# wb_arbiter_flat

wb_arbiter_flat/layer_met1.png
Drawn at 6 px/um.
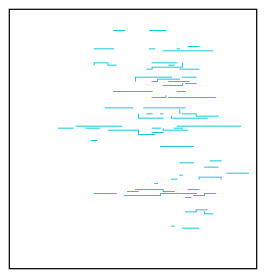
wb_arbiter_flat/detail.png
Window x 16 to 41, y 18 to 43 um. Cells in grey, sequential cells in the stronger grey; small squares are vias.
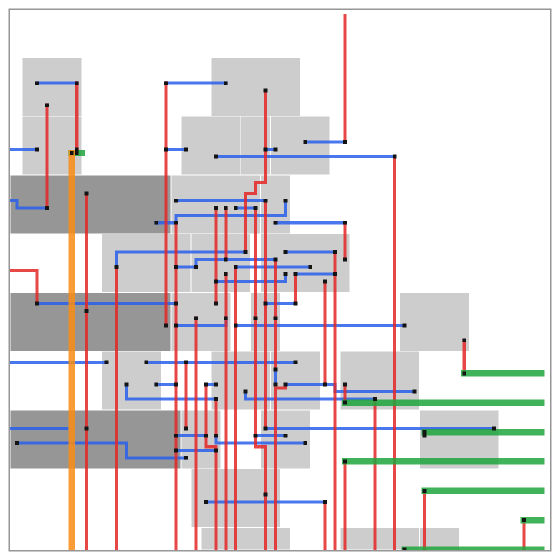
`src/rtl/wb_bus_pkg.sv`:
```
// Shared SoC Wishbone definitions: arbiter state codes, master IDs (matching the
// bus-mux select encoding) and watchdog defaults.
package wb_bus_pkg;

   localparam logic [1:0] ARB_IDLE = 2'd0;
   localparam logic [1:0] ARB_CPU  = 2'd1;
   localparam logic [1:0] ARB_EXT  = 2'd2;

   localparam logic MASTER_CPU = 1'b0;
   localparam logic MASTER_EXT = 1'b1;

   localparam int unsigned WB_TIMEOUT_DEFAULT       = 255;
   localparam int unsigned WB_TIMEOUT_WIDTH_DEFAULT = 16;

   typedef enum logic [1:0] {
      ST_IDLE = ARB_IDLE,
      ST_CPU  = ARB_CPU,
      ST_EXT  = ARB_EXT
   } arb_state_e;

endpackage

```
`src/rtl/wb_arbiter_if.sv`:
```
// Request/grant/ack bundle between the two Wishbone masters, the bus mux and the arbiter.
interface wb_arbiter_if;

   logic wb_cpu_cyc_i;
   logic wb_cpu_stb_i;
   logic wb_ext_cyc_i;
   logic wb_ext_stb_i;
   logic wb_bus_ack_i;
   logic bus_master_o;
   logic wb_cpu_gnt_o;
   logic wb_ext_gnt_o;
   logic wb_cpu_ack_o;
   logic wb_ext_ack_o;
   logic wb_cpu_err_o;
   logic wb_ext_err_o;

   modport slave (
      input  wb_cpu_cyc_i, wb_cpu_stb_i, wb_ext_cyc_i, wb_ext_stb_i, wb_bus_ack_i,
      output bus_master_o, wb_cpu_gnt_o, wb_ext_gnt_o,
      output wb_cpu_ack_o, wb_ext_ack_o, wb_cpu_err_o, wb_ext_err_o
   );

   modport master (
      output wb_cpu_cyc_i, wb_cpu_stb_i, wb_ext_cyc_i, wb_ext_stb_i, wb_bus_ack_i,
      input  bus_master_o, wb_cpu_gnt_o, wb_ext_gnt_o,
      input  wb_cpu_ack_o, wb_ext_ack_o, wb_cpu_err_o, wb_ext_err_o
   );

endinterface

```
`src/rtl/wb_watchdog.sv`:
```
// Stall watchdog: counts owner strobe cycles without ack and emits a one-cycle
// registered error pulse to the owning master at the terminal count.
module wb_watchdog
   import wb_bus_pkg::*;
#(
   parameter int unsigned TIMEOUT_CYCLES = WB_TIMEOUT_DEFAULT,
   parameter int unsigned TIMEOUT_WIDTH  = WB_TIMEOUT_WIDTH_DEFAULT
) (
   input  logic clk_i,
   input  logic rst_i,
   input  logic cpu_active,
   input  logic ext_active,
   input  logic ack,
   output logic cpu_err,
   output logic ext_err
);

   localparam logic [TIMEOUT_WIDTH-1:0] TERMINAL = TIMEOUT_WIDTH'(TIMEOUT_CYCLES - 1);

   logic [TIMEOUT_WIDTH-1:0] count;
   logic                     active;
   logic                     expire;

   assign active = cpu_active | ext_active;
   // An ack in the terminal cycle completes the transfer, so it suppresses the error.
   assign expire = active & ~ack & (count == TERMINAL);

   always_ff @(posedge clk_i or posedge rst_i) begin
      if (rst_i) begin
         count   <= '0;
         cpu_err <= 1'b0;
         ext_err <= 1'b0;
      end else begin
         cpu_err <= expire & cpu_active;
         ext_err <= expire & ext_active;
         if (!active || ack || expire) begin
            count <= '0;
         end else if (count != '1) begin
            count <= count + TIMEOUT_WIDTH'(1);
         end
      end
   end

endmodule

```
`src/rtl/wb_arbiter.sv`:
```
// Two-master (CPU / external) Wishbone arbiter with grant-gated acks.
// Optional stall watchdog enabled by defining WB_ARBITER_TIMEOUT_EN.
module wb_arbiter
   import wb_bus_pkg::*;
#(
   parameter int unsigned EXT_PRIORITY   = 0,
   parameter int unsigned TIMEOUT_CYCLES = WB_TIMEOUT_DEFAULT,
   parameter int unsigned TIMEOUT_WIDTH  = WB_TIMEOUT_WIDTH_DEFAULT
) (
   input  logic         clk_i,
   input  logic         rst_i,
   wb_arbiter_if.slave  bus
);

   if (TIMEOUT_CYCLES < 32'd2 || TIMEOUT_CYCLES > 32'd65535 ||
       TIMEOUT_CYCLES > (32'd1 << TIMEOUT_WIDTH)) begin : g_bad_cfg
      $error("wb_arbiter: TIMEOUT_CYCLES does not fit 2..65535 / TIMEOUT_WIDTH");
   end

   arb_state_e state;
   arb_state_e state_next;
   logic       last_grant;
   logic       last_grant_next;
   logic       bus_master;
   logic       bus_master_next;

   always_ff @(posedge clk_i or posedge rst_i) begin
      if (rst_i) begin
         state      <= ST_IDLE;
         last_grant <= MASTER_EXT;
         bus_master <= MASTER_CPU;
      end else begin
         state      <= state_next;
         last_grant <= last_grant_next;
         bus_master <= bus_master_next;
      end
   end

   // Owners keep the bus for their whole cyc; handover always passes through IDLE.
   always_comb begin
      state_next      = state;
      last_grant_next = last_grant;
      bus_master_next = bus_master;
      case (state)
         ST_IDLE: begin
            if (bus.wb_cpu_cyc_i && bus.wb_ext_cyc_i) begin
               if (EXT_PRIORITY != 0 || last_grant == MASTER_CPU) state_next = ST_EXT;
               else                                                state_next = ST_CPU;
            end else if (bus.wb_cpu_cyc_i) begin
               state_next = ST_CPU;
            end else if (bus.wb_ext_cyc_i) begin
               state_next = ST_EXT;
            end
         end
         ST_CPU:  if (!bus.wb_cpu_cyc_i) state_next = ST_IDLE;
         ST_EXT:  if (!bus.wb_ext_cyc_i) state_next = ST_IDLE;
         default: state_next = ST_IDLE;
      endcase
      if (state == ST_IDLE && state_next == ST_CPU) begin
         last_grant_next = MASTER_CPU;
         bus_master_next = MASTER_CPU;
      end else if (state == ST_IDLE && state_next == ST_EXT) begin
         last_grant_next = MASTER_EXT;
         bus_master_next = MASTER_EXT;
      end
   end

   assign bus.bus_master_o = bus_master;
   assign bus.wb_cpu_gnt_o = (state == ST_CPU);
   assign bus.wb_ext_gnt_o = (state == ST_EXT);
   assign bus.wb_cpu_ack_o = bus.wb_bus_ack_i & (state == ST_CPU);
   assign bus.wb_ext_ack_o = bus.wb_bus_ack_i & (state == ST_EXT);

`ifdef WB_ARBITER_TIMEOUT_EN
   logic cpu_active;
   logic ext_active;

   assign cpu_active = (state == ST_CPU) & bus.wb_cpu_stb_i;
   assign ext_active = (state == ST_EXT) & bus.wb_ext_stb_i;

   wb_watchdog #(
      .TIMEOUT_CYCLES (TIMEOUT_CYCLES),
      .TIMEOUT_WIDTH  (TIMEOUT_WIDTH)
   ) u_watchdog (
      .clk_i      (clk_i),
      .rst_i      (rst_i),
      .cpu_active (cpu_active),
      .ext_active (ext_active),
      .ack        (bus.wb_bus_ack_i),
      .cpu_err    (bus.wb_cpu_err_o),
      .ext_err    (bus.wb_ext_err_o)
   );
`else
   // Strobes only matter to the watchdog.
   logic unused_stb;
   assign unused_stb = bus.wb_cpu_stb_i ^ bus.wb_ext_stb_i;

   assign bus.wb_cpu_err_o = 1'b0;
   assign bus.wb_ext_err_o = 1'b0;
`endif

endmodule
```
`src/flat_wrapper.sv`:
```
// flat-port wrapper written by rule: the top's interface ports become plain ports
module wb_arbiter_flat import wb_bus_pkg::*;
#(
   parameter int unsigned EXT_PRIORITY   = 0,
   parameter int unsigned TIMEOUT_CYCLES = WB_TIMEOUT_DEFAULT,
   parameter int unsigned TIMEOUT_WIDTH  = WB_TIMEOUT_WIDTH_DEFAULT
)
  (clk_i, rst_i, bus_wb_cpu_cyc_i, bus_wb_cpu_stb_i, bus_wb_ext_cyc_i, bus_wb_ext_stb_i, bus_wb_bus_ack_i, bus_bus_master_o, bus_wb_cpu_gnt_o, bus_wb_ext_gnt_o, bus_wb_cpu_ack_o, bus_wb_ext_ack_o, bus_wb_cpu_err_o, bus_wb_ext_err_o);
  wb_arbiter_if bus_i ();
  input  logic clk_i;
  input  logic rst_i;
  input wire logic [$bits(bus_i.wb_cpu_cyc_i)-1:0] bus_wb_cpu_cyc_i;
  input wire logic [$bits(bus_i.wb_cpu_stb_i)-1:0] bus_wb_cpu_stb_i;
  input wire logic [$bits(bus_i.wb_ext_cyc_i)-1:0] bus_wb_ext_cyc_i;
  input wire logic [$bits(bus_i.wb_ext_stb_i)-1:0] bus_wb_ext_stb_i;
  input wire logic [$bits(bus_i.wb_bus_ack_i)-1:0] bus_wb_bus_ack_i;
  output wire logic [$bits(bus_i.bus_master_o)-1:0] bus_bus_master_o;
  output wire logic [$bits(bus_i.wb_cpu_gnt_o)-1:0] bus_wb_cpu_gnt_o;
  output wire logic [$bits(bus_i.wb_ext_gnt_o)-1:0] bus_wb_ext_gnt_o;
  output wire logic [$bits(bus_i.wb_cpu_ack_o)-1:0] bus_wb_cpu_ack_o;
  output wire logic [$bits(bus_i.wb_ext_ack_o)-1:0] bus_wb_ext_ack_o;
  output wire logic [$bits(bus_i.wb_cpu_err_o)-1:0] bus_wb_cpu_err_o;
  output wire logic [$bits(bus_i.wb_ext_err_o)-1:0] bus_wb_ext_err_o;
  assign bus_i.wb_cpu_cyc_i = bus_wb_cpu_cyc_i;
  assign bus_i.wb_cpu_stb_i = bus_wb_cpu_stb_i;
  assign bus_i.wb_ext_cyc_i = bus_wb_ext_cyc_i;
  assign bus_i.wb_ext_stb_i = bus_wb_ext_stb_i;
  assign bus_i.wb_bus_ack_i = bus_wb_bus_ack_i;
  assign bus_bus_master_o = bus_i.bus_master_o;
  assign bus_wb_cpu_gnt_o = bus_i.wb_cpu_gnt_o;
  assign bus_wb_ext_gnt_o = bus_i.wb_ext_gnt_o;
  assign bus_wb_cpu_ack_o = bus_i.wb_cpu_ack_o;
  assign bus_wb_ext_ack_o = bus_i.wb_ext_ack_o;
  assign bus_wb_cpu_err_o = bus_i.wb_cpu_err_o;
  assign bus_wb_ext_err_o = bus_i.wb_ext_err_o;
  wb_arbiter #(.EXT_PRIORITY(EXT_PRIORITY), .TIMEOUT_CYCLES(TIMEOUT_CYCLES), .TIMEOUT_WIDTH(TIMEOUT_WIDTH)) u_core (.clk_i(clk_i), .rst_i(rst_i), .bus(bus_i));
endmodule
```
`config.mk`:
```
export PLATFORM = sky130hd
export DESIGN_NAME = wb_arbiter_flat
export DESIGN_NICKNAME = d
export VERILOG_FILES = /design/src/rtl/wb_bus_pkg.sv /design/src/rtl/wb_arbiter_if.sv /design/src/rtl/wb_watchdog.sv /design/src/rtl/wb_arbiter.sv /design/src/flat_wrapper.sv
export SDC_FILE = /design/constraint.sdc
export NUM_CORES = 1
export LEC_CHECK = 0
export ABC_CLOCK_PERIOD_IN_PS = 1260
export CORE_AREA = 2 2 39 41
export CTS_CLUSTER_SIZE = 8
export DETAILED_ROUTE_END_ITERATION = 16
export DIE_AREA = 0 0 41 43
export GPL_TIMING_DRIVEN = 0
export PLACE_DENSITY_LB_ADDON = 0.25
export SLEW_MARGIN = 40
export SYNTH_ARGS = -nofsm -noshare
export SYNTH_HDL_FRONTEND = slang
export SYNTH_HIERARCHICAL = 1
export SYNTH_SLANG_ARGS = --single-unit
```
`constraint.sdc`:
```
create_clock -name clk_i -period 1.26 [get_ports clk_i]
set_input_delay 0.189 -clock clk_i [delete_from_list [all_inputs] [get_ports clk_i]]
set_output_delay 0.189 -clock clk_i [all_outputs]
set_load 0.005 [all_outputs]
```
==> run notes <==
State of the implementation.

- Global routing consumed, over all layers together, 9.47% of the routing resources.
- The area fraction of the largest cell type after synthesis is approximately 34%.
- The clock reaches the later pin of the worst-skew pair after 240 ps.
- The dominant delay contributor by cell family on the critical path is flip-flops, for reference.
- STA classifies the critical path endpoint as a flop.
- The die is 41 um wide.
- The die is approximately 43 um tall.
- The main area contributors are sky130_fd_sc_hd__dfrtp_1, sky130_fd_sc_hd__dfstp_2, sky130_fd_sc_hd__buf_4.
- In the final layout, clock buffers and inverters account for 6.23% of the cell area.
- The setup slack of the critical path after layout is -107 ps, for reference.
- Per the finish-stage timing summary, setup violations number 3.
- On the critical path the data arrives at 1490 ps.
- Before antenna repair, the detailed router went through 2 iterations.
- In the synthesized netlist, the dominant kind of combinational cell is simple AND/OR/NAND/NOR gates.
- Post-synthesis, Yosys gives the total cell area as 218 um2.
- Along the critical path, the tally of buffer and inverter instances is 2.
- Entering global routing, the biggest net connects 6 pins.
- sky130_fd_sc_hd__dfrtp_1 takes more of the synthesized area than any other cell.
- The run finished, with violations left.
- The area used by sequential logic in the layout is 101 um2, for reference.
- The final reports fail on setup timing.
- The number of warnings the tools reported is 30, for reference.
- No sink is reached through more buffers than the 2 on the longest clock path.
- The setup TNS is -235 ps, for reference.
- The most common cell after layout, fill and taps aside is sky130_fd_sc_hd__buf_4, for reference.
- From synthesis to final layout, the design area changed by 93.7%.
- The worst register-to-register path has a setup slack of -110 ps.
- In the synthesized netlist the dominant register cell turns out to be sky130_fd_sc_hd__dfrtp_1.
- The floorplan has 14 rows.
- The power per cell area is 1620 mW/mm2, for reference.
About wb_arbiter_flat/layer_met1.png:
main direction: horizontal
wire length on this layer: 215 um
share of all routed wire: 31%
total wirelength of the detailed-routed design: 688 um
met1 GRT Util: 7.79%
Vias: 225

About wb_arbiter_flat/detail.png:
| layer | colour |
|---|---|
| metal 3 | green |
| metal 1 | blue |
| metal 2 | red |
| metal 4 | orange |
sequential cells in the window: 3
netlist names of flops here include: u_core/state (2), u_core/last_grant (1)
cells with their middle in the window: 25
most frequent: buf_4 (4), buf_6 (3)

[sequential cells by signal, summed over array words and instances, names as in the netlist]
register                 count
u_core/state                 2
u_core/bus.bus_master_o      1
u_core/last_grant            1
[power breakdown]
part           internal, uW  leakage (uW)  total (uW)  switching [uW]
Clock                   120     0.0000150         182            62.6
Sequential              185     0.0000475         227            41.6
Combinational           177      0.000153         274            96.8
Total                   482      0.000216         683             201
[per-layer routing]
metal / vias up / GRT usage [%] / routed length [um]
met5: - / 0 / 0
met4: 0 / 10.0 / 31
met3: 4 / 4.71 / 69
met2: 12 / 14.4 / 372
met1: 99 / 7.79 / 214
li1: 110 / - / -

# logic_op_pipe

logic_op_pipe/clk_routes.png
Drawn at 4 px/um.
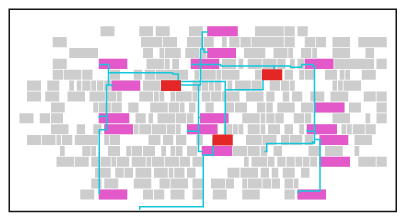
logic_op_pipe/layer_met1.png
Drawn at 4 px/um.
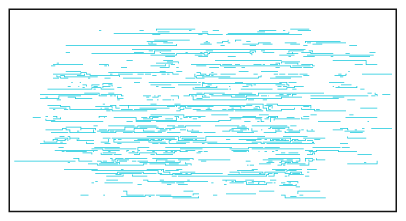
<file path="config.mk">
export PLATFORM = sky130hd
export DESIGN_NAME = logic_op_pipe
export DESIGN_NICKNAME = d
export VERILOG_FILES = /design/src/rtl/logic_op_pkg.sv /design/src/rtl/logic_op_core.sv /design/src/rtl/logic_op_pipe.sv
export SDC_FILE = /design/constraint.sdc
export NUM_CORES = 1
export LEC_CHECK = 0
export CORE_ASPECT_RATIO = 0.5
export CORE_MARGIN = 2
export CORE_UTILIZATION = 45
export CTS_CLUSTER_SIZE = 10
export DETAILED_ROUTE_END_ITERATION = 8
export PLACE_DENSITY = 0.77
export SYNTH_ARGS = -nofsm -noshare
export SYNTH_HDL_FRONTEND = slang
export SYNTH_SLANG_ARGS = --single-unit
</file>
<file path="constraint.sdc">
create_clock -name clk -period 3.1 [get_ports clk]
set_clock_uncertainty 0.15 [all_clocks]
set_input_delay 0.775 -clock clk [delete_from_list [all_inputs] [get_ports clk]]
set_output_delay 0.775 -clock clk [all_outputs]
set_load 0.1 [all_outputs]
</file>
<file path="src/rtl/logic_op_pkg.sv">
// Shared definitions for the registered bitwise-op pipe: operation encoding
// and the values the output stage and accumulator take on reset.
package logic_op_pkg;

  typedef enum logic [2:0] {
    OP_AND  = 3'd0,
    OP_OR   = 3'd1,
    OP_XOR  = 3'd2,
    OP_NAND = 3'd3,
    OP_NOR  = 3'd4,
    OP_XNOR = 3'd5,
    OP_NOT  = 3'd6,
    OP_PASS = 3'd7
  } op_e;

  localparam logic RST_VALID = 1'b0;
  localparam logic RST_ACC_BIT = 1'b0;
  localparam logic RST_Y_BIT = 1'b0;

endpackage

</file>
<file path="src/rtl/logic_op_core.sv">
// Purely combinational WIDTH-bit bitwise operator; NOT and PASS ignore b.
module logic_op_core
  import logic_op_pkg::*;
#(
  parameter int WIDTH = 8
) (
  input  logic [WIDTH-1:0] a,
  input  logic [WIDTH-1:0] b,
  input  op_e              op,
  output logic [WIDTH-1:0] y
);

  always_comb begin
    y = '0;
    case (op)
      OP_AND:  y = a & b;
      OP_OR:   y = a | b;
      OP_XOR:  y = a ^ b;
      OP_NAND: y = ~(a & b);
      OP_NOR:  y = ~(a | b);
      OP_XNOR: y = ~(a ^ b);
      OP_NOT:  y = ~a;
      OP_PASS: y = a;
      default: y = '0;
    endcase
  end

endmodule

</file>
<file path="src/rtl/logic_op_pipe.sv">
// Single-entry elastic stage around logic_op_core with a chaining accumulator;
// flags are reduced from the output register so no in_* path reaches out_*.
module logic_op_pipe
  import logic_op_pkg::*;
#(
  parameter int WIDTH = 8
) (
  input  logic             clk,
  input  logic             rst,
  input  logic             in_valid,
  output logic             in_ready,
  input  logic [WIDTH-1:0] in_a,
  input  logic [WIDTH-1:0] in_b,
  input  logic [2:0]       in_op,
  input  logic             in_acc,
  input  logic             acc_clr,
  output logic             out_valid,
  input  logic             out_ready,
  output logic [WIDTH-1:0] out_y,
  output logic             out_zero,
  output logic             out_ones,
  output logic             out_par,
  output logic [WIDTH-1:0] acc_q
);

  logic             accept;
  logic [WIDTH-1:0] acc_eff;
  logic [WIDTH-1:0] b_eff;
  logic [WIDTH-1:0] res;
  logic [WIDTH-1:0] y_q;
  logic             v_q;

  assign in_ready = !v_q || out_ready;
  assign accept   = in_valid && in_ready;

  // A clear in the same cycle as an accumulating beat makes that beat see zero.
  assign acc_eff = acc_clr ? '0 : acc_q;
  assign b_eff   = in_acc ? acc_eff : in_b;

  logic_op_core #(.WIDTH(WIDTH)) u_core (
    .a  (in_a),
    .b  (b_eff),
    .op (op_e'(in_op)),
    .y  (res)
  );

  always_ff @(posedge clk) begin
    if (rst) begin
      v_q   <= RST_VALID;
      y_q   <= {WIDTH{RST_Y_BIT}};
      acc_q <= {WIDTH{RST_ACC_BIT}};
    end else begin
      if (accept) begin
        y_q <= res;
        v_q <= 1'b1;
      end else if (out_ready) begin
        v_q <= 1'b0;
      end
      if (accept && in_acc)
        acc_q <= res;
      else if (acc_clr)
        acc_q <= '0;
    end
  end

  assign out_valid = v_q;
  assign out_y     = y_q;
  assign out_zero  = ~|y_q;
  assign out_ones  = &y_q;
  assign out_par   = ^y_q;

endmodule
</file>
==> run notes <==
State of the implementation.

- Across all setup checks in the final design, the least slack found is 153 ps.
- On the critical path the data arrives at 2950 ps.
- The synth_stat.txt file lists the number of cells as 231.
- The first global-routing pass estimated 8.69 mm of wire.
- During I/O placement, the number of pins put on the boundary was roughly 46.
- The flow ran to the end, and the final reports show no timing, DRC or antenna violations.
- In this run the mean area of a mapped cell was around 8.3 um2.
- The overall die size recorded for this design is between 0.004 and 0.005 mm2.
- The stage logs contain a warning count of 38.
- The tree is rooted in a sky130_fd_sc_hd__clkbuf_8.
- In the setup report, the worst path falls into the class in2reg.
- The clock-pin slew on the worst setup and hold paths is around 70 ps, for reference.
- The area fraction in full adders, half adders and majority gates is 15.6%, for reference.
- Final hold analysis gives a worst-case slack of 356 ps.
- Sequential elements use between 10% and 20% of the synthesized area.
- In this run the top signal layer used is met4.
- After synthesis, the chip area reported by Yosys is around 0.0019 mm2.
- The final hold violation count is 0, for reference.
## Picture notes: logic_op_pipe/clk_routes.png
[clock drivers] red | count: 3
[flip-flops] magenta | count: 17
[clock wires] cyan | length: 280 um
routed clock nets: 4

## Picture notes: logic_op_pipe/layer_met1.png
main direction: horizontal
wire length on this layer: 2430 um
share of all routed wire: 45%
met1 GRT Util: 31.8%
Vias: 1930

registers in the layout (all words and copies together), names as in the netlist:
signal	flops
acc_q	8
out_valid	1
out_y	8
where the power goes:
part | internal (uW) | switching [uW] | total [uW]
Combinational | 227 | 411 | 638
Clock | 89.6 | 89.2 | 179
Sequential | 240 | 20.9 | 261
area by class of cell:
type / instances / area, um2
Timing Repair Buffer: 58 / 533
Clock inverter: 1 / 5.00
Sequential cell: 17 / 349
Clock buffer: 3 / 41.3
Fill cell: 357 / 1500
Inverter: 27 / 101
Multi-Input combinational cell: 173 / 1400
Tap cell: 54 / 67.6

# m68k_bus_ctrl

### src/rtl/m68k_bus_ctrl.sv
// 68000 bus controller: region decode with registered chip selects, DTACK wait
// states, BERR on unmapped/read-only-write or timeout, and VPA for IACK cycles.
module m68k_bus_ctrl #(
  parameter int                              NUM_REGIONS  = 3,
  parameter int                              DEC_BITS     = 4,
  parameter logic [NUM_REGIONS*DEC_BITS-1:0] REGION_BASE  = {4'hE, 4'hC, 4'h0},
  parameter logic [NUM_REGIONS*4-1:0]        WAIT_STATES  = {4'd0, 4'd0, 4'd2},
  parameter logic [NUM_REGIONS-1:0]          RO_MASK      = 3'b001,
  parameter int                              BERR_TIMEOUT = 64
) (
  input  logic                   cpu_clk,
  input  logic                   reset,
  input  logic [23:0]            addr,
  input  logic                   as,
  input  logic                   rw,
  input  logic [2:0]             fc,
  input  logic                   lds,
  input  logic                   uds,
  output logic [NUM_REGIONS-1:0] cs_n,
  output logic                   dtack,
  output logic                   berr,
  output logic                   vpa
);

  localparam int              TO_W    = $clog2(BERR_TIMEOUT + 1);
  localparam logic [TO_W-1:0] TO_FIRE = TO_W'(BERR_TIMEOUT - 2);

  typedef enum logic [2:0] {
    S_IDLE, S_WAIT, S_ACK, S_ERR, S_IACK, S_END
  } state_t;

  state_t                   r_state;
  state_t                   w_state_nxt;
  logic                     r_hit;
  logic [3:0]               r_wcnt;
  logic [TO_W-1:0]          r_to;

  logic [DEC_BITS-1:0]      w_dec_code;
  logic                     w_dec_hit;
  logic [NUM_REGIONS-1:0]   w_dec_sel;
  logic [3:0]               w_dec_ws;
  logic                     w_dec_ro;
  logic                     w_start;
  logic                     w_iack;
  logic                     w_ws_done;
  logic                     w_to_fire;
  logic                     w_unused;

  logic [NUM_REGIONS-1:0]   w_cs_n_nxt;
  logic                     w_dtack_nxt;
  logic                     w_berr_nxt;
  logic                     w_vpa_nxt;

  assign w_dec_code = addr[23 -: DEC_BITS];
  assign w_unused   = ^addr[23-DEC_BITS:0];

  // Walk from the top index down so the lowest matching region wins.
  always_comb begin
    w_dec_hit = 1'b0;
    w_dec_sel = '0;
    w_dec_ws  = 4'd0;
    w_dec_ro  = 1'b0;
    for (int i = NUM_REGIONS - 1; i >= 0; i--) begin
      if (w_dec_code == REGION_BASE[i*DEC_BITS +: DEC_BITS]) begin
        w_dec_hit    = 1'b1;
        w_dec_sel    = '0;
        w_dec_sel[i] = 1'b1;
        w_dec_ws     = WAIT_STATES[i*4 +: 4];
        w_dec_ro     = RO_MASK[i];
      end
    end
  end

  assign w_start   = (r_state == S_IDLE) && !as && (!lds || !uds);
  assign w_iack    = (fc == 3'b111);
  assign w_ws_done = (r_wcnt == 4'd0);
  assign w_to_fire = (r_to == TO_FIRE);

  always_ff @(posedge cpu_clk or negedge reset) begin
    if (!reset) begin
      r_state <= S_END;
      cs_n    <= '1;
      dtack   <= 1'b1;
      berr    <= 1'b1;
      vpa     <= 1'b1;
    end else begin
      r_state <= w_state_nxt;
      cs_n    <= w_cs_n_nxt;
      dtack   <= w_dtack_nxt;
      berr    <= w_berr_nxt;
      vpa     <= w_vpa_nxt;
    end
  end

  always_comb begin
    w_state_nxt = r_state;
    case (r_state)
      S_IDLE: begin
        if (w_start) begin
          if (w_iack)                          w_state_nxt = S_IACK;
          else if (w_dec_hit && w_dec_ro && !rw) w_state_nxt = S_ERR;
          else                                 w_state_nxt = S_WAIT;
        end
      end
      S_WAIT: begin
        if (as)                          w_state_nxt = S_IDLE;
        else if (r_hit && w_ws_done)     w_state_nxt = S_ACK;
        else if (!r_hit && w_to_fire)    w_state_nxt = S_ERR;
      end
      S_ACK, S_ERR, S_IACK, S_END: begin
        if (as) w_state_nxt = S_IDLE;
      end
      default: w_state_nxt = S_IDLE;
    endcase
  end

  // Next registered output values; asserted strobes hold until AS is seen high.
  always_comb begin
    w_cs_n_nxt  = cs_n;
    w_dtack_nxt = dtack;
    w_berr_nxt  = berr;
    w_vpa_nxt   = vpa;
    case (r_state)
      S_IDLE: begin
        w_cs_n_nxt  = '1;
        w_dtack_nxt = 1'b1;
        w_berr_nxt  = 1'b1;
        w_vpa_nxt   = 1'b1;
        if (w_start) begin
          if (w_iack)                            w_vpa_nxt  = 1'b0;
          else if (w_dec_hit && w_dec_ro && !rw) w_berr_nxt = 1'b0;
          else                                   w_cs_n_nxt = ~w_dec_sel;
        end
      end
      S_WAIT: begin
        if (as) begin
          w_cs_n_nxt  = '1;
          w_dtack_nxt = 1'b1;
          w_berr_nxt  = 1'b1;
          w_vpa_nxt   = 1'b1;
        end else if (r_hit && w_ws_done) begin
          w_dtack_nxt = 1'b0;
        end else if (!r_hit && w_to_fire) begin
          w_berr_nxt = 1'b0;
        end
      end
      S_ACK, S_ERR, S_IACK: begin
        if (as) begin
          w_cs_n_nxt  = '1;
          w_dtack_nxt = 1'b1;
          w_berr_nxt  = 1'b1;
          w_vpa_nxt   = 1'b1;
        end
      end
      default: begin
        w_cs_n_nxt  = '1;
        w_dtack_nxt = 1'b1;
        w_berr_nxt  = 1'b1;
        w_vpa_nxt   = 1'b1;
      end
    endcase
  end

  // Wait-state and timeout counters; the timeout saturates instead of wrapping.
  always_ff @(posedge cpu_clk or negedge reset) begin
    if (!reset) begin
      r_hit  <= 1'b0;
      r_wcnt <= 4'd0;
      r_to   <= '0;
    end else if (w_start) begin
      r_hit  <= w_dec_hit;
      r_wcnt <= w_dec_ws;
      r_to   <= '0;
    end else if (r_state == S_WAIT) begin
      if (!w_ws_done) r_wcnt <= r_wcnt - 4'd1;
      if (!as && (r_to != '1)) r_to <= r_to + 1'b1;
    end
  end

endmodule

### config.mk
export PLATFORM = sky130hd
export DESIGN_NAME = m68k_bus_ctrl
export DESIGN_NICKNAME = d
export VERILOG_FILES = /design/src/rtl/m68k_bus_ctrl.sv
export SDC_FILE = /design/constraint.sdc
export NUM_CORES = 1
export LEC_CHECK = 0
export ABC_CLOCK_PERIOD_IN_PS = 5200
export CAP_MARGIN = 20
export CORE_MARGIN = 3
export CORE_UTILIZATION = 25
export DETAILED_ROUTE_END_ITERATION = 7
export GPL_ROUTABILITY_DRIVEN = 0
export GPL_TIMING_DRIVEN = 0
export PLACE_DENSITY = 0.49
export SLEW_MARGIN = 20
export SYNTH_ARGS = -nofsm -noshare
export SYNTH_HDL_FRONTEND = slang
export SYNTH_SLANG_ARGS = --single-unit
### constraint.sdc
create_clock -name cpu_clk -period 5.2 [get_ports cpu_clk]
set_clock_uncertainty 0.1 [all_clocks]
set_input_delay 1.56 -clock cpu_clk [delete_from_list [all_inputs] [get_ports cpu_clk]]
set_output_delay 1.56 -clock cpu_clk [all_outputs]
set_load 0.01 [all_outputs]
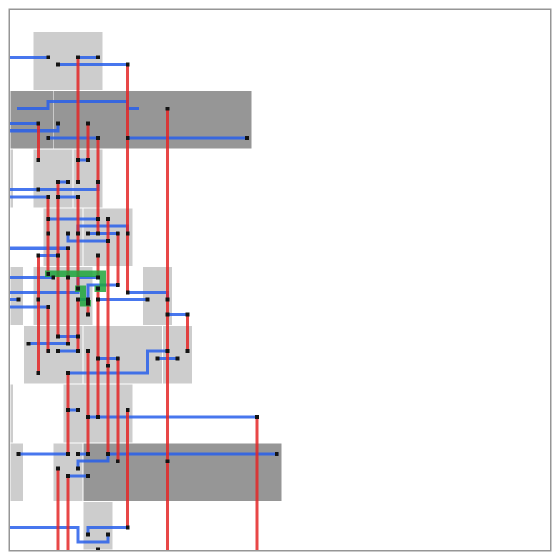
m68k_bus_ctrl/detail.png
Window x 44 to 69, y 44 to 69 um. Cells in grey, sequential cells in the stronger grey; small squares are vias.
| layer | colour |
|---|---|
| metal 1 | blue |
| metal 3 | green |
| metal 2 | red |
most frequent: nor2_1 (3)
netlist names of flops here include: r_to (2)
cells with their middle in the window: 15
sequential cells in the window: 2

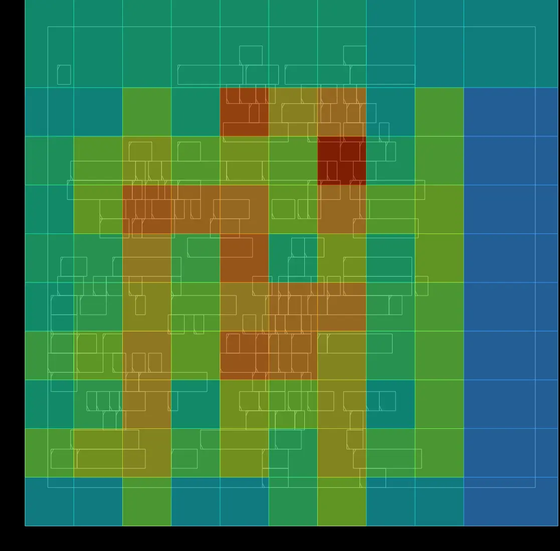
m68k_bus_ctrl/congestion.png
final design utilization: 33.1%
drt wl/cell: 12.9 um
total global-route track usage: 10.4%
M3 GR Usage: 1.45%
met2 demand-to-capacity share in global routing: 17.8%

## critical path, stage by stage
cell and delay (ps):
sky130_fd_sc_hd__clkdlybuf4s50_1 570, sky130_fd_sc_hd__nor4b_4 450, sky130_fd_sc_hd__o21ai_2 170, sky130_fd_sc_hd__or4_1 500, sky130_fd_sc_hd__a21oi_1 160
## path summary, 6_finish.rpt
path                       startpoint         to  slack, ps
max                                as    r_to[5]       1880
min                           cs_n[2]    cs_n[2]        400
max reg2reg                r_state[1]    r_to[5]       3280
min reg2reg                   cs_n[2]    cs_n[2]        400
max in group asynchronous       reset      dtack       3490
min in group asynchronous       reset  r_wcnt[1]       1150
==> run notes <==
State of the implementation.

- TritonCTS reports the number of clock sinks as 21.
- The power report lists the clock group at 109 uW.
- For this block, the routed nets add up to 2.64 mm of wire.
- The gate-level netlist out of Yosys references 36 unique cell types.
- The post-cts hold-fix buffer tally is 0, for reference.
- The number of placed instances, taps included is 200, for reference.
- The total power consumption of the routed design is 611 uW, for reference.
- Cell internal power was estimated by the tool at 383 uW.
- Leaving out fill and tap cells, the most frequent cells in the layout are sky130_fd_sc_hd__clkdlybuf4s50_1, sky130_fd_sc_hd__nor2_1, sky130_fd_sc_hd__dfrtp_1.
- The initial utilization of the core area, before any placement, comes to 26.8%.
- The final hold violation count is 0, for reference.
- A synthesized cell averages just over 9 um2.
- The class occupying the most area after layout is reported as multi-input combinational cells.
- The time the final worst path needs with I/O delays and setup is 3320 ps, for reference.
- The clock-pin slew on the worst setup and hold paths is 80 ps, for reference.
- The number of clock-tree buffers in the layout is 3, for reference.
- The power report lists the combinational group at 258 uW.
- The biggest power consumer among the groups is combinational cells, for reference.
- The layer flagged by global routing as most heavily used is met2.
- The arrival time at the worst endpoint is 3410 ps, for reference.
- The die is 75.4 um tall.
- The share of synthesized cell area in and, or, nand and nor gates is 25.9%, for reference.
- The run finished with clean final reports.
- The initial DRC count is 72, for reference.

# ahb_rr_arbiter

### config.mk
export PLATFORM = sky130hd
export DESIGN_NAME = ahb_rr_arbiter
export DESIGN_NICKNAME = d
export VERILOG_FILES = /design/src/rtl/ahb_rr_arbiter.sv
export SDC_FILE = /design/constraint.sdc
export NUM_CORES = 1
export LEC_CHECK = 0
export ABC_AREA = 1
export CORE_UTILIZATION = 24
export DETAILED_ROUTE_END_ITERATION = 10
export GPL_TIMING_DRIVEN = 0
export HOLD_SLACK_MARGIN = 0.03
export MAX_ROUTING_LAYER = met4
export REMOVE_ABC_BUFFERS = 1
export SETUP_SLACK_MARGIN = 0.2
export SLEW_MARGIN = 20
export SYNTH_ARGS = -nofsm -noshare
export SYNTH_HDL_FRONTEND = slang
export SYNTH_SLANG_ARGS = --single-unit
### constraint.sdc
create_clock -name clk -period 3.3 [get_ports clk]
set_input_delay 0.99 -clock clk [delete_from_list [all_inputs] [get_ports clk]]
set_output_delay 0.99 -clock clk [all_outputs]
set_load 0.05 [all_outputs]
### src/rtl/ahb_rr_arbiter.sv
// ============================================================================
//  Module      : ahb_rr_arbiter
//  Description : Parametrised AHB bus arbiter with fixed-priority or
//                round-robin selection, locked transfers and a burst cap.
//  Revision    : 1.0 - initial release
// ============================================================================
`default_nettype none

module ahb_rr_arbiter #(
   parameter int NUM_MASTERS = 4,
   parameter int MASTER_BITS = $clog2(NUM_MASTERS),
   parameter int PRIO_MODE   = 1,
   parameter int DEF_MASTER  = 0,
   parameter int MAX_BEATS   = 8
) (
   input  logic                   clk,
   input  logic                   rst,
   input  logic [NUM_MASTERS-1:0] hbusreq,
   input  logic [NUM_MASTERS-1:0] hlock,
   input  logic [1:0]             htrans,
   input  logic                   hready,
   output logic [NUM_MASTERS-1:0] hgrant,
   output logic [MASTER_BITS-1:0] hmaster,
   output logic [MASTER_BITS-1:0] hmaster_data,
   output logic                   hmastlock
);

   localparam int                   c_cnt_w   = (MAX_BEATS > 0) ? $clog2(MAX_BEATS + 1) : 1;
   localparam logic [MASTER_BITS-1:0] c_def_idx = MASTER_BITS'(DEF_MASTER);
   localparam logic [MASTER_BITS-1:0] c_last_idx = MASTER_BITS'(NUM_MASTERS - 1);
   localparam logic [c_cnt_w-1:0]   c_cnt_max = c_cnt_w'(MAX_BEATS);

   logic [MASTER_BITS-1:0]   r_owner;
   logic [MASTER_BITS-1:0]   r_rr_ptr;
   logic [c_cnt_w-1:0]       r_beat_cnt;

   logic [NUM_MASTERS-1:0]   w_mask;
   logic [2*NUM_MASTERS-1:0] w_mask_dbl;
   logic [MASTER_BITS-1:0]   w_arb_idx;
   logic [MASTER_BITS-1:0]   w_next;
   logic [MASTER_BITS-1:0]   w_next_ptr;
   logic                     w_cap_ok;
   logic                     w_others;
   logic                     w_hold;
   logic                     w_change;
   logic                     w_unused;

   assign w_unused = htrans[0];

   // Grant is kept as an owner index so exactly one hgrant bit is ever high.
   always_comb begin
      hgrant          = '0;
      hgrant[r_owner] = 1'b1;
   end

   generate
      if (MAX_BEATS == 0) begin : g_no_cap
         assign w_cap_ok = 1'b1;
      end else begin : g_cap
         assign w_cap_ok = (r_beat_cnt < c_cnt_w'(MAX_BEATS - 1));
      end
   endgenerate

   assign w_mask     = hbusreq & ~hgrant;
   assign w_mask_dbl = {w_mask, w_mask};
   assign w_others   = |w_mask;
   assign w_hold     = hlock[r_owner] | hmastlock |
                       (hbusreq[r_owner] & (w_cap_ok | ~w_others));

   // Descending scans so the last hit is the highest-priority candidate.
   always_comb begin
      w_arb_idx = c_def_idx;
      if (PRIO_MODE == 0) begin
         for (int i = NUM_MASTERS - 1; i >= 0; i--) begin
            if (w_mask[i]) w_arb_idx = MASTER_BITS'(i);
         end
      end else begin
         for (int k = NUM_MASTERS - 1; k >= 0; k--) begin
            if (w_mask_dbl[int'(r_rr_ptr) + k])
               w_arb_idx = MASTER_BITS'((int'(r_rr_ptr) + k) % NUM_MASTERS);
         end
      end
   end

   assign w_next     = w_hold ? r_owner : w_arb_idx;
   assign w_change   = (w_next != r_owner);
   assign w_next_ptr = (w_next == c_last_idx) ? '0 : w_next + 1'b1;

   always_ff @(posedge clk or posedge rst) begin
      if (rst) begin
         r_owner      <= c_def_idx;
         r_rr_ptr     <= c_def_idx;
         r_beat_cnt   <= '0;
         hmaster      <= c_def_idx;
         hmaster_data <= c_def_idx;
         hmastlock    <= 1'b0;
      end else if (hready) begin
         r_owner      <= w_next;
         hmaster      <= r_owner;
         hmaster_data <= hmaster;
         hmastlock    <= hlock[r_owner];
         if (w_change) begin
            r_beat_cnt <= '0;
            r_rr_ptr   <= w_next_ptr;
         end else if (htrans[1] && (r_beat_cnt < c_cnt_max)) begin
            r_beat_cnt <= r_beat_cnt + 1'b1;
         end
      end
   end

endmodule

`default_nettype wire

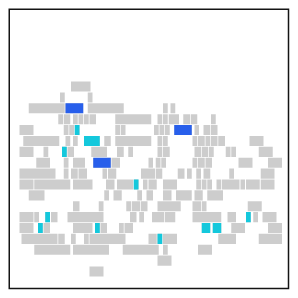
ahb_rr_arbiter/logic_types.png
Drawn at 4 px/um.
| family | colour | cells | most used |
|---|---|---|---|
| fa/ha/maj cells | blue | 3 | ha_1 |
| nor cells | cyan | 11 | nor2_1 |

==> run notes <==
State of the implementation.

- The flow ran to the end, and the final reports show no timing, DRC or antenna violations.
- The post-cts hold-fix buffer tally is 0, for reference.
- The proportion of register bits with asynchronous set or reset after synthesis is 100%, for reference.
- The transition time at the pin with the least slew margin is 628 ps, for reference.
- The global router reports that the layer with the highest usage is met2.
- The filler cells instantiated in the layout total between 400 and 500.
- The routing usage on met1 is 13.8%, for reference.
- The largest register by flop count is r_beat_cnt.
- Looking at the gate-level netlist, the highest instance count belongs to sky130_fd_sc_hd__nand2_1.
- The total cell area reported by yosys after synthesis is 0.00109 mm2, for reference.
- The number of clock-tree buffers in the layout is 4, for reference.
- The site row count is 24, for reference.
- The kind of end point of the critical path is a primary output, for reference.
- Yosys reported a register bit count of 13.
- The violation tally recorded at the end of detailed-routing iteration 0 is around 46.
- Sorting the synthesized cells by area gives the leading types as sky130_fd_sc_hd__dfrtp_1, sky130_fd_sc_hd__nand2_1, sky130_fd_sc_hd__nand3_1.
- The combinational share of power is around 66%, for reference.
- The path type of the worst min-delay path is reg2reg, for reference.
- Per report_power, the Combinational row totals 833 uW.
- The routed design shows a via density per instance of ~4.5.
- The routed wire length on met2 is 943 um, for reference.
- After the last flow step, the layout net total stands at around 190.
- The post-layout period usage of the worst path is roughly nine tenths, for reference.
## critical path, stage by stage (launching register included)
cell and delay [ps]:
sky130_fd_sc_hd__dfrtp_1 620, sky130_fd_sc_hd__inv_6 90, sky130_fd_sc_hd__nor2_2 180, sky130_fd_sc_hd__clkdlybuf4s50_1 840
## metrics by stage
step                      total power (uW)  hold slack, ps  cell area [um2]
after detailed placement              1130             505             1320
after CTS                             1280             520             1370
after global routing                  1380             545             1370
after floorplan                        932             472             1060
final                                 1260             514             1370
after global placement                1120             496             1320

# wptr_full_gen_flat

wptr_full_gen_flat/flops_by_reg.png
Drawn at 8 px/um. Other sequential cells in the stronger grey, the rest of the logic in the fainter grey.
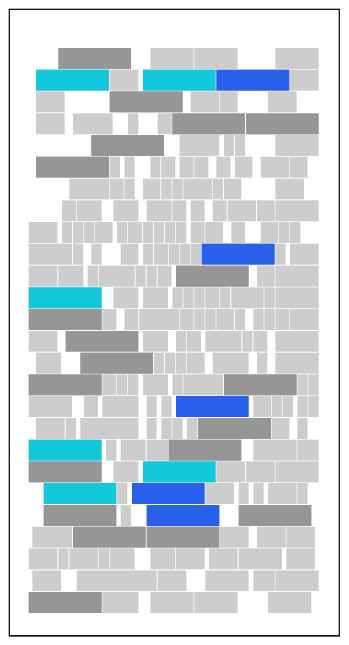
wptr_full_gen_flat/detail.png
Window x 16 to 41, y 46 to 71 um. Cells in grey, sequential cells in the stronger grey; small squares are vias.
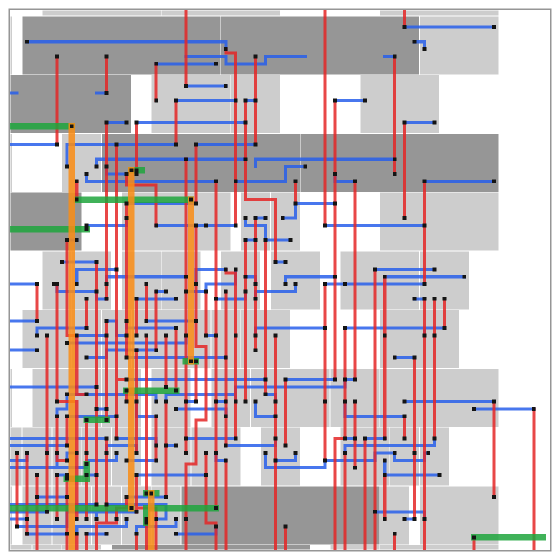
**src/rtl/wptr_full_gen_if.sv**
```systemverilog
// Write-side pointer bundle of an async FIFO: write request, foreign Gray read pointer, and write status.
// Latency: none; this interface only carries the signals between modules.
// Backpressure: wfull tells the writer to stop. The block drops writes while full and records them in woverflow.
// Ports: winc, rptr_gray (from the writer / read domain); waddr, wptr_gray, wfull, wlevel, woverflow (from the pointer block).
interface wptr_full_gen_if #(
  parameter int ADDR_WIDTH = 5
);
  localparam int PTR_WIDTH = ADDR_WIDTH + 1;

  logic                  winc;
  logic [PTR_WIDTH-1:0]  rptr_gray;
  logic [ADDR_WIDTH-1:0] waddr;
  logic [PTR_WIDTH-1:0]  wptr_gray;
  logic                  wfull;
  logic [PTR_WIDTH-1:0]  wlevel;
  logic                  woverflow;

  // The writer / read-domain side drives the request and the foreign pointer.
  modport master (
    output winc, rptr_gray,
    input  waddr, wptr_gray, wfull, wlevel, woverflow
  );

  // The pointer block consumes the request and reports status.
  modport slave (
    input  winc, rptr_gray,
    output waddr, wptr_gray, wfull, wlevel, woverflow
  );
endinterface

```
**src/rtl/wptr_full_gen.sv**
```systemverilog
// Async FIFO write-pointer / full-flag generator: binary and Gray write pointers, 2-flop read-pointer sync, level.
// Latency: pointer, full, and level are registered 1 edge after winc. A read-pointer change is visible by the 3rd wclk edge.
// Backpressure: while wfull=1, winc is ignored and the attempt sets the sticky woverflow flag.
// Ports: wclk, wrst (async, active-high); wif.slave carries winc, rptr_gray, waddr, wptr_gray, wfull, wlevel, woverflow.
module wptr_full_gen #(
  parameter int ADDR_WIDTH = 5
) (
  input  logic            wclk,
  input  logic            wrst,
  wptr_full_gen_if.slave  wif
);
  localparam int PTR_WIDTH = ADDR_WIDTH + 1;

  logic [PTR_WIDTH-1:0] wbin;
  logic [PTR_WIDTH-1:0] wbin_next;
  logic [PTR_WIDTH-1:0] wgray_next;
  logic [PTR_WIDTH-1:0] wptr_gray_q;
  logic [PTR_WIDTH-1:0] rq1;
  logic [PTR_WIDTH-1:0] rq2;
  logic [PTR_WIDTH-1:0] rbin_s;
  logic [PTR_WIDTH-1:0] full_cmp;
  logic [PTR_WIDTH-1:0] wlevel_q;
  logic                 wfull_q;
  logic                 woverflow_q;
  logic                 accept;

  assign accept     = wif.winc & ~wfull_q;
  assign wbin_next  = wbin + {{(PTR_WIDTH-1){1'b0}}, accept};
  assign wgray_next = wbin_next ^ (wbin_next >> 1);

  // The FIFO is full when the write pointer is exactly one lap ahead of the read pointer.
  // In Gray code, that is the read pointer with its two MSBs inverted.
  assign full_cmp = {~rq2[PTR_WIDTH-1:PTR_WIDTH-2], rq2[PTR_WIDTH-3:0]};

  // Gray to binary: each binary bit is the XOR of all Gray bits at or above it.
  always_comb begin
    rbin_s = '0;
    for (int i = 0; i < PTR_WIDTH; i++) begin
      rbin_s[i] = ^(rq2 >> i);
    end
  end

  always_ff @(posedge wclk or posedge wrst) begin
    if (wrst) begin
      wbin        <= '0;
      wptr_gray_q <= '0;
      rq1         <= '0;
      rq2         <= '0;
      wfull_q     <= 1'b0;
      wlevel_q    <= '0;
      woverflow_q <= 1'b0;
    end else begin
      // Only rq2 feeds logic; rq1 may be metastable.
      rq1         <= wif.rptr_gray;
      rq2         <= rq1;
      wbin        <= wbin_next;
      wptr_gray_q <= wgray_next;
      // Both flags use the stale synchronized read pointer.
      // As a result, full can only linger, never release early.
      wfull_q     <= (wgray_next == full_cmp);
      wlevel_q    <= wbin_next - rbin_s;
      if (wif.winc & wfull_q) begin
        woverflow_q <= 1'b1;
      end
    end
  end

  assign wif.waddr     = wbin[ADDR_WIDTH-1:0];
  assign wif.wptr_gray = wptr_gray_q;
  assign wif.wfull     = wfull_q;
  assign wif.wlevel    = wlevel_q;
  assign wif.woverflow = woverflow_q;
endmodule
```
**src/flat_wrapper.sv**
```systemverilog
// flat-port wrapper written by rule: the top's interface ports become plain ports
module wptr_full_gen_flat 
#(
  parameter int ADDR_WIDTH = 5
)
  (wclk, wrst, wif_winc, wif_rptr_gray, wif_waddr, wif_wptr_gray, wif_wfull, wif_wlevel, wif_woverflow);
  wptr_full_gen_if #(.ADDR_WIDTH(ADDR_WIDTH)) wif_i ();
  input  logic wclk;
  input  logic wrst;
  input wire logic [$bits(wif_i.winc)-1:0] wif_winc;
  input wire logic [$bits(wif_i.rptr_gray)-1:0] wif_rptr_gray;
  output wire logic [$bits(wif_i.waddr)-1:0] wif_waddr;
  output wire logic [$bits(wif_i.wptr_gray)-1:0] wif_wptr_gray;
  output wire logic [$bits(wif_i.wfull)-1:0] wif_wfull;
  output wire logic [$bits(wif_i.wlevel)-1:0] wif_wlevel;
  output wire logic [$bits(wif_i.woverflow)-1:0] wif_woverflow;
  assign wif_i.winc = wif_winc;
  assign wif_i.rptr_gray = wif_rptr_gray;
  assign wif_waddr = wif_i.waddr;
  assign wif_wptr_gray = wif_i.wptr_gray;
  assign wif_wfull = wif_i.wfull;
  assign wif_wlevel = wif_i.wlevel;
  assign wif_woverflow = wif_i.woverflow;
  wptr_full_gen #(.ADDR_WIDTH(ADDR_WIDTH)) u_core (.wclk(wclk), .wrst(wrst), .wif(wif_i));
endmodule
```
**config.mk**
```make
export PLATFORM = sky130hd
export DESIGN_NAME = wptr_full_gen_flat
export DESIGN_NICKNAME = d
export VERILOG_FILES = /design/src/rtl/wptr_full_gen_if.sv /design/src/rtl/wptr_full_gen.sv /design/src/flat_wrapper.sv
export SDC_FILE = /design/constraint.sdc
export NUM_CORES = 1
export LEC_CHECK = 0
export ABC_AREA = 1
export CAP_MARGIN = 40
export CORE_ASPECT_RATIO = 2
export CORE_MARGIN = 2
export CORE_UTILIZATION = 55
export CTS_BUF_LIST = sky130_fd_sc_hd__clkbuf_8 sky130_fd_sc_hd__clkbuf_16
export DETAILED_ROUTE_END_ITERATION = 8
export GPL_TIMING_DRIVEN = 0
export HOLD_SLACK_MARGIN = 0.1
export PLACE_DENSITY = 0.8
export SLEW_MARGIN = 20
export SYNTH_ARGS = -nofsm -noshare
export SYNTH_HDL_FRONTEND = slang
export SYNTH_SLANG_ARGS = --single-unit
```
**constraint.sdc**
```tcl
create_clock -name wclk -period 3.4 [get_ports wclk]
set_clock_uncertainty 0.1 [all_clocks]
set_input_delay 0.68 -clock wclk [delete_from_list [all_inputs] [get_ports wclk]]
set_output_delay 0.68 -clock wclk [all_outputs]
set_load 0.1 [all_outputs]
```
==> run notes <==
State of the implementation.

- The run finished with clean final reports.
- The commonest cells after synthesis are sky130_fd_sc_hd__nand2_1, sky130_fd_sc_hd__dfrtp_1, sky130_fd_sc_hd__nand3_1, sky130_fd_sc_hd__inv_1, sky130_fd_sc_hd__nand2_2.
- Cells fill between 80 and 90% of the core in the end.
- STA lists the maximum fanout along the critical path as 6.
- The type of element launching the critical path is an input pin, for reference.
- The via-per-instance ratio is 5.34, for reference.
- The layout report lists the combined flip-flop and latch area as 776 um2.
- Counting instances, the worst hold path has a depth of 0.
- The area inside the core boundary is 0.00257 mm2, for reference.
- STA puts the critical path data required time at 3470 ps.
- In the per-layer summary, the met1 wirelength comes to 1.16 mm.
- The global-route wire length before repair is 5.64 mm, for reference.
- The number of warnings reported in the stage logs is 26.
- The global-route congestion overflow total is 0, for reference.
- The setup TNS is 0 ps, for reference.
- The worst reg-to-reg setup slack is 840 ps, for reference.
- The count of instantiated cells in the yosys netlist is between 150 and 200, for reference.
- Per the TritonCTS log, the buffer count is 5.
- The area of all placed cells without fillers is 0.00222 mm2, for reference.
- In this run the number of H-tree levels came out at 2.
- The launching instance or port of the critical path is wif_winc, for reference.
- In the global route stage, met1 resource usage came out at between 20% and 30%.
- The vertical extent of the die is 78.1 um, for reference.
- The worst path uses 90.0% of the clock period.
- After synthesis, the cell types taking the most area are sky130_fd_sc_hd__dfrtp_1, sky130_fd_sc_hd__nand2_1, sky130_fd_sc_hd__nand3_1.
- Per the placement log, port buffering inserted 27 buffers.
- The largest buffer count on any clock path is 2, for reference.
- Detailed placement reports a standard cell area of 0.00213 mm2.
- The initial antenna violation count was 0.
## Picture notes: wptr_full_gen_flat/flops_by_reg.png
| name in the netlist | colour | sequential cells |
|---|---|---|
| u_core.wif.wptr_gray | blue | 5 |
| u_core.wif.wlevel | cyan | 6 |
not coloured: 20

## Picture notes: wptr_full_gen_flat/detail.png
| layer | colour |
|---|---|
| metal 1 | blue |
| metal 3 | green |
| metal 2 | red |
| metal 4 | orange |
most frequent: nand2_1 (12), nand3_1 (10)
cells with their middle in the window: 54
sequential cells in the window: 6
netlist names of flops here include: u_core.wbin (2), u_core.wif.wptr_gray (2)

## cells by family (layout without fill, tap and decap cells)
family                     Yosys count  after routing  synth area share, %
and+or+nand+nor                     91             91                 29.1
DFF                                 31             31                 51.3
buffers and inverters               23             77                 5.96
xor gates and xnor gates            12             12                 6.95
adders and majority gates            6              6                 5.46
AOI/OAI and AO/OA                    3              3                 1.16

# dcache_ctrl

[src/rtl/dcache_ctrl.sv]
// Direct-mapped, write-through, no-write-allocate data cache controller.
// One word per line; the backing memory is reached through a req/ack handshake.
module dcache_ctrl #(
    parameter int DATA_WIDTH      = 32,
    parameter int BYTE_DATA_WIDTH = 4,
    parameter int LINES           = 16
) (
    input  logic                       clk,
    input  logic                       rst_n,
    input  logic                       data_req,
    input  logic                       data_we,
    input  logic [DATA_WIDTH-1:0]      data_addr,
    input  logic [DATA_WIDTH-1:0]      wdata,
    input  logic [BYTE_DATA_WIDTH-1:0] byte_enable,
    output logic                       data_valid,
    output logic [DATA_WIDTH-1:0]      rdata,
    input  logic                       flush,
    output logic                       mem_req,
    output logic                       mem_we,
    output logic [DATA_WIDTH-1:0]      mem_addr,
    output logic [DATA_WIDTH-1:0]      mem_wdata,
    output logic [BYTE_DATA_WIDTH-1:0] mem_be,
    input  logic                       mem_ack,
    input  logic [DATA_WIDTH-1:0]      mem_rdata
);

    // state | meaning
    // IDLE  | waiting for data_req; flush honoured here; hit lookup
    // FILL  | load miss, reading the word from memory
    // WRITE | store, writing through to memory
    // RESP  | data_valid pulse, back to IDLE

    localparam int IDX_W = $clog2(LINES);
    localparam int TAG_W = DATA_WIDTH - IDX_W - 2;

    typedef enum logic [1:0] {IDLE, FILL, WRITE, RESP} state_e;

    state_e                     state_q, state_d;
    logic [LINES-1:0]           valid_q, valid_d;
    logic [DATA_WIDTH-1:0]      rdata_q, rdata_d;
    logic                       data_valid_q, data_valid_d;
    logic                       mem_req_q, mem_req_d;
    logic                       mem_we_q, mem_we_d;
    logic [DATA_WIDTH-1:0]      mem_addr_q, mem_addr_d;
    logic [DATA_WIDTH-1:0]      mem_wdata_q, mem_wdata_d;
    logic [BYTE_DATA_WIDTH-1:0] mem_be_q, mem_be_d;

    logic [TAG_W-1:0]           tag_q  [LINES];
    logic [DATA_WIDTH-1:0]      data_q [LINES];

    logic [IDX_W-1:0]           req_idx, cur_idx;
    logic [TAG_W-1:0]           req_tag, cur_tag;
    logic [DATA_WIDTH-1:0]      req_word_addr;
    logic                       req_hit, cur_hit;
    logic [DATA_WIDTH-1:0]      merged_word;
    logic                       line_we;
    logic [DATA_WIDTH-1:0]      line_word;
    logic                       addr_unused;

    assign addr_unused   = ^data_addr[1:0];
    assign req_idx       = data_addr[IDX_W+1:2];
    assign req_tag       = data_addr[DATA_WIDTH-1:IDX_W+2];
    assign req_word_addr = {data_addr[DATA_WIDTH-1:2], 2'b00};

    // The registered memory address doubles as the captured request address.
    assign cur_idx = mem_addr_q[IDX_W+1:2];
    assign cur_tag = mem_addr_q[DATA_WIDTH-1:IDX_W+2];

    // A flush in the same IDLE cycle makes every line look invalid.
    assign req_hit = valid_q[req_idx] && !flush && (tag_q[req_idx] == req_tag);
    assign cur_hit = valid_q[cur_idx] && (tag_q[cur_idx] == cur_tag);

    always_comb begin
        merged_word = data_q[cur_idx];
        for (int b = 0; b < BYTE_DATA_WIDTH; b++) begin
            if (mem_be_q[b]) begin
                merged_word[8*b +: 8] = mem_wdata_q[8*b +: 8];
            end
        end
    end

    always_comb begin
        state_d      = state_q;
        valid_d      = valid_q;
        rdata_d      = rdata_q;
        data_valid_d = 1'b0;
        mem_req_d    = mem_req_q;
        mem_we_d     = mem_we_q;
        mem_addr_d   = mem_addr_q;
        mem_wdata_d  = mem_wdata_q;
        mem_be_d     = mem_be_q;
        line_we      = 1'b0;
        line_word    = mem_rdata;

        case (state_q)
            IDLE: begin
                if (flush) begin
                    valid_d = '0;
                end
                if (data_req) begin
                    mem_addr_d = req_word_addr;
                    if (data_we) begin
                        state_d     = WRITE;
                        mem_req_d   = 1'b1;
                        mem_we_d    = 1'b1;
                        mem_wdata_d = wdata;
                        mem_be_d    = byte_enable;
                    end else if (req_hit) begin
                        state_d      = RESP;
                        data_valid_d = 1'b1;
                        rdata_d      = data_q[req_idx];
                    end else begin
                        state_d   = FILL;
                        mem_req_d = 1'b1;
                        mem_we_d  = 1'b0;
                        mem_be_d  = '1;
                    end
                end
            end
            FILL: begin
                if (mem_ack) begin
                    line_we          = 1'b1;
                    line_word        = mem_rdata;
                    valid_d[cur_idx] = 1'b1;
                    rdata_d          = mem_rdata;
                    mem_req_d        = 1'b0;
                    data_valid_d     = 1'b1;
                    state_d          = RESP;
                end
            end
            WRITE: begin
                if (mem_ack) begin
                    // No allocation on a store miss.
                    line_we      = cur_hit;
                    line_word    = merged_word;
                    mem_req_d    = 1'b0;
                    data_valid_d = 1'b1;
                    state_d      = RESP;
                end
            end
            RESP: begin
                state_d = IDLE;
            end
            default: begin
                state_d = IDLE;
            end
        endcase
    end

    always_ff @(posedge clk or negedge rst_n) begin
        if (!rst_n) begin
            state_q      <= IDLE;
            valid_q      <= '0;
            rdata_q      <= '0;
            data_valid_q <= 1'b0;
            mem_req_q    <= 1'b0;
            mem_we_q     <= 1'b0;
            mem_addr_q   <= '0;
            mem_wdata_q  <= '0;
            mem_be_q     <= '0;
        end else begin
            state_q      <= state_d;
            valid_q      <= valid_d;
            rdata_q      <= rdata_d;
            data_valid_q <= data_valid_d;
            mem_req_q    <= mem_req_d;
            mem_we_q     <= mem_we_d;
            mem_addr_q   <= mem_addr_d;
            mem_wdata_q  <= mem_wdata_d;
            mem_be_q     <= mem_be_d;
        end
    end

    // Line payload needs no reset; validity lives in valid_q.
    always_ff @(posedge clk) begin
        if (line_we) begin
            tag_q[cur_idx]  <= cur_tag;
            data_q[cur_idx] <= line_word;
        end
    end

    assign data_valid = data_valid_q;
    assign rdata      = rdata_q;
    assign mem_req    = mem_req_q;
    assign mem_we     = mem_we_q;
    assign mem_addr   = mem_addr_q;
    assign mem_wdata  = mem_wdata_q;
    assign mem_be     = mem_be_q;

endmodule

[config.mk]
export PLATFORM = sky130hd
export DESIGN_NAME = dcache_ctrl
export DESIGN_NICKNAME = d
export VERILOG_FILES = /design/src/rtl/dcache_ctrl.sv
export SDC_FILE = /design/constraint.sdc
export NUM_CORES = 1
export LEC_CHECK = 0
export CELL_PAD_IN_SITES_DETAIL_PLACEMENT = 0
export CELL_PAD_IN_SITES_GLOBAL_PLACEMENT = 1
export CORE_ASPECT_RATIO = 2
export CORE_UTILIZATION = 40
export DETAILED_ROUTE_END_ITERATION = 12
export GPL_ROUTABILITY_DRIVEN = 1
export PLACE_DENSITY_LB_ADDON = 0.1
export SLEW_MARGIN = 10
export SYNTH_ARGS = -nofsm -noshare
export SYNTH_HDL_FRONTEND = slang
export SYNTH_SLANG_ARGS = --single-unit
[constraint.sdc]
create_clock -name clk -period 5.6 [get_ports clk]
set_input_delay 0.56 -clock clk [delete_from_list [all_inputs] [get_ports clk]]
set_output_delay 0.56 -clock clk [all_outputs]
set_load 0.005 [all_outputs]
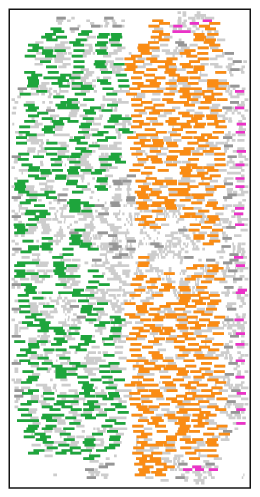
dcache_ctrl/flops_by_reg.png
Drawn at 1 px/um. Other sequential cells in the stronger grey, the rest of the logic in the fainter grey.
| name in the netlist | colour | sequential cells |
|---|---|---|
| tag_q | green | 416 |
| data_q | orange | 512 |
| mem_wdata | magenta | 32 |
not coloured: 87

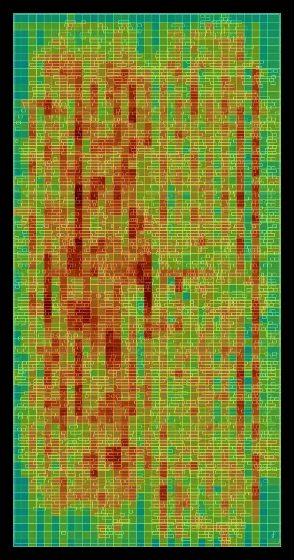
dcache_ctrl/congestion.png
final design utilization: 47.6%
drt wl/cell: 30.5 um
met2 demand-to-capacity share in global routing: 43.1%
met1 GRT Util: 24.9%

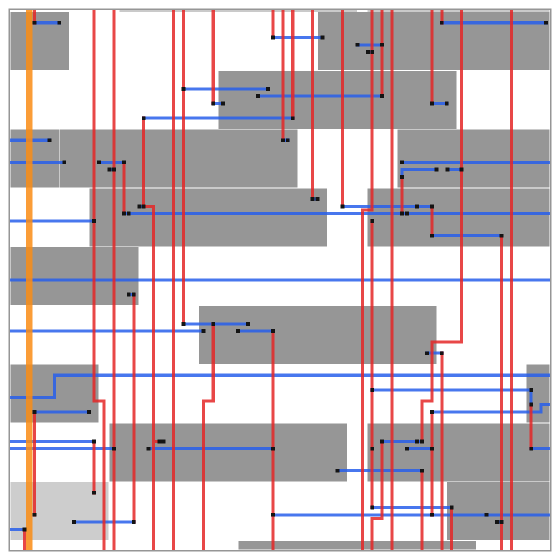
dcache_ctrl/detail.png
Window x 167 to 192, y 345 to 370 um. Cells in grey, sequential cells in the stronger grey; small squares are vias.
| layer | colour |
|---|---|
| metal 2 | red |
| metal 1 | blue |
| metal 4 | orange |
most frequent: edfxtp_1 (10), mux4_2 (1)
cells with their middle in the window: 11
sequential cells in the window: 10
netlist names of flops here include: data_q (10)

==> run notes <==
State of the implementation.

- The run finished with clean final reports.
- The congestion estimate from routability-driven global placement came to 0.801.
- The post-synthesis instance area is 0.0452 mm2, for reference.
- Per the timing report, the most critical flop-to-flop path originates at mem_addr[3].
- The total power consumption of the routed design is ~23000 uW, for reference.
- The power consumed by the clock network is 6570 uW, for reference.
- After layout, the inverter instance count without clock inverters stands at 12.
- Sequential cells burn 46.9% of the power.
- The multiplexer share of the synthesized area is 23.5%, for reference.
- The number of clock-tree buffers in the layout is between 100 and 150, for reference.
- The flip-flop and latch count after synthesis is 1047, for reference.
- At the end of the flow, the number of nets in the layout was about 2700.
- The area enclosed by the die boundary is 0.114 mm2, for reference.
- Across the routed clock network, the largest skew measured is around 26 ps.
- Warnings reported by Yosys during synthesis add up to 0.
- The kind of end point of the critical path is a flop, for reference.
- Per the post-route antenna check, the number of violating nets is 0.
- Ranking logic cells in the layout by count gives the top entries sky130_fd_sc_hd__edfxtp_1, sky130_fd_sc_hd__mux4_2, sky130_fd_sc_hd__clkdlybuf4s50_1.
- The final layout report lists a filler cell count of ~9400.
- The setup slack of the critical path after layout is around 420 ps, for reference.
- The die extent in x is 240 um, for reference.
- The power drawn by the combinational cells is 5590 uW, for reference.
- The main kind of combinational logic by area is multiplexers, for reference.
- The via count of the first global-routing pass is 25900, for reference.
- The total number of tap cells is 1496, for reference.
- The number of H-tree levels is 3, for reference.
- The worst VDD IR drop from the latest analysis is 329 uV.
- The number of distinct library cell variants in the gate-level netlist after synthesis is 61, for reference.
- The share of the Yosys chip area taken by registers is 68.3%.
- The global routing stage identified its most utilized layer as met2.
## state kept, by name, summed over array words and instances, names as in the netlist
name        count
mem_we          1
tag_q         416
mem_be          4
valid_q        16
rdata          32
state_q         2
mem_req         1
data_valid      1
mem_wdata      32
data_q        512
mem_addr       30
## repair_timing
item | CTS | global route
hold buffers | 1 | 0
endpoints found under the hold margin | 66 | 0
setup endpoints to repair | 0 | 256
setup buffers | 0 | 1

# saturn_run_ctrl

File: src/rtl/saturn_run_ctrl.sv
// saturn_run_ctrl -- run controller for the Saturn core.
// Holds the core in reset for RESET_CYCLES edges after a synchronised reset
// release, counts run cycles (saturating), latches halt requests into a sticky
// vector and declares completion, optionally after a drain period. A restart
// pulse in DONE begins a fresh run.
// Optional feature macro: SATURN_RUN_WATCHDOG_EN (ends a run with o_timeout=1
// once the cycle count reaches MAX_CYCLES).
module saturn_run_ctrl #(
  parameter int RESET_CYCLES = 3,
  parameter int N_HALT       = 1,
  parameter int HALT_ALL     = 0,
  parameter int DRAIN_CYCLES = 0,
  parameter int CNT_W        = 32,
  parameter int MAX_CYCLES   = 1000000
) (
  input  logic              i_clk,
  input  logic              i_reset,
  input  logic [N_HALT-1:0] i_halt,
  input  logic              i_restart,
  output logic              o_core_reset,
  output logic              o_running,
  output logic              o_done,
  output logic [N_HALT-1:0] o_halt_vec,
  output logic [CNT_W-1:0]  o_cycles,
  output logic              o_timeout
);

  localparam int HOLD_W     = (RESET_CYCLES > 1) ? $clog2(RESET_CYCLES) : 1;
  localparam int DRAIN_W    = (DRAIN_CYCLES > 1) ? $clog2(DRAIN_CYCLES) : 1;
  localparam int DRAIN_LAST = (DRAIN_CYCLES > 0) ? DRAIN_CYCLES - 1 : 0;

  typedef enum logic [1:0] {
    S_RST_HOLD,
    S_RUN,
    S_DRAIN,
    S_DONE
  } state_e;

  state_e              state_q, state_d;
  logic [1:0]          sync_q;
  logic [HOLD_W-1:0]   hold_q, hold_d;
  logic [DRAIN_W-1:0]  drain_q, drain_d;
  logic [CNT_W-1:0]    cycles_q, cycles_d, cycles_inc;
  logic [N_HALT-1:0]   halt_vec_q, halt_vec_d, halt_vec_upd;
  logic                rst_sync;
  logic                halt_hit;
  logic                wd_hit;
  logic                wd_fire;
  logic                restart_fire;

  assign rst_sync = sync_q[1];

  // Two-flop synchroniser: assertion is asynchronous, release is aligned to i_clk.
  always_ff @(posedge i_clk or negedge i_reset) begin
    if (!i_reset) begin
      sync_q <= 2'b00;
    end else begin
      // NOTE: sequential state uses non-blocking assignments so every flop
      // samples the pre-edge value; blocking here would collapse the chain.
      sync_q <= {sync_q[0], 1'b1};
    end
  end

  // Saturating increment and the halt vector as it would look after this edge.
  assign cycles_inc   = (&cycles_q) ? cycles_q : cycles_q + CNT_W'(1);
  assign halt_vec_upd = halt_vec_q | i_halt;
  assign halt_hit     = (HALT_ALL != 0) ? (&halt_vec_upd) : (|halt_vec_upd);

`ifdef SATURN_RUN_WATCHDOG_EN
  localparam logic [CNT_W-1:0] MAX_C = CNT_W'(MAX_CYCLES);
  assign wd_hit = (cycles_inc >= MAX_C);
`else
  assign wd_hit = 1'b0;
`endif

  // Next-state and datapath updates for the run sequencer.
  always_comb begin
    // NOTE: every variable gets a default before the case so no path leaves
    // one unassigned, which would otherwise infer a latch.
    state_d      = state_q;
    hold_d       = hold_q;
    drain_d      = drain_q;
    cycles_d     = cycles_q;
    halt_vec_d   = halt_vec_q;
    wd_fire      = 1'b0;
    restart_fire = 1'b0;

    unique case (state_q)
      S_RST_HOLD: begin
        if (rst_sync) begin
          if (hold_q == HOLD_W'(RESET_CYCLES - 1)) begin
            state_d = S_RUN;
            hold_d  = '0;
          end else begin
            hold_d = hold_q + HOLD_W'(1);
          end
        end
      end

      S_RUN: begin
        cycles_d   = cycles_inc;
        halt_vec_d = halt_vec_upd;
        drain_d    = '0;
        // A halt on the same edge as the watchdog limit takes priority.
        if (halt_hit) begin
          state_d = (DRAIN_CYCLES > 0) ? S_DRAIN : S_DONE;
        end else if (wd_hit) begin
          state_d = S_DONE;
          wd_fire = 1'b1;
        end
      end

      S_DRAIN: begin
        cycles_d   = cycles_inc;
        halt_vec_d = halt_vec_upd;
        if (drain_q == DRAIN_W'(DRAIN_LAST)) begin
          state_d = S_DONE;
        end else begin
          drain_d = drain_q + DRAIN_W'(1);
          if (wd_hit) begin
            state_d = S_DONE;
            wd_fire = 1'b1;
          end
        end
      end

      S_DONE: begin
        if (i_restart) begin
          state_d      = S_RST_HOLD;
          hold_d       = '0;
          drain_d      = '0;
          cycles_d     = '0;
          halt_vec_d   = '0;
          restart_fire = 1'b1;
        end
      end

      default: state_d = S_RST_HOLD;
    endcase
  end

  // State and datapath registers.
  always_ff @(posedge i_clk or negedge i_reset) begin
    if (!i_reset) begin
      state_q    <= S_RST_HOLD;
      hold_q     <= '0;
      drain_q    <= '0;
      cycles_q   <= '0;
      halt_vec_q <= '0;
    end else begin
      state_q    <= state_d;
      hold_q     <= hold_d;
      drain_q    <= drain_d;
      cycles_q   <= cycles_d;
      halt_vec_q <= halt_vec_d;
    end
  end

`ifdef SATURN_RUN_WATCHDOG_EN
  logic timeout_q;

  // Sticky timeout flag, cleared only by reset or restart.
  always_ff @(posedge i_clk or negedge i_reset) begin
    if (!i_reset) begin
      timeout_q <= 1'b0;
    end else if (restart_fire) begin
      timeout_q <= 1'b0;
    end else if (wd_fire) begin
      timeout_q <= 1'b1;
    end
  end

  assign o_timeout = timeout_q;
`else
  // Watchdog compiled out: the limit parameter and its strobes have no effect.
  logic unused_watchdog;
  assign unused_watchdog = wd_fire ^ restart_fire ^ (^32'(MAX_CYCLES));
  assign o_timeout       = 1'b0;
`endif

  // Outputs decode registered state only; no input reaches an output combinationally.
  assign o_core_reset = (state_q == S_RST_HOLD) || (state_q == S_DONE);
  assign o_running    = (state_q == S_RUN) || (state_q == S_DRAIN);
  assign o_done       = (state_q == S_DONE);
  assign o_halt_vec   = halt_vec_q;
  assign o_cycles     = cycles_q;

endmodule

File: config.mk
export PLATFORM = sky130hd
export DESIGN_NAME = saturn_run_ctrl
export DESIGN_NICKNAME = d
export VERILOG_FILES = /design/src/rtl/saturn_run_ctrl.sv
export SDC_FILE = /design/constraint.sdc
export NUM_CORES = 1
export LEC_CHECK = 0
export CELL_PAD_IN_SITES_DETAIL_PLACEMENT = 0
export CELL_PAD_IN_SITES_GLOBAL_PLACEMENT = 2
export CORE_MARGIN = 10
export CORE_UTILIZATION = 35
export CTS_CLUSTER_SIZE = 28
export DETAILED_ROUTE_END_ITERATION = 6
export DONT_BUFFER_PORTS = 1
export PLACE_DENSITY = 0.82
export RECOVER_POWER = 25
export SLEW_MARGIN = 40
export SYNTH_ARGS = -nofsm -noshare
export SYNTH_HDL_FRONTEND = slang
export SYNTH_SLANG_ARGS = --single-unit
File: constraint.sdc
create_clock -name i_clk -period 1.8 [get_ports i_clk]
set_input_delay 0.18 -clock i_clk [delete_from_list [all_inputs] [get_ports i_clk]]
set_output_delay 0.18 -clock i_clk [all_outputs]
set_load 0.05 [all_outputs]
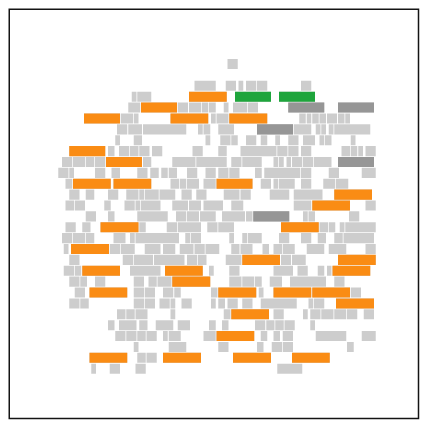
saturn_run_ctrl/flops_by_reg.png
Drawn at 4 px/um. Other sequential cells in the stronger grey, the rest of the logic in the fainter grey.
| name in the netlist | colour | sequential cells |
|---|---|---|
| o_cycles | orange | 32 |
| sync_q | green | 2 |
not coloured: 5

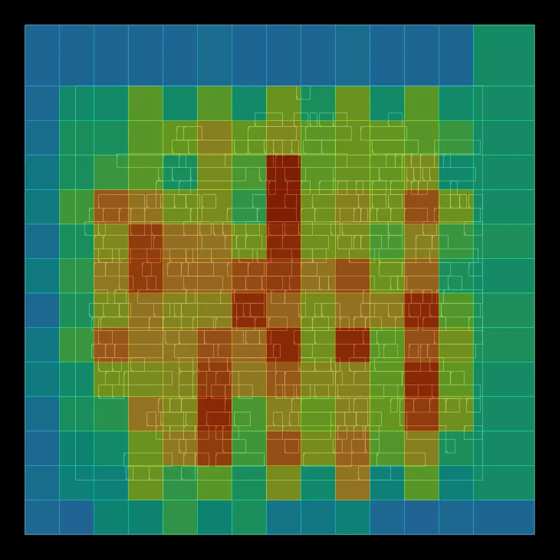
saturn_run_ctrl/congestion.png
final design utilization: 53.8%
M3 GR Usage: 4.39%
drt wl/cell: 19.5 um
met1 GRT Util: 18.9%
total global-route track usage: 14.9%

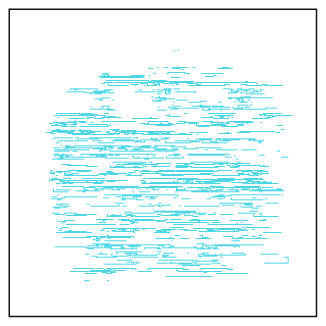
saturn_run_ctrl/layer_met1.png
Drawn at 3 px/um.
share of all routed wire: 44%
longest straight run: 24.8 um
main direction: horizontal
Vias: 2323
total wirelength of the detailed-routed design: 7.93 mm

==> run notes <==
State of the implementation.

- The flow ran to the end, and the final reports show no timing, DRC or antenna violations.
- Per the synthesis report, the XOR/XNOR share of the synthesized area is between 1 and 1.5%.
- The number of detailed-routing iterations run before antenna repair is 4, for reference.
- Per the post-route antenna check, the number of violating nets is 0.
- The internal portion of the total power is 3600 uW.
- The highest attainable clock frequency is 570 MHz, for reference.
- The area of all placed cells without fillers is approximately 0.0035 mm2, for reference.
- The initial antenna violation count was 0.
- Clock tree synthesis inserted a total of 5 buffers.
- The synthesized area divided by synthesized cell count is 9.47 um2, for reference.
- For the final routed database, the setup TNS stands at 0 ps.
- The termination of the worst setup path is o_cycles[5], for reference.
- TritonCTS built the clock tree.
- After layout, the minimum clock period comes to 1760 ps.
- The most common cell in the synthesized netlist is sky130_fd_sc_hd__dfrtp_1, for reference.
- The arrival time at the worst endpoint is 1940 ps, for reference.
-- final cells by class --
| class | instances | area, um2 | area share, % |
|---|---|---|---|
| flip-flops and latches | 39 | 1010 | 29.2 |
| well taps | 77 | 96.3 | 2.79 |
| multi-input cells | 185 | 1450 | 42.1 |
| inverters | 12 | 56.3 | 1.63 |
| clock buffers | 6 | 72.6 | 2.10 |
| repair buffers | 85 | 704 | 20.4 |
| clock inverters | 2 | 60.1 | 1.74 |
-- flip-flops by register name, summed over array words and instances, names as in the netlist --
signal and count:
hold_q 2, sync_q 2, o_cycles 32, o_halt_vec 1, state_q 2

# fetch_sequencer

fetch_sequencer/layer_met1.png
Drawn at 2 px/um.
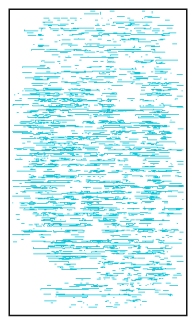
fetch_sequencer/detail.png
Window x 53 to 78, y 102 to 127 um. Cells in grey, sequential cells in the stronger grey; small squares are vias.
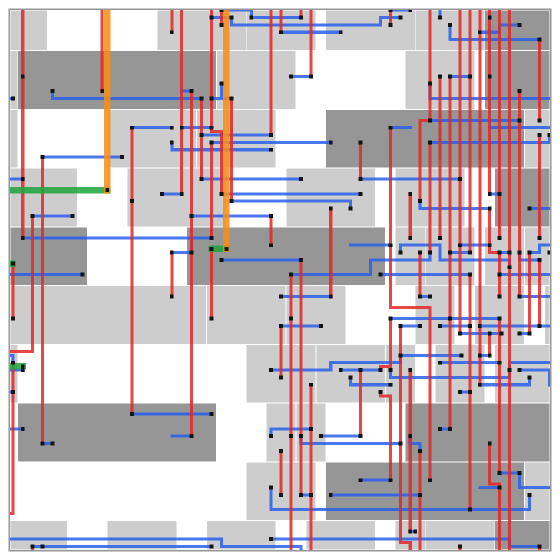
[src/rtl/cpu_pkg.sv]
// Shared CPU definitions: opcode/funct encodings, instruction field positions
// and the fetch sequencer state encoding.
package cpu_pkg;

    localparam logic [5:0] OP_R_TYPE = 6'd0;
    localparam logic [5:0] OP_J      = 6'd2;
    localparam logic [5:0] OP_JAL    = 6'd3;
    localparam logic [5:0] OP_BEQ    = 6'd4;
    localparam logic [5:0] OP_BNE    = 6'd5;
    localparam logic [5:0] OP_ADDI   = 6'd8;
    localparam logic [5:0] OP_LW     = 6'd35;
    localparam logic [5:0] OP_SW     = 6'd43;

    localparam logic [5:0] FN_ADD    = 6'd32;
    localparam logic [5:0] FN_SUB    = 6'd34;
    localparam logic [5:0] FN_JR     = 6'd8;

    localparam int OPCODE_MSB = 31;
    localparam int OPCODE_LSB = 26;
    localparam int RS_MSB     = 25;
    localparam int RS_LSB     = 21;
    localparam int RT_MSB     = 20;
    localparam int RT_LSB     = 16;
    localparam int RD_MSB     = 15;
    localparam int RD_LSB     = 11;
    localparam int FUNCT_MSB  = 5;
    localparam int IMM_MSB    = 15;
    localparam int TARGET_MSB = 25;

    typedef enum logic [1:0] {
        IDLE    = 2'd0,
        FETCH   = 2'd1,
        ISSUE   = 2'd2,
        RESOLVE = 2'd3
    } fetch_state_e;

endpackage

[src/rtl/next_pc_calc.sv]
// Next-PC selection for a resolved instruction: jump_reg > jump > taken branch > pc+1.
module next_pc_calc
    import cpu_pkg::*;
#(
    parameter int ADDR_W  = 16,
    parameter int INSTR_W = 32
) (
    input  logic [ADDR_W-1:0]  pc,
    input  logic [INSTR_W-1:0] instr,
    input  logic [ADDR_W-1:0]  rs_val,
    input  logic               jump,
    input  logic               jump_reg,
    input  logic               branch_eq,
    input  logic               branch_ne,
    input  logic               alu_zero,
    output logic [ADDR_W-1:0]  next_pc
);

    logic [ADDR_W-1:0] pc_inc;
    logic [31:0]       imm_ext;
    logic [ADDR_W-1:0] target;
    logic              taken;
    logic              unused_instr;

    assign unused_instr = ^instr;
    assign pc_inc  = pc + ADDR_W'(1);
    // Sign-extend to 32 bits first, then truncate: arithmetic stays mod 2^ADDR_W.
    assign imm_ext = 32'(signed'(instr[IMM_MSB:0]));
    assign target  = ADDR_W'(instr[TARGET_MSB:0]);
    assign taken   = (branch_eq & alu_zero) | (branch_ne & ~alu_zero);

    always_comb begin
        next_pc = pc_inc;
        if (jump_reg)
            next_pc = rs_val;
        else if (jump)
            next_pc = target;
        else if (taken)
            next_pc = pc_inc + imm_ext[ADDR_W-1:0];
    end

endmodule

[src/rtl/fetch_sequencer.sv]
// Multi-cycle instruction fetch / PC sequencer: fetch, hand to decode, wait for
// the control outcome, then compute the next PC.
module fetch_sequencer
    import cpu_pkg::*;
#(
    parameter int               ADDR_W   = 16,
    parameter int               INSTR_W  = 32,
    parameter logic [ADDR_W-1:0] RESET_PC = '0
) (
    input  logic               clk,
    input  logic               rst_n,
    output logic               imem_req,
    output logic [ADDR_W-1:0]  imem_addr,
    input  logic               imem_ack,
    input  logic [INSTR_W-1:0] imem_rdata,
    output logic               instr_valid,
    input  logic               instr_ready,
    output logic [INSTR_W-1:0] instr,
    output logic [5:0]         opcode,
    output logic [5:0]         funct,
    output logic [ADDR_W-1:0]  link_pc,
    input  logic               resolve_valid,
    input  logic               jump,
    input  logic               jump_reg,
    input  logic               branch_eq,
    input  logic               branch_ne,
    input  logic               alu_zero,
    input  logic [ADDR_W-1:0]  rs_val,
    output logic [31:0]        retired_cnt,
    output logic               proto_err
);

    fetch_state_e       state_q, state_d;
    logic [ADDR_W-1:0]  pc_q, pc_d;
    logic [INSTR_W-1:0] instr_q, instr_d;
    logic [ADDR_W-1:0]  link_pc_q, link_pc_d;
    logic [31:0]        retired_q, retired_d;
    logic               proto_err_q, proto_err_d;
    logic [ADDR_W-1:0]  next_pc;

    next_pc_calc #(.ADDR_W(ADDR_W), .INSTR_W(INSTR_W)) u_next_pc (
        .pc        (pc_q),
        .instr     (instr_q),
        .rs_val    (rs_val),
        .jump      (jump),
        .jump_reg  (jump_reg),
        .branch_eq (branch_eq),
        .branch_ne (branch_ne),
        .alu_zero  (alu_zero),
        .next_pc   (next_pc)
    );

    always_comb begin
        state_d     = state_q;
        pc_d        = pc_q;
        instr_d     = instr_q;
        link_pc_d   = link_pc_q;
        retired_d   = retired_q;
        proto_err_d = proto_err_q;

        // Handshakes arriving in the wrong state are flagged and otherwise dropped.
        if ((imem_ack && state_q != FETCH) ||
            (resolve_valid && state_q != RESOLVE) ||
            (instr_ready && state_q != ISSUE))
            proto_err_d = 1'b1;

        case (state_q)
            IDLE:    state_d = FETCH;
            FETCH:   if (imem_ack) begin
                         instr_d   = imem_rdata;
                         link_pc_d = pc_q + ADDR_W'(1);
                         state_d   = ISSUE;
                     end
            ISSUE:   if (instr_ready) state_d = RESOLVE;
            RESOLVE: if (resolve_valid) begin
                         pc_d      = next_pc;
                         retired_d = retired_q + 32'd1;
                         state_d   = FETCH;
                     end
            default: state_d = IDLE;
        endcase
    end

    always_ff @(posedge clk or negedge rst_n) begin
        if (!rst_n) begin
            state_q     <= IDLE;
            pc_q        <= RESET_PC;
            instr_q     <= '0;
            link_pc_q   <= '0;
            retired_q   <= '0;
            proto_err_q <= 1'b0;
        end else begin
            state_q     <= state_d;
            pc_q        <= pc_d;
            instr_q     <= instr_d;
            link_pc_q   <= link_pc_d;
            retired_q   <= retired_d;
            proto_err_q <= proto_err_d;
        end
    end

    assign imem_req    = (state_q == FETCH);
    assign imem_addr   = pc_q;
    assign instr_valid = (state_q == ISSUE);
    assign instr       = instr_q;
    assign opcode      = instr_q[OPCODE_MSB:OPCODE_LSB];
    assign funct       = instr_q[FUNCT_MSB:0];
    assign link_pc     = link_pc_q;
    assign retired_cnt = retired_q;
    assign proto_err   = proto_err_q;

endmodule

[config.mk]
export PLATFORM = sky130hd
export DESIGN_NAME = fetch_sequencer
export DESIGN_NICKNAME = d
export VERILOG_FILES = /design/src/rtl/cpu_pkg.sv /design/src/rtl/next_pc_calc.sv /design/src/rtl/fetch_sequencer.sv
export SDC_FILE = /design/constraint.sdc
export NUM_CORES = 1
export LEC_CHECK = 0
export CAP_MARGIN = 5
export CORE_ASPECT_RATIO = 1.75
export CORE_UTILIZATION = 43
export CTS_CLUSTER_SIZE = 14
export DETAILED_ROUTE_END_ITERATION = 8
export PLACE_DENSITY = 0.77
export SETUP_SLACK_MARGIN = 0.5
export SYNTH_ARGS = -nofsm -noshare
export SYNTH_HDL_FRONTEND = slang
export SYNTH_SLANG_ARGS = --single-unit
[constraint.sdc]
create_clock -name clk -period 2.6 [get_ports clk]
set_clock_uncertainty 0.15 [all_clocks]
set_input_delay 0.52 -clock clk [delete_from_list [all_inputs] [get_ports clk]]
set_output_delay 0.52 -clock clk [all_outputs]
set_load 0.03 [all_outputs]
==> run notes <==
State of the implementation.

- The met2 track demand over resource in global routing is 50.0%, for reference.
- The fill cell instance count of the final layout is 937, for reference.
- The signal on the critical path passes through buf_6, ha_4, nand3_4, nor2_4, buf_6, nand4_1, xnor2_2, ha_4, a21oi_2, o21ai_2, and3_4, nor3_2, o22ai_1.
- The internal power consumption is 6480 uW, for reference.
- The run finished, with violations left.
- After routing the design area is 0.00892 mm2.
- The synthesized area divided by synthesized cell count is 10.1 um2, for reference.
- The final-layout worst hold slack is about 7.2 ps, for reference.
- According to the timing report, the data required time at the worst endpoint equals roughly 2700 ps.
- The number of setup violations in the final report is 10, for reference.
- The global-route wire length before repair is 27.6 mm, for reference.
- For reference, the top cells by area after synthesis are sky130_fd_sc_hd__dfrtp_1, sky130_fd_sc_hd__mux2_2, sky130_fd_sc_hd__ha_1.
- The checks that failed: setup timing.
- The via count of the routed design is 5259, for reference.
- The overall routed net length is 18.2 mm, for reference.
- The setup slack of the critical path after layout is -198 ps, for reference.
- The count of cells in the finished layout, fillers not included, comes to around 970.
- The maximum fanout count along the critical path is 5, for reference.
- The multiplexer share of the synthesized area is 10.5%, for reference.
- The number of H-tree levels is 3, for reference.
- The initial DRC count is 229, for reference.
Notes on fetch_sequencer/layer_met1.png above:
share of all routed wire: 34%
main direction: horizontal
longest straight run: 42.3 um
wire length on this layer: 6260 um

Notes on fetch_sequencer/detail.png above:
| layer | colour |
|---|---|
| metal 2 | red |
| metal 3 | green |
| metal 4 | orange |
| metal 1 | blue |
cells with their middle in the window: 43
netlist names of flops here include: retired_cnt (4), instr (2)
most frequent: xor2_1 (6), dfrtp_1 (6), mux2_2 (5)
sequential cells in the window: 6

-- final cells by class --
| type | instances | area [um2] | share of cell area (%) |
|---|---|---|---|
| inverter | 26 | 97.6 | 1.09 |
| timing repair buffer | 266 | 2440 | 27.4 |
| clock buffer | 9 | 225 | 2.53 |
| clock inverter | 7 | 58.8 | 0.659 |
| multi-input combinational | 393 | 3380 | 37.9 |
| sequential | 99 | 2500 | 28.0 |
| tap | 168 | 210 | 2.36 |
-- flip-flops by register name (all words and copies together) (netlist names) --
register and cells:
imem_addr 16, proto_err 1, retired_cnt 32, instr 32, state_q 2, link_pc 16

# lobster_cache_arb_flat

--- src/rtl/lobster_cache_arb_if.sv ---
// Request, range-invalidate and cache-side signals of the lobster_cache front-end arbiter.
// slave is the arbiter's view; master is the view of the requesters, invalidate source and cache.
interface lobster_cache_arb_if #(
    parameter int unsigned ADDR_WIDTH = 36,
    parameter int unsigned DATA_WIDTH = 64,
    parameter int unsigned CNT_WIDTH  = 16
);
    logic                  rq0_valid;
    logic                  rq0_ready;
    logic                  rq0_we;
    logic [ADDR_WIDTH-1:0] rq0_addr;
    logic [DATA_WIDTH-1:0] rq0_wdata;
    logic                  rq0_rvalid;
    logic [DATA_WIDTH-1:0] rq0_rdata;

    logic                  rq1_valid;
    logic                  rq1_ready;
    logic                  rq1_we;
    logic [ADDR_WIDTH-1:0] rq1_addr;
    logic [DATA_WIDTH-1:0] rq1_wdata;
    logic                  rq1_rvalid;
    logic [DATA_WIDTH-1:0] rq1_rdata;

    logic                  inv_start;
    logic [ADDR_WIDTH-1:0] inv_base;
    logic [CNT_WIDTH-1:0]  inv_count;
    logic                  inv_busy;
    logic                  inv_done;

    logic                  c_we;
    logic                  c_inv;
    logic [ADDR_WIDTH-1:0] c_addr_in;
    logic [ADDR_WIDTH-1:0] c_addr_out;
    logic [DATA_WIDTH-1:0] c_data_in;
    logic [DATA_WIDTH-1:0] c_data_out;

    modport slave (
        input  rq0_valid, rq0_we, rq0_addr, rq0_wdata,
        output rq0_ready, rq0_rvalid, rq0_rdata,
        input  rq1_valid, rq1_we, rq1_addr, rq1_wdata,
        output rq1_ready, rq1_rvalid, rq1_rdata,
        input  inv_start, inv_base, inv_count,
        output inv_busy, inv_done,
        output c_we, c_inv, c_addr_in, c_addr_out, c_data_in,
        input  c_data_out
    );

    modport master (
        output rq0_valid, rq0_we, rq0_addr, rq0_wdata,
        input  rq0_ready, rq0_rvalid, rq0_rdata,
        output rq1_valid, rq1_we, rq1_addr, rq1_wdata,
        input  rq1_ready, rq1_rvalid, rq1_rdata,
        output inv_start, inv_base, inv_count,
        input  inv_busy, inv_done,
        input  c_we, c_inv, c_addr_in, c_addr_out, c_data_in,
        output c_data_out
    );
endinterface

--- src/rtl/lobster_cache_arb.sv ---
// Front-end controller for the lobster_cache data array: round-robin arbitration of two
// requesters onto the cache ports, plus a one-word-per-cycle range-invalidate sequencer.
module lobster_cache_arb #(
    parameter int unsigned ADDR_WIDTH = 36,
    parameter int unsigned DATA_WIDTH = 64,
    parameter int unsigned CNT_WIDTH  = 16
) (
    input logic                clk,
    input logic                rst,
    lobster_cache_arb_if.slave bus
);
    localparam logic [ADDR_WIDTH-1:0] WordBytes = ADDR_WIDTH'(DATA_WIDTH / 8);

    typedef enum logic [0:0] {StIdle, StSweep} state_e;

    state_e                r_state, w_state_d;
    logic                  r_pend, w_pend_d;
    logic                  r_last, w_last_d;  // 1: rq1 was granted most recently
    logic [ADDR_WIDTH-1:0] r_cur, w_cur_d;
    logic [CNT_WIDTH-1:0]  r_rem, w_rem_d;
    logic                  r_done, w_done_d;

    logic                  r_iss_v;
    logic                  r_iss_we;
    logic                  r_iss_id;
    logic [ADDR_WIDTH-1:0] r_iss_addr;
    logic [DATA_WIDTH-1:0] r_iss_wdata;

    logic                  r_rv0, r_rv1;
    logic [DATA_WIDTH-1:0] r_rdata0, r_rdata1;

    logic                  w_can_grant;
    logic                  w_inv_take;
    logic                  w_gnt0, w_gnt1, w_acc;
    logic                  w_sel_we;
    logic [ADDR_WIDTH-1:0] w_sel_addr;
    logic [DATA_WIDTH-1:0] w_sel_wdata;
    logic                  w_rd_done;

    always_comb begin
        w_inv_take  = (r_state == StIdle) && !r_pend && bus.inv_start;
        w_can_grant = (r_state == StIdle) && !r_pend && !bus.inv_start && !rst;
        w_gnt0      = w_can_grant && bus.rq0_valid && (!bus.rq1_valid || r_last);
        w_gnt1      = w_can_grant && bus.rq1_valid && (!bus.rq0_valid || !r_last);
        w_acc       = w_gnt0 || w_gnt1;
        w_sel_we    = w_gnt1 ? bus.rq1_we    : bus.rq0_we;
        w_sel_addr  = w_gnt1 ? bus.rq1_addr  : bus.rq0_addr;
        w_sel_wdata = w_gnt1 ? bus.rq1_wdata : bus.rq0_wdata;
        w_rd_done   = r_iss_v && !r_iss_we;
    end

    // Next-state: taking inv_start blocks grants that cycle, so the issue register is
    // always empty the following cycle and the sweep can start immediately.
    always_comb begin
        w_state_d = r_state;
        w_pend_d  = r_pend;
        w_cur_d   = r_cur;
        w_rem_d   = r_rem;
        w_done_d  = 1'b0;
        w_last_d  = r_last;
        if (w_gnt0) begin
            w_last_d = 1'b0;
        end else if (w_gnt1) begin
            w_last_d = 1'b1;
        end
        unique case (r_state)
            StIdle: begin
                if (w_inv_take) begin
                    w_cur_d = bus.inv_base;
                    w_rem_d = bus.inv_count;
                    if (bus.inv_count == '0) begin
                        w_done_d = 1'b1;
                    end else begin
                        w_pend_d  = 1'b1;
                        w_state_d = StSweep;
                    end
                end
            end
            StSweep: begin
                w_cur_d = r_cur + WordBytes;
                w_rem_d = r_rem - CNT_WIDTH'(1);
                if (r_rem == CNT_WIDTH'(1)) begin
                    w_state_d = StIdle;
                    w_pend_d  = 1'b0;
                    w_done_d  = 1'b1;
                end
            end
            default: w_state_d = StIdle;
        endcase
    end

    always_comb begin
        bus.c_we       = 1'b0;
        bus.c_inv      = 1'b0;
        bus.c_addr_in  = '0;
        bus.c_addr_out = '0;
        bus.c_data_in  = '0;
        if (r_iss_v) begin
            // Reads also drive addr_in: the cache validity lookup is keyed on it.
            bus.c_addr_in = r_iss_addr;
            if (r_iss_we) begin
                bus.c_we      = 1'b1;
                bus.c_data_in = r_iss_wdata;
            end else begin
                bus.c_addr_out = r_iss_addr;
            end
        end else if (r_state == StSweep) begin
            bus.c_inv     = 1'b1;
            bus.c_addr_in = r_cur;
        end
    end

    assign bus.rq0_ready  = w_gnt0;
    assign bus.rq1_ready  = w_gnt1;
    assign bus.rq0_rvalid = r_rv0;
    assign bus.rq1_rvalid = r_rv1;
    assign bus.rq0_rdata  = r_rdata0;
    assign bus.rq1_rdata  = r_rdata1;
    assign bus.inv_busy   = r_pend || (r_state == StSweep);
    assign bus.inv_done   = r_done;

    always_ff @(posedge clk) begin
        if (rst) begin
            r_state     <= StIdle;
            r_pend      <= 1'b0;
            r_last      <= 1'b1;
            r_cur       <= '0;
            r_rem       <= '0;
            r_done      <= 1'b0;
            r_iss_v     <= 1'b0;
            r_iss_we    <= 1'b0;
            r_iss_id    <= 1'b0;
            r_iss_addr  <= '0;
            r_iss_wdata <= '0;
            r_rv0       <= 1'b0;
            r_rv1       <= 1'b0;
            r_rdata0    <= '0;
            r_rdata1    <= '0;
        end else begin
            r_state <= w_state_d;
            r_pend  <= w_pend_d;
            r_last  <= w_last_d;
            r_cur   <= w_cur_d;
            r_rem   <= w_rem_d;
            r_done  <= w_done_d;
            r_iss_v <= w_acc;
            if (w_acc) begin
                r_iss_we    <= w_sel_we;
                r_iss_id    <= w_gnt1;
                r_iss_addr  <= w_sel_addr;
                r_iss_wdata <= w_sel_wdata;
            end
            r_rv0 <= w_rd_done && !r_iss_id;
            r_rv1 <= w_rd_done && r_iss_id;
            if (w_rd_done && !r_iss_id) begin
                r_rdata0 <= bus.c_data_out;
            end
            if (w_rd_done && r_iss_id) begin
                r_rdata1 <= bus.c_data_out;
            end
        end
    end
endmodule

--- src/flat_wrapper.sv ---
// flat-port wrapper written by rule: the top's interface ports become plain ports
module lobster_cache_arb_flat 
#(
    parameter int unsigned ADDR_WIDTH = 36,
    parameter int unsigned DATA_WIDTH = 64,
    parameter int unsigned CNT_WIDTH  = 16
)
  (clk, rst, bus_rq0_valid, bus_rq0_we, bus_rq0_addr, bus_rq0_wdata, bus_rq0_ready, bus_rq0_rvalid, bus_rq0_rdata, bus_rq1_valid, bus_rq1_we, bus_rq1_addr, bus_rq1_wdata, bus_rq1_ready, bus_rq1_rvalid, bus_rq1_rdata, bus_inv_start, bus_inv_base, bus_inv_count, bus_inv_busy, bus_inv_done, bus_c_we, bus_c_inv, bus_c_addr_in, bus_c_addr_out, bus_c_data_in, bus_c_data_out);
  lobster_cache_arb_if #(.ADDR_WIDTH(ADDR_WIDTH), .DATA_WIDTH(DATA_WIDTH), .CNT_WIDTH(CNT_WIDTH)) bus_i ();
  input logic clk;
  input logic rst;
  input wire logic [$bits(bus_i.rq0_valid)-1:0] bus_rq0_valid;
  input wire logic [$bits(bus_i.rq0_we)-1:0] bus_rq0_we;
  input wire logic [$bits(bus_i.rq0_addr)-1:0] bus_rq0_addr;
  input wire logic [$bits(bus_i.rq0_wdata)-1:0] bus_rq0_wdata;
  output wire logic [$bits(bus_i.rq0_ready)-1:0] bus_rq0_ready;
  output wire logic [$bits(bus_i.rq0_rvalid)-1:0] bus_rq0_rvalid;
  output wire logic [$bits(bus_i.rq0_rdata)-1:0] bus_rq0_rdata;
  input wire logic [$bits(bus_i.rq1_valid)-1:0] bus_rq1_valid;
  input wire logic [$bits(bus_i.rq1_we)-1:0] bus_rq1_we;
  input wire logic [$bits(bus_i.rq1_addr)-1:0] bus_rq1_addr;
  input wire logic [$bits(bus_i.rq1_wdata)-1:0] bus_rq1_wdata;
  output wire logic [$bits(bus_i.rq1_ready)-1:0] bus_rq1_ready;
  output wire logic [$bits(bus_i.rq1_rvalid)-1:0] bus_rq1_rvalid;
  output wire logic [$bits(bus_i.rq1_rdata)-1:0] bus_rq1_rdata;
  input wire logic [$bits(bus_i.inv_start)-1:0] bus_inv_start;
  input wire logic [$bits(bus_i.inv_base)-1:0] bus_inv_base;
  input wire logic [$bits(bus_i.inv_count)-1:0] bus_inv_count;
  output wire logic [$bits(bus_i.inv_busy)-1:0] bus_inv_busy;
  output wire logic [$bits(bus_i.inv_done)-1:0] bus_inv_done;
  output wire logic [$bits(bus_i.c_we)-1:0] bus_c_we;
  output wire logic [$bits(bus_i.c_inv)-1:0] bus_c_inv;
  output wire logic [$bits(bus_i.c_addr_in)-1:0] bus_c_addr_in;
  output wire logic [$bits(bus_i.c_addr_out)-1:0] bus_c_addr_out;
  output wire logic [$bits(bus_i.c_data_in)-1:0] bus_c_data_in;
  input wire logic [$bits(bus_i.c_data_out)-1:0] bus_c_data_out;
  assign bus_i.rq0_valid = bus_rq0_valid;
  assign bus_i.rq0_we = bus_rq0_we;
  assign bus_i.rq0_addr = bus_rq0_addr;
  assign bus_i.rq0_wdata = bus_rq0_wdata;
  assign bus_rq0_ready = bus_i.rq0_ready;
  assign bus_rq0_rvalid = bus_i.rq0_rvalid;
  assign bus_rq0_rdata = bus_i.rq0_rdata;
  assign bus_i.rq1_valid = bus_rq1_valid;
  assign bus_i.rq1_we = bus_rq1_we;
  assign bus_i.rq1_addr = bus_rq1_addr;
  assign bus_i.rq1_wdata = bus_rq1_wdata;
  assign bus_rq1_ready = bus_i.rq1_ready;
  assign bus_rq1_rvalid = bus_i.rq1_rvalid;
  assign bus_rq1_rdata = bus_i.rq1_rdata;
  assign bus_i.inv_start = bus_inv_start;
  assign bus_i.inv_base = bus_inv_base;
  assign bus_i.inv_count = bus_inv_count;
  assign bus_inv_busy = bus_i.inv_busy;
  assign bus_inv_done = bus_i.inv_done;
  assign bus_c_we = bus_i.c_we;
  assign bus_c_inv = bus_i.c_inv;
  assign bus_c_addr_in = bus_i.c_addr_in;
  assign bus_c_addr_out = bus_i.c_addr_out;
  assign bus_c_data_in = bus_i.c_data_in;
  assign bus_i.c_data_out = bus_c_data_out;
  lobster_cache_arb #(.ADDR_WIDTH(ADDR_WIDTH), .DATA_WIDTH(DATA_WIDTH), .CNT_WIDTH(CNT_WIDTH)) u_core (.clk(clk), .rst(rst), .bus(bus_i));
endmodule
--- config.mk ---
export PLATFORM = sky130hd
export DESIGN_NAME = lobster_cache_arb_flat
export DESIGN_NICKNAME = d
export VERILOG_FILES = /design/src/rtl/lobster_cache_arb_if.sv /design/src/rtl/lobster_cache_arb.sv /design/src/flat_wrapper.sv
export SDC_FILE = /design/constraint.sdc
export NUM_CORES = 1
export LEC_CHECK = 0
export CAP_MARGIN = 10
export CORE_AREA = 2 2 231 233
export CTS_BUF_LIST = sky130_fd_sc_hd__clkbuf_2
export DETAILED_ROUTE_END_ITERATION = 12
export DIE_AREA = 0 0 233 235
export GPL_ROUTABILITY_DRIVEN = 0
export GPL_TIMING_DRIVEN = 0
export PLACE_DENSITY = 0.62
export SLEW_MARGIN = 30
export SYNTH_ARGS = -nofsm -noshare
export SYNTH_HDL_FRONTEND = slang
export SYNTH_SLANG_ARGS = --single-unit
--- constraint.sdc ---
create_clock -name clk -period 2.7 [get_ports clk]
set_input_delay 0.54 -clock clk [delete_from_list [all_inputs] [get_ports clk]]
set_output_delay 0.54 -clock clk [all_outputs]
set_load 0.05 [all_outputs]
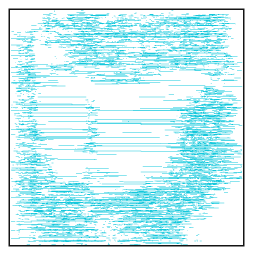
lobster_cache_arb_flat/layer_met1.png
Drawn at 1 px/um.
main direction: horizontal
nets with wire on the layer: 2502
wire length on this layer: 26.8 mm
longest straight run: 81.4 um

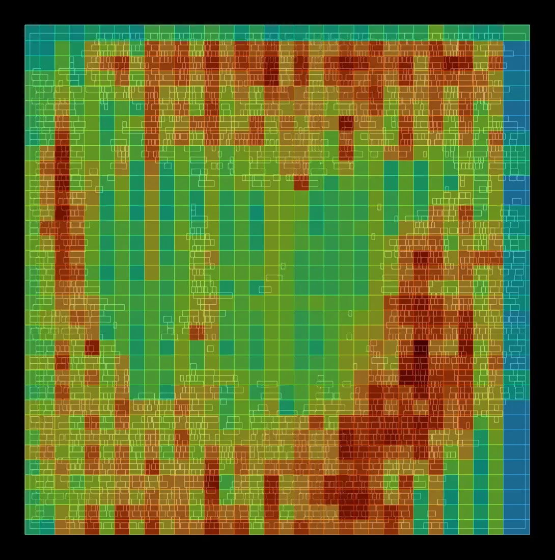
lobster_cache_arb_flat/congestion.png
drt wl/cell: 20.9 um
global route hottest layer: met2

==> run notes <==
State of the implementation.

- The run finished, with violations left.
- The final reports fail on setup timing.
- The setup slack of the critical path after layout is -150 ps, for reference.
- Counting I/O delays and the setup requirement, the final critical path takes 2850 ps.
- The vertical extent of the die is between 200 and 250 um, for reference.
- TritonCTS built the clock tree.
- The post-synthesis cell count is between 1500 and 2000, for reference.
- Fill cells in the final layout number between 5000 and 6000.
- Traced cell by cell, the critical path runs through buf_8, clkbuf_16, clkbuf_16, buf_12, or2_4, buf_8.
- The routed design uses 5.27 mm of met3 wire.
- The count of final max-slew check failures is 0, for reference.
- The portion of total power attributed to the clock network is 31.5%, for reference.
- The xor and xnor area share after synthesis is 0%, for reference.
- The area share of the leading cell type in the synthesized netlist is 44.2%, for reference.
- The switching part of the total power is 34.1%, for reference.
- When the netlist entered floorplanning its net count stood at 1991.
- In the placement report, post-DP HPWL is listed as 50.3 mm.
- In the layout the commonest cells are sky130_fd_sc_hd__nand2_1, sky130_fd_sc_hd__clkdlybuf4s50_1, sky130_fd_sc_hd__dfxtp_1.
- The multiplexer share of the synthesized area is under 10%, for reference.
- The number of setup violations in the final report is 63, for reference.
## how the worst min path moves through the flow
stage / from / endpoint / depth (start not counted)
2_1_floorplan: u_core.r_iss_wdata[63] / u_core.r_iss_wdata[63] / 2
3_3_place_gp: u_core.bus.rq0_rdata[34] / u_core.bus.rq0_rdata[34] / 2
3_5_place_dp: u_core.bus.rq0_rdata[10] / u_core.bus.rq0_rdata[10] / 2
4_1_cts: bus_rq1_wdata[46] / u_core.r_iss_wdata[46] / 3
5_1_grt: bus_inv_base[27] / u_core.r_cur[27] / 3
6_report: bus_inv_base[20] / u_core.r_cur[20] / 3


## Gallery

Sequential cells coloured by netlist name.
Plate I
Drawn at 4 px/um. Other sequential cells in the stronger grey, the rest of the logic in the fainter grey.
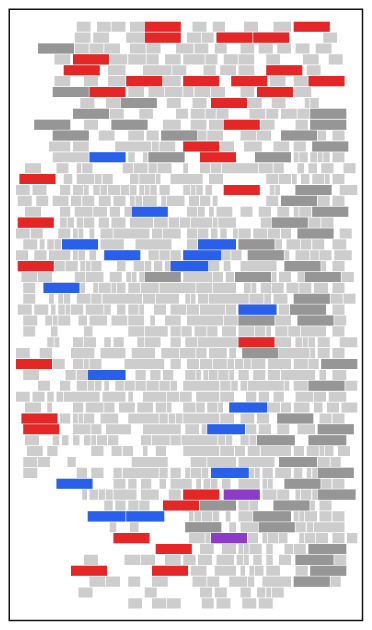
Plate II
Drawn at 2 px/um. Other sequential cells in the stronger grey, the rest of the logic in the fainter grey.
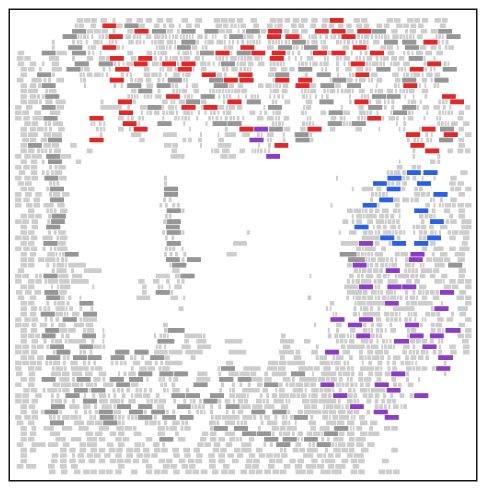
Plate III
Drawn at 6 px/um. Other sequential cells in the stronger grey, the rest of the logic in the fainter grey.
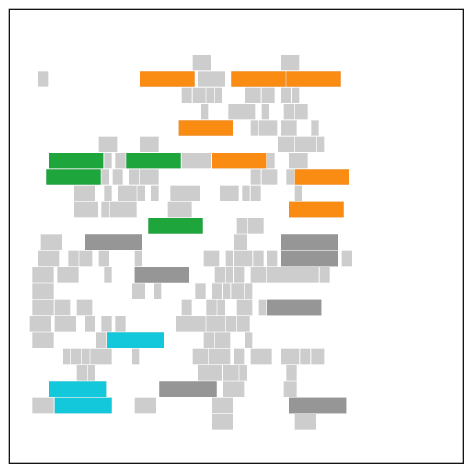
Plate IV
Drawn at 6 px/um. Other sequential cells in the stronger grey, the rest of the logic in the fainter grey.
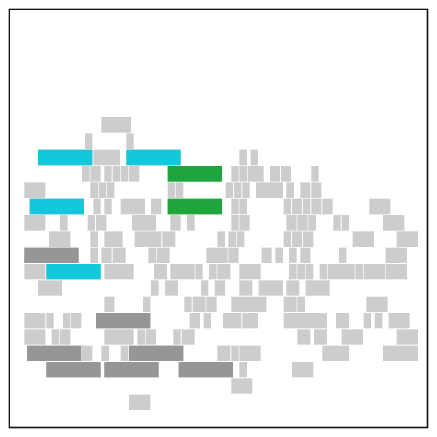
Plate II is lobster_cache_arb_flat.
Plate III is m68k_bus_ctrl.
Plate I is fetch_sequencer.
Plate IV is ahb_rr_arbiter.
The one with the smallest die is Plate IV.
The one with the most sequential cells is Plate II.


==> layout pictures side by side <==
Gate-type map.
picture 1
Drawn at 4 px/um.
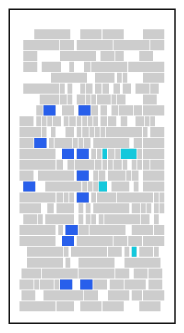
picture 2
Drawn at 3 px/um.
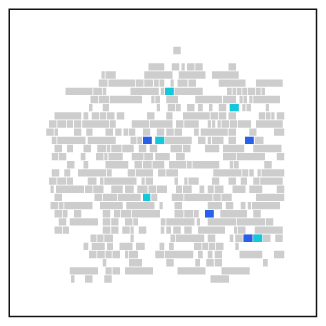
picture 3
Drawn at 2 px/um.
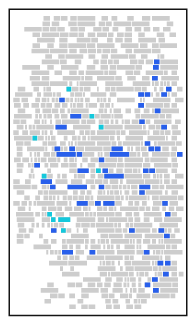
picture 4
Drawn at 6 px/um.
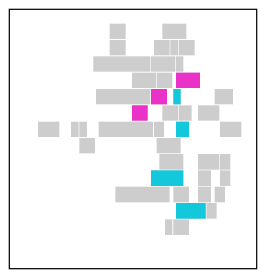
picture 5
Drawn at 4 px/um.
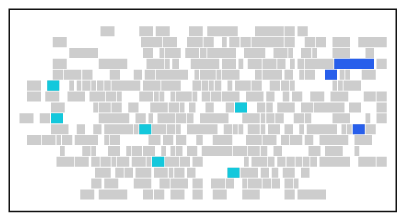
picture 6
Drawn at 4 px/um.
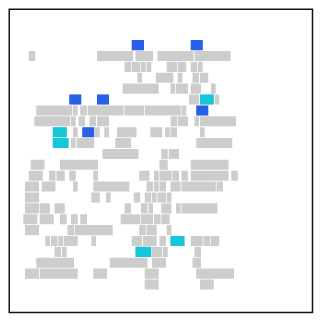
| picture | from |
|---|---|
| picture 2 | saturn_run_ctrl |
| picture 6 | m68k_bus_ctrl |
| picture 1 | wptr_full_gen_flat |
| picture 4 | wb_arbiter_flat |
| picture 3 | fetch_sequencer |
| picture 5 | logic_op_pipe |

No activity file was given, so power comes from the tool's default toggle rates.
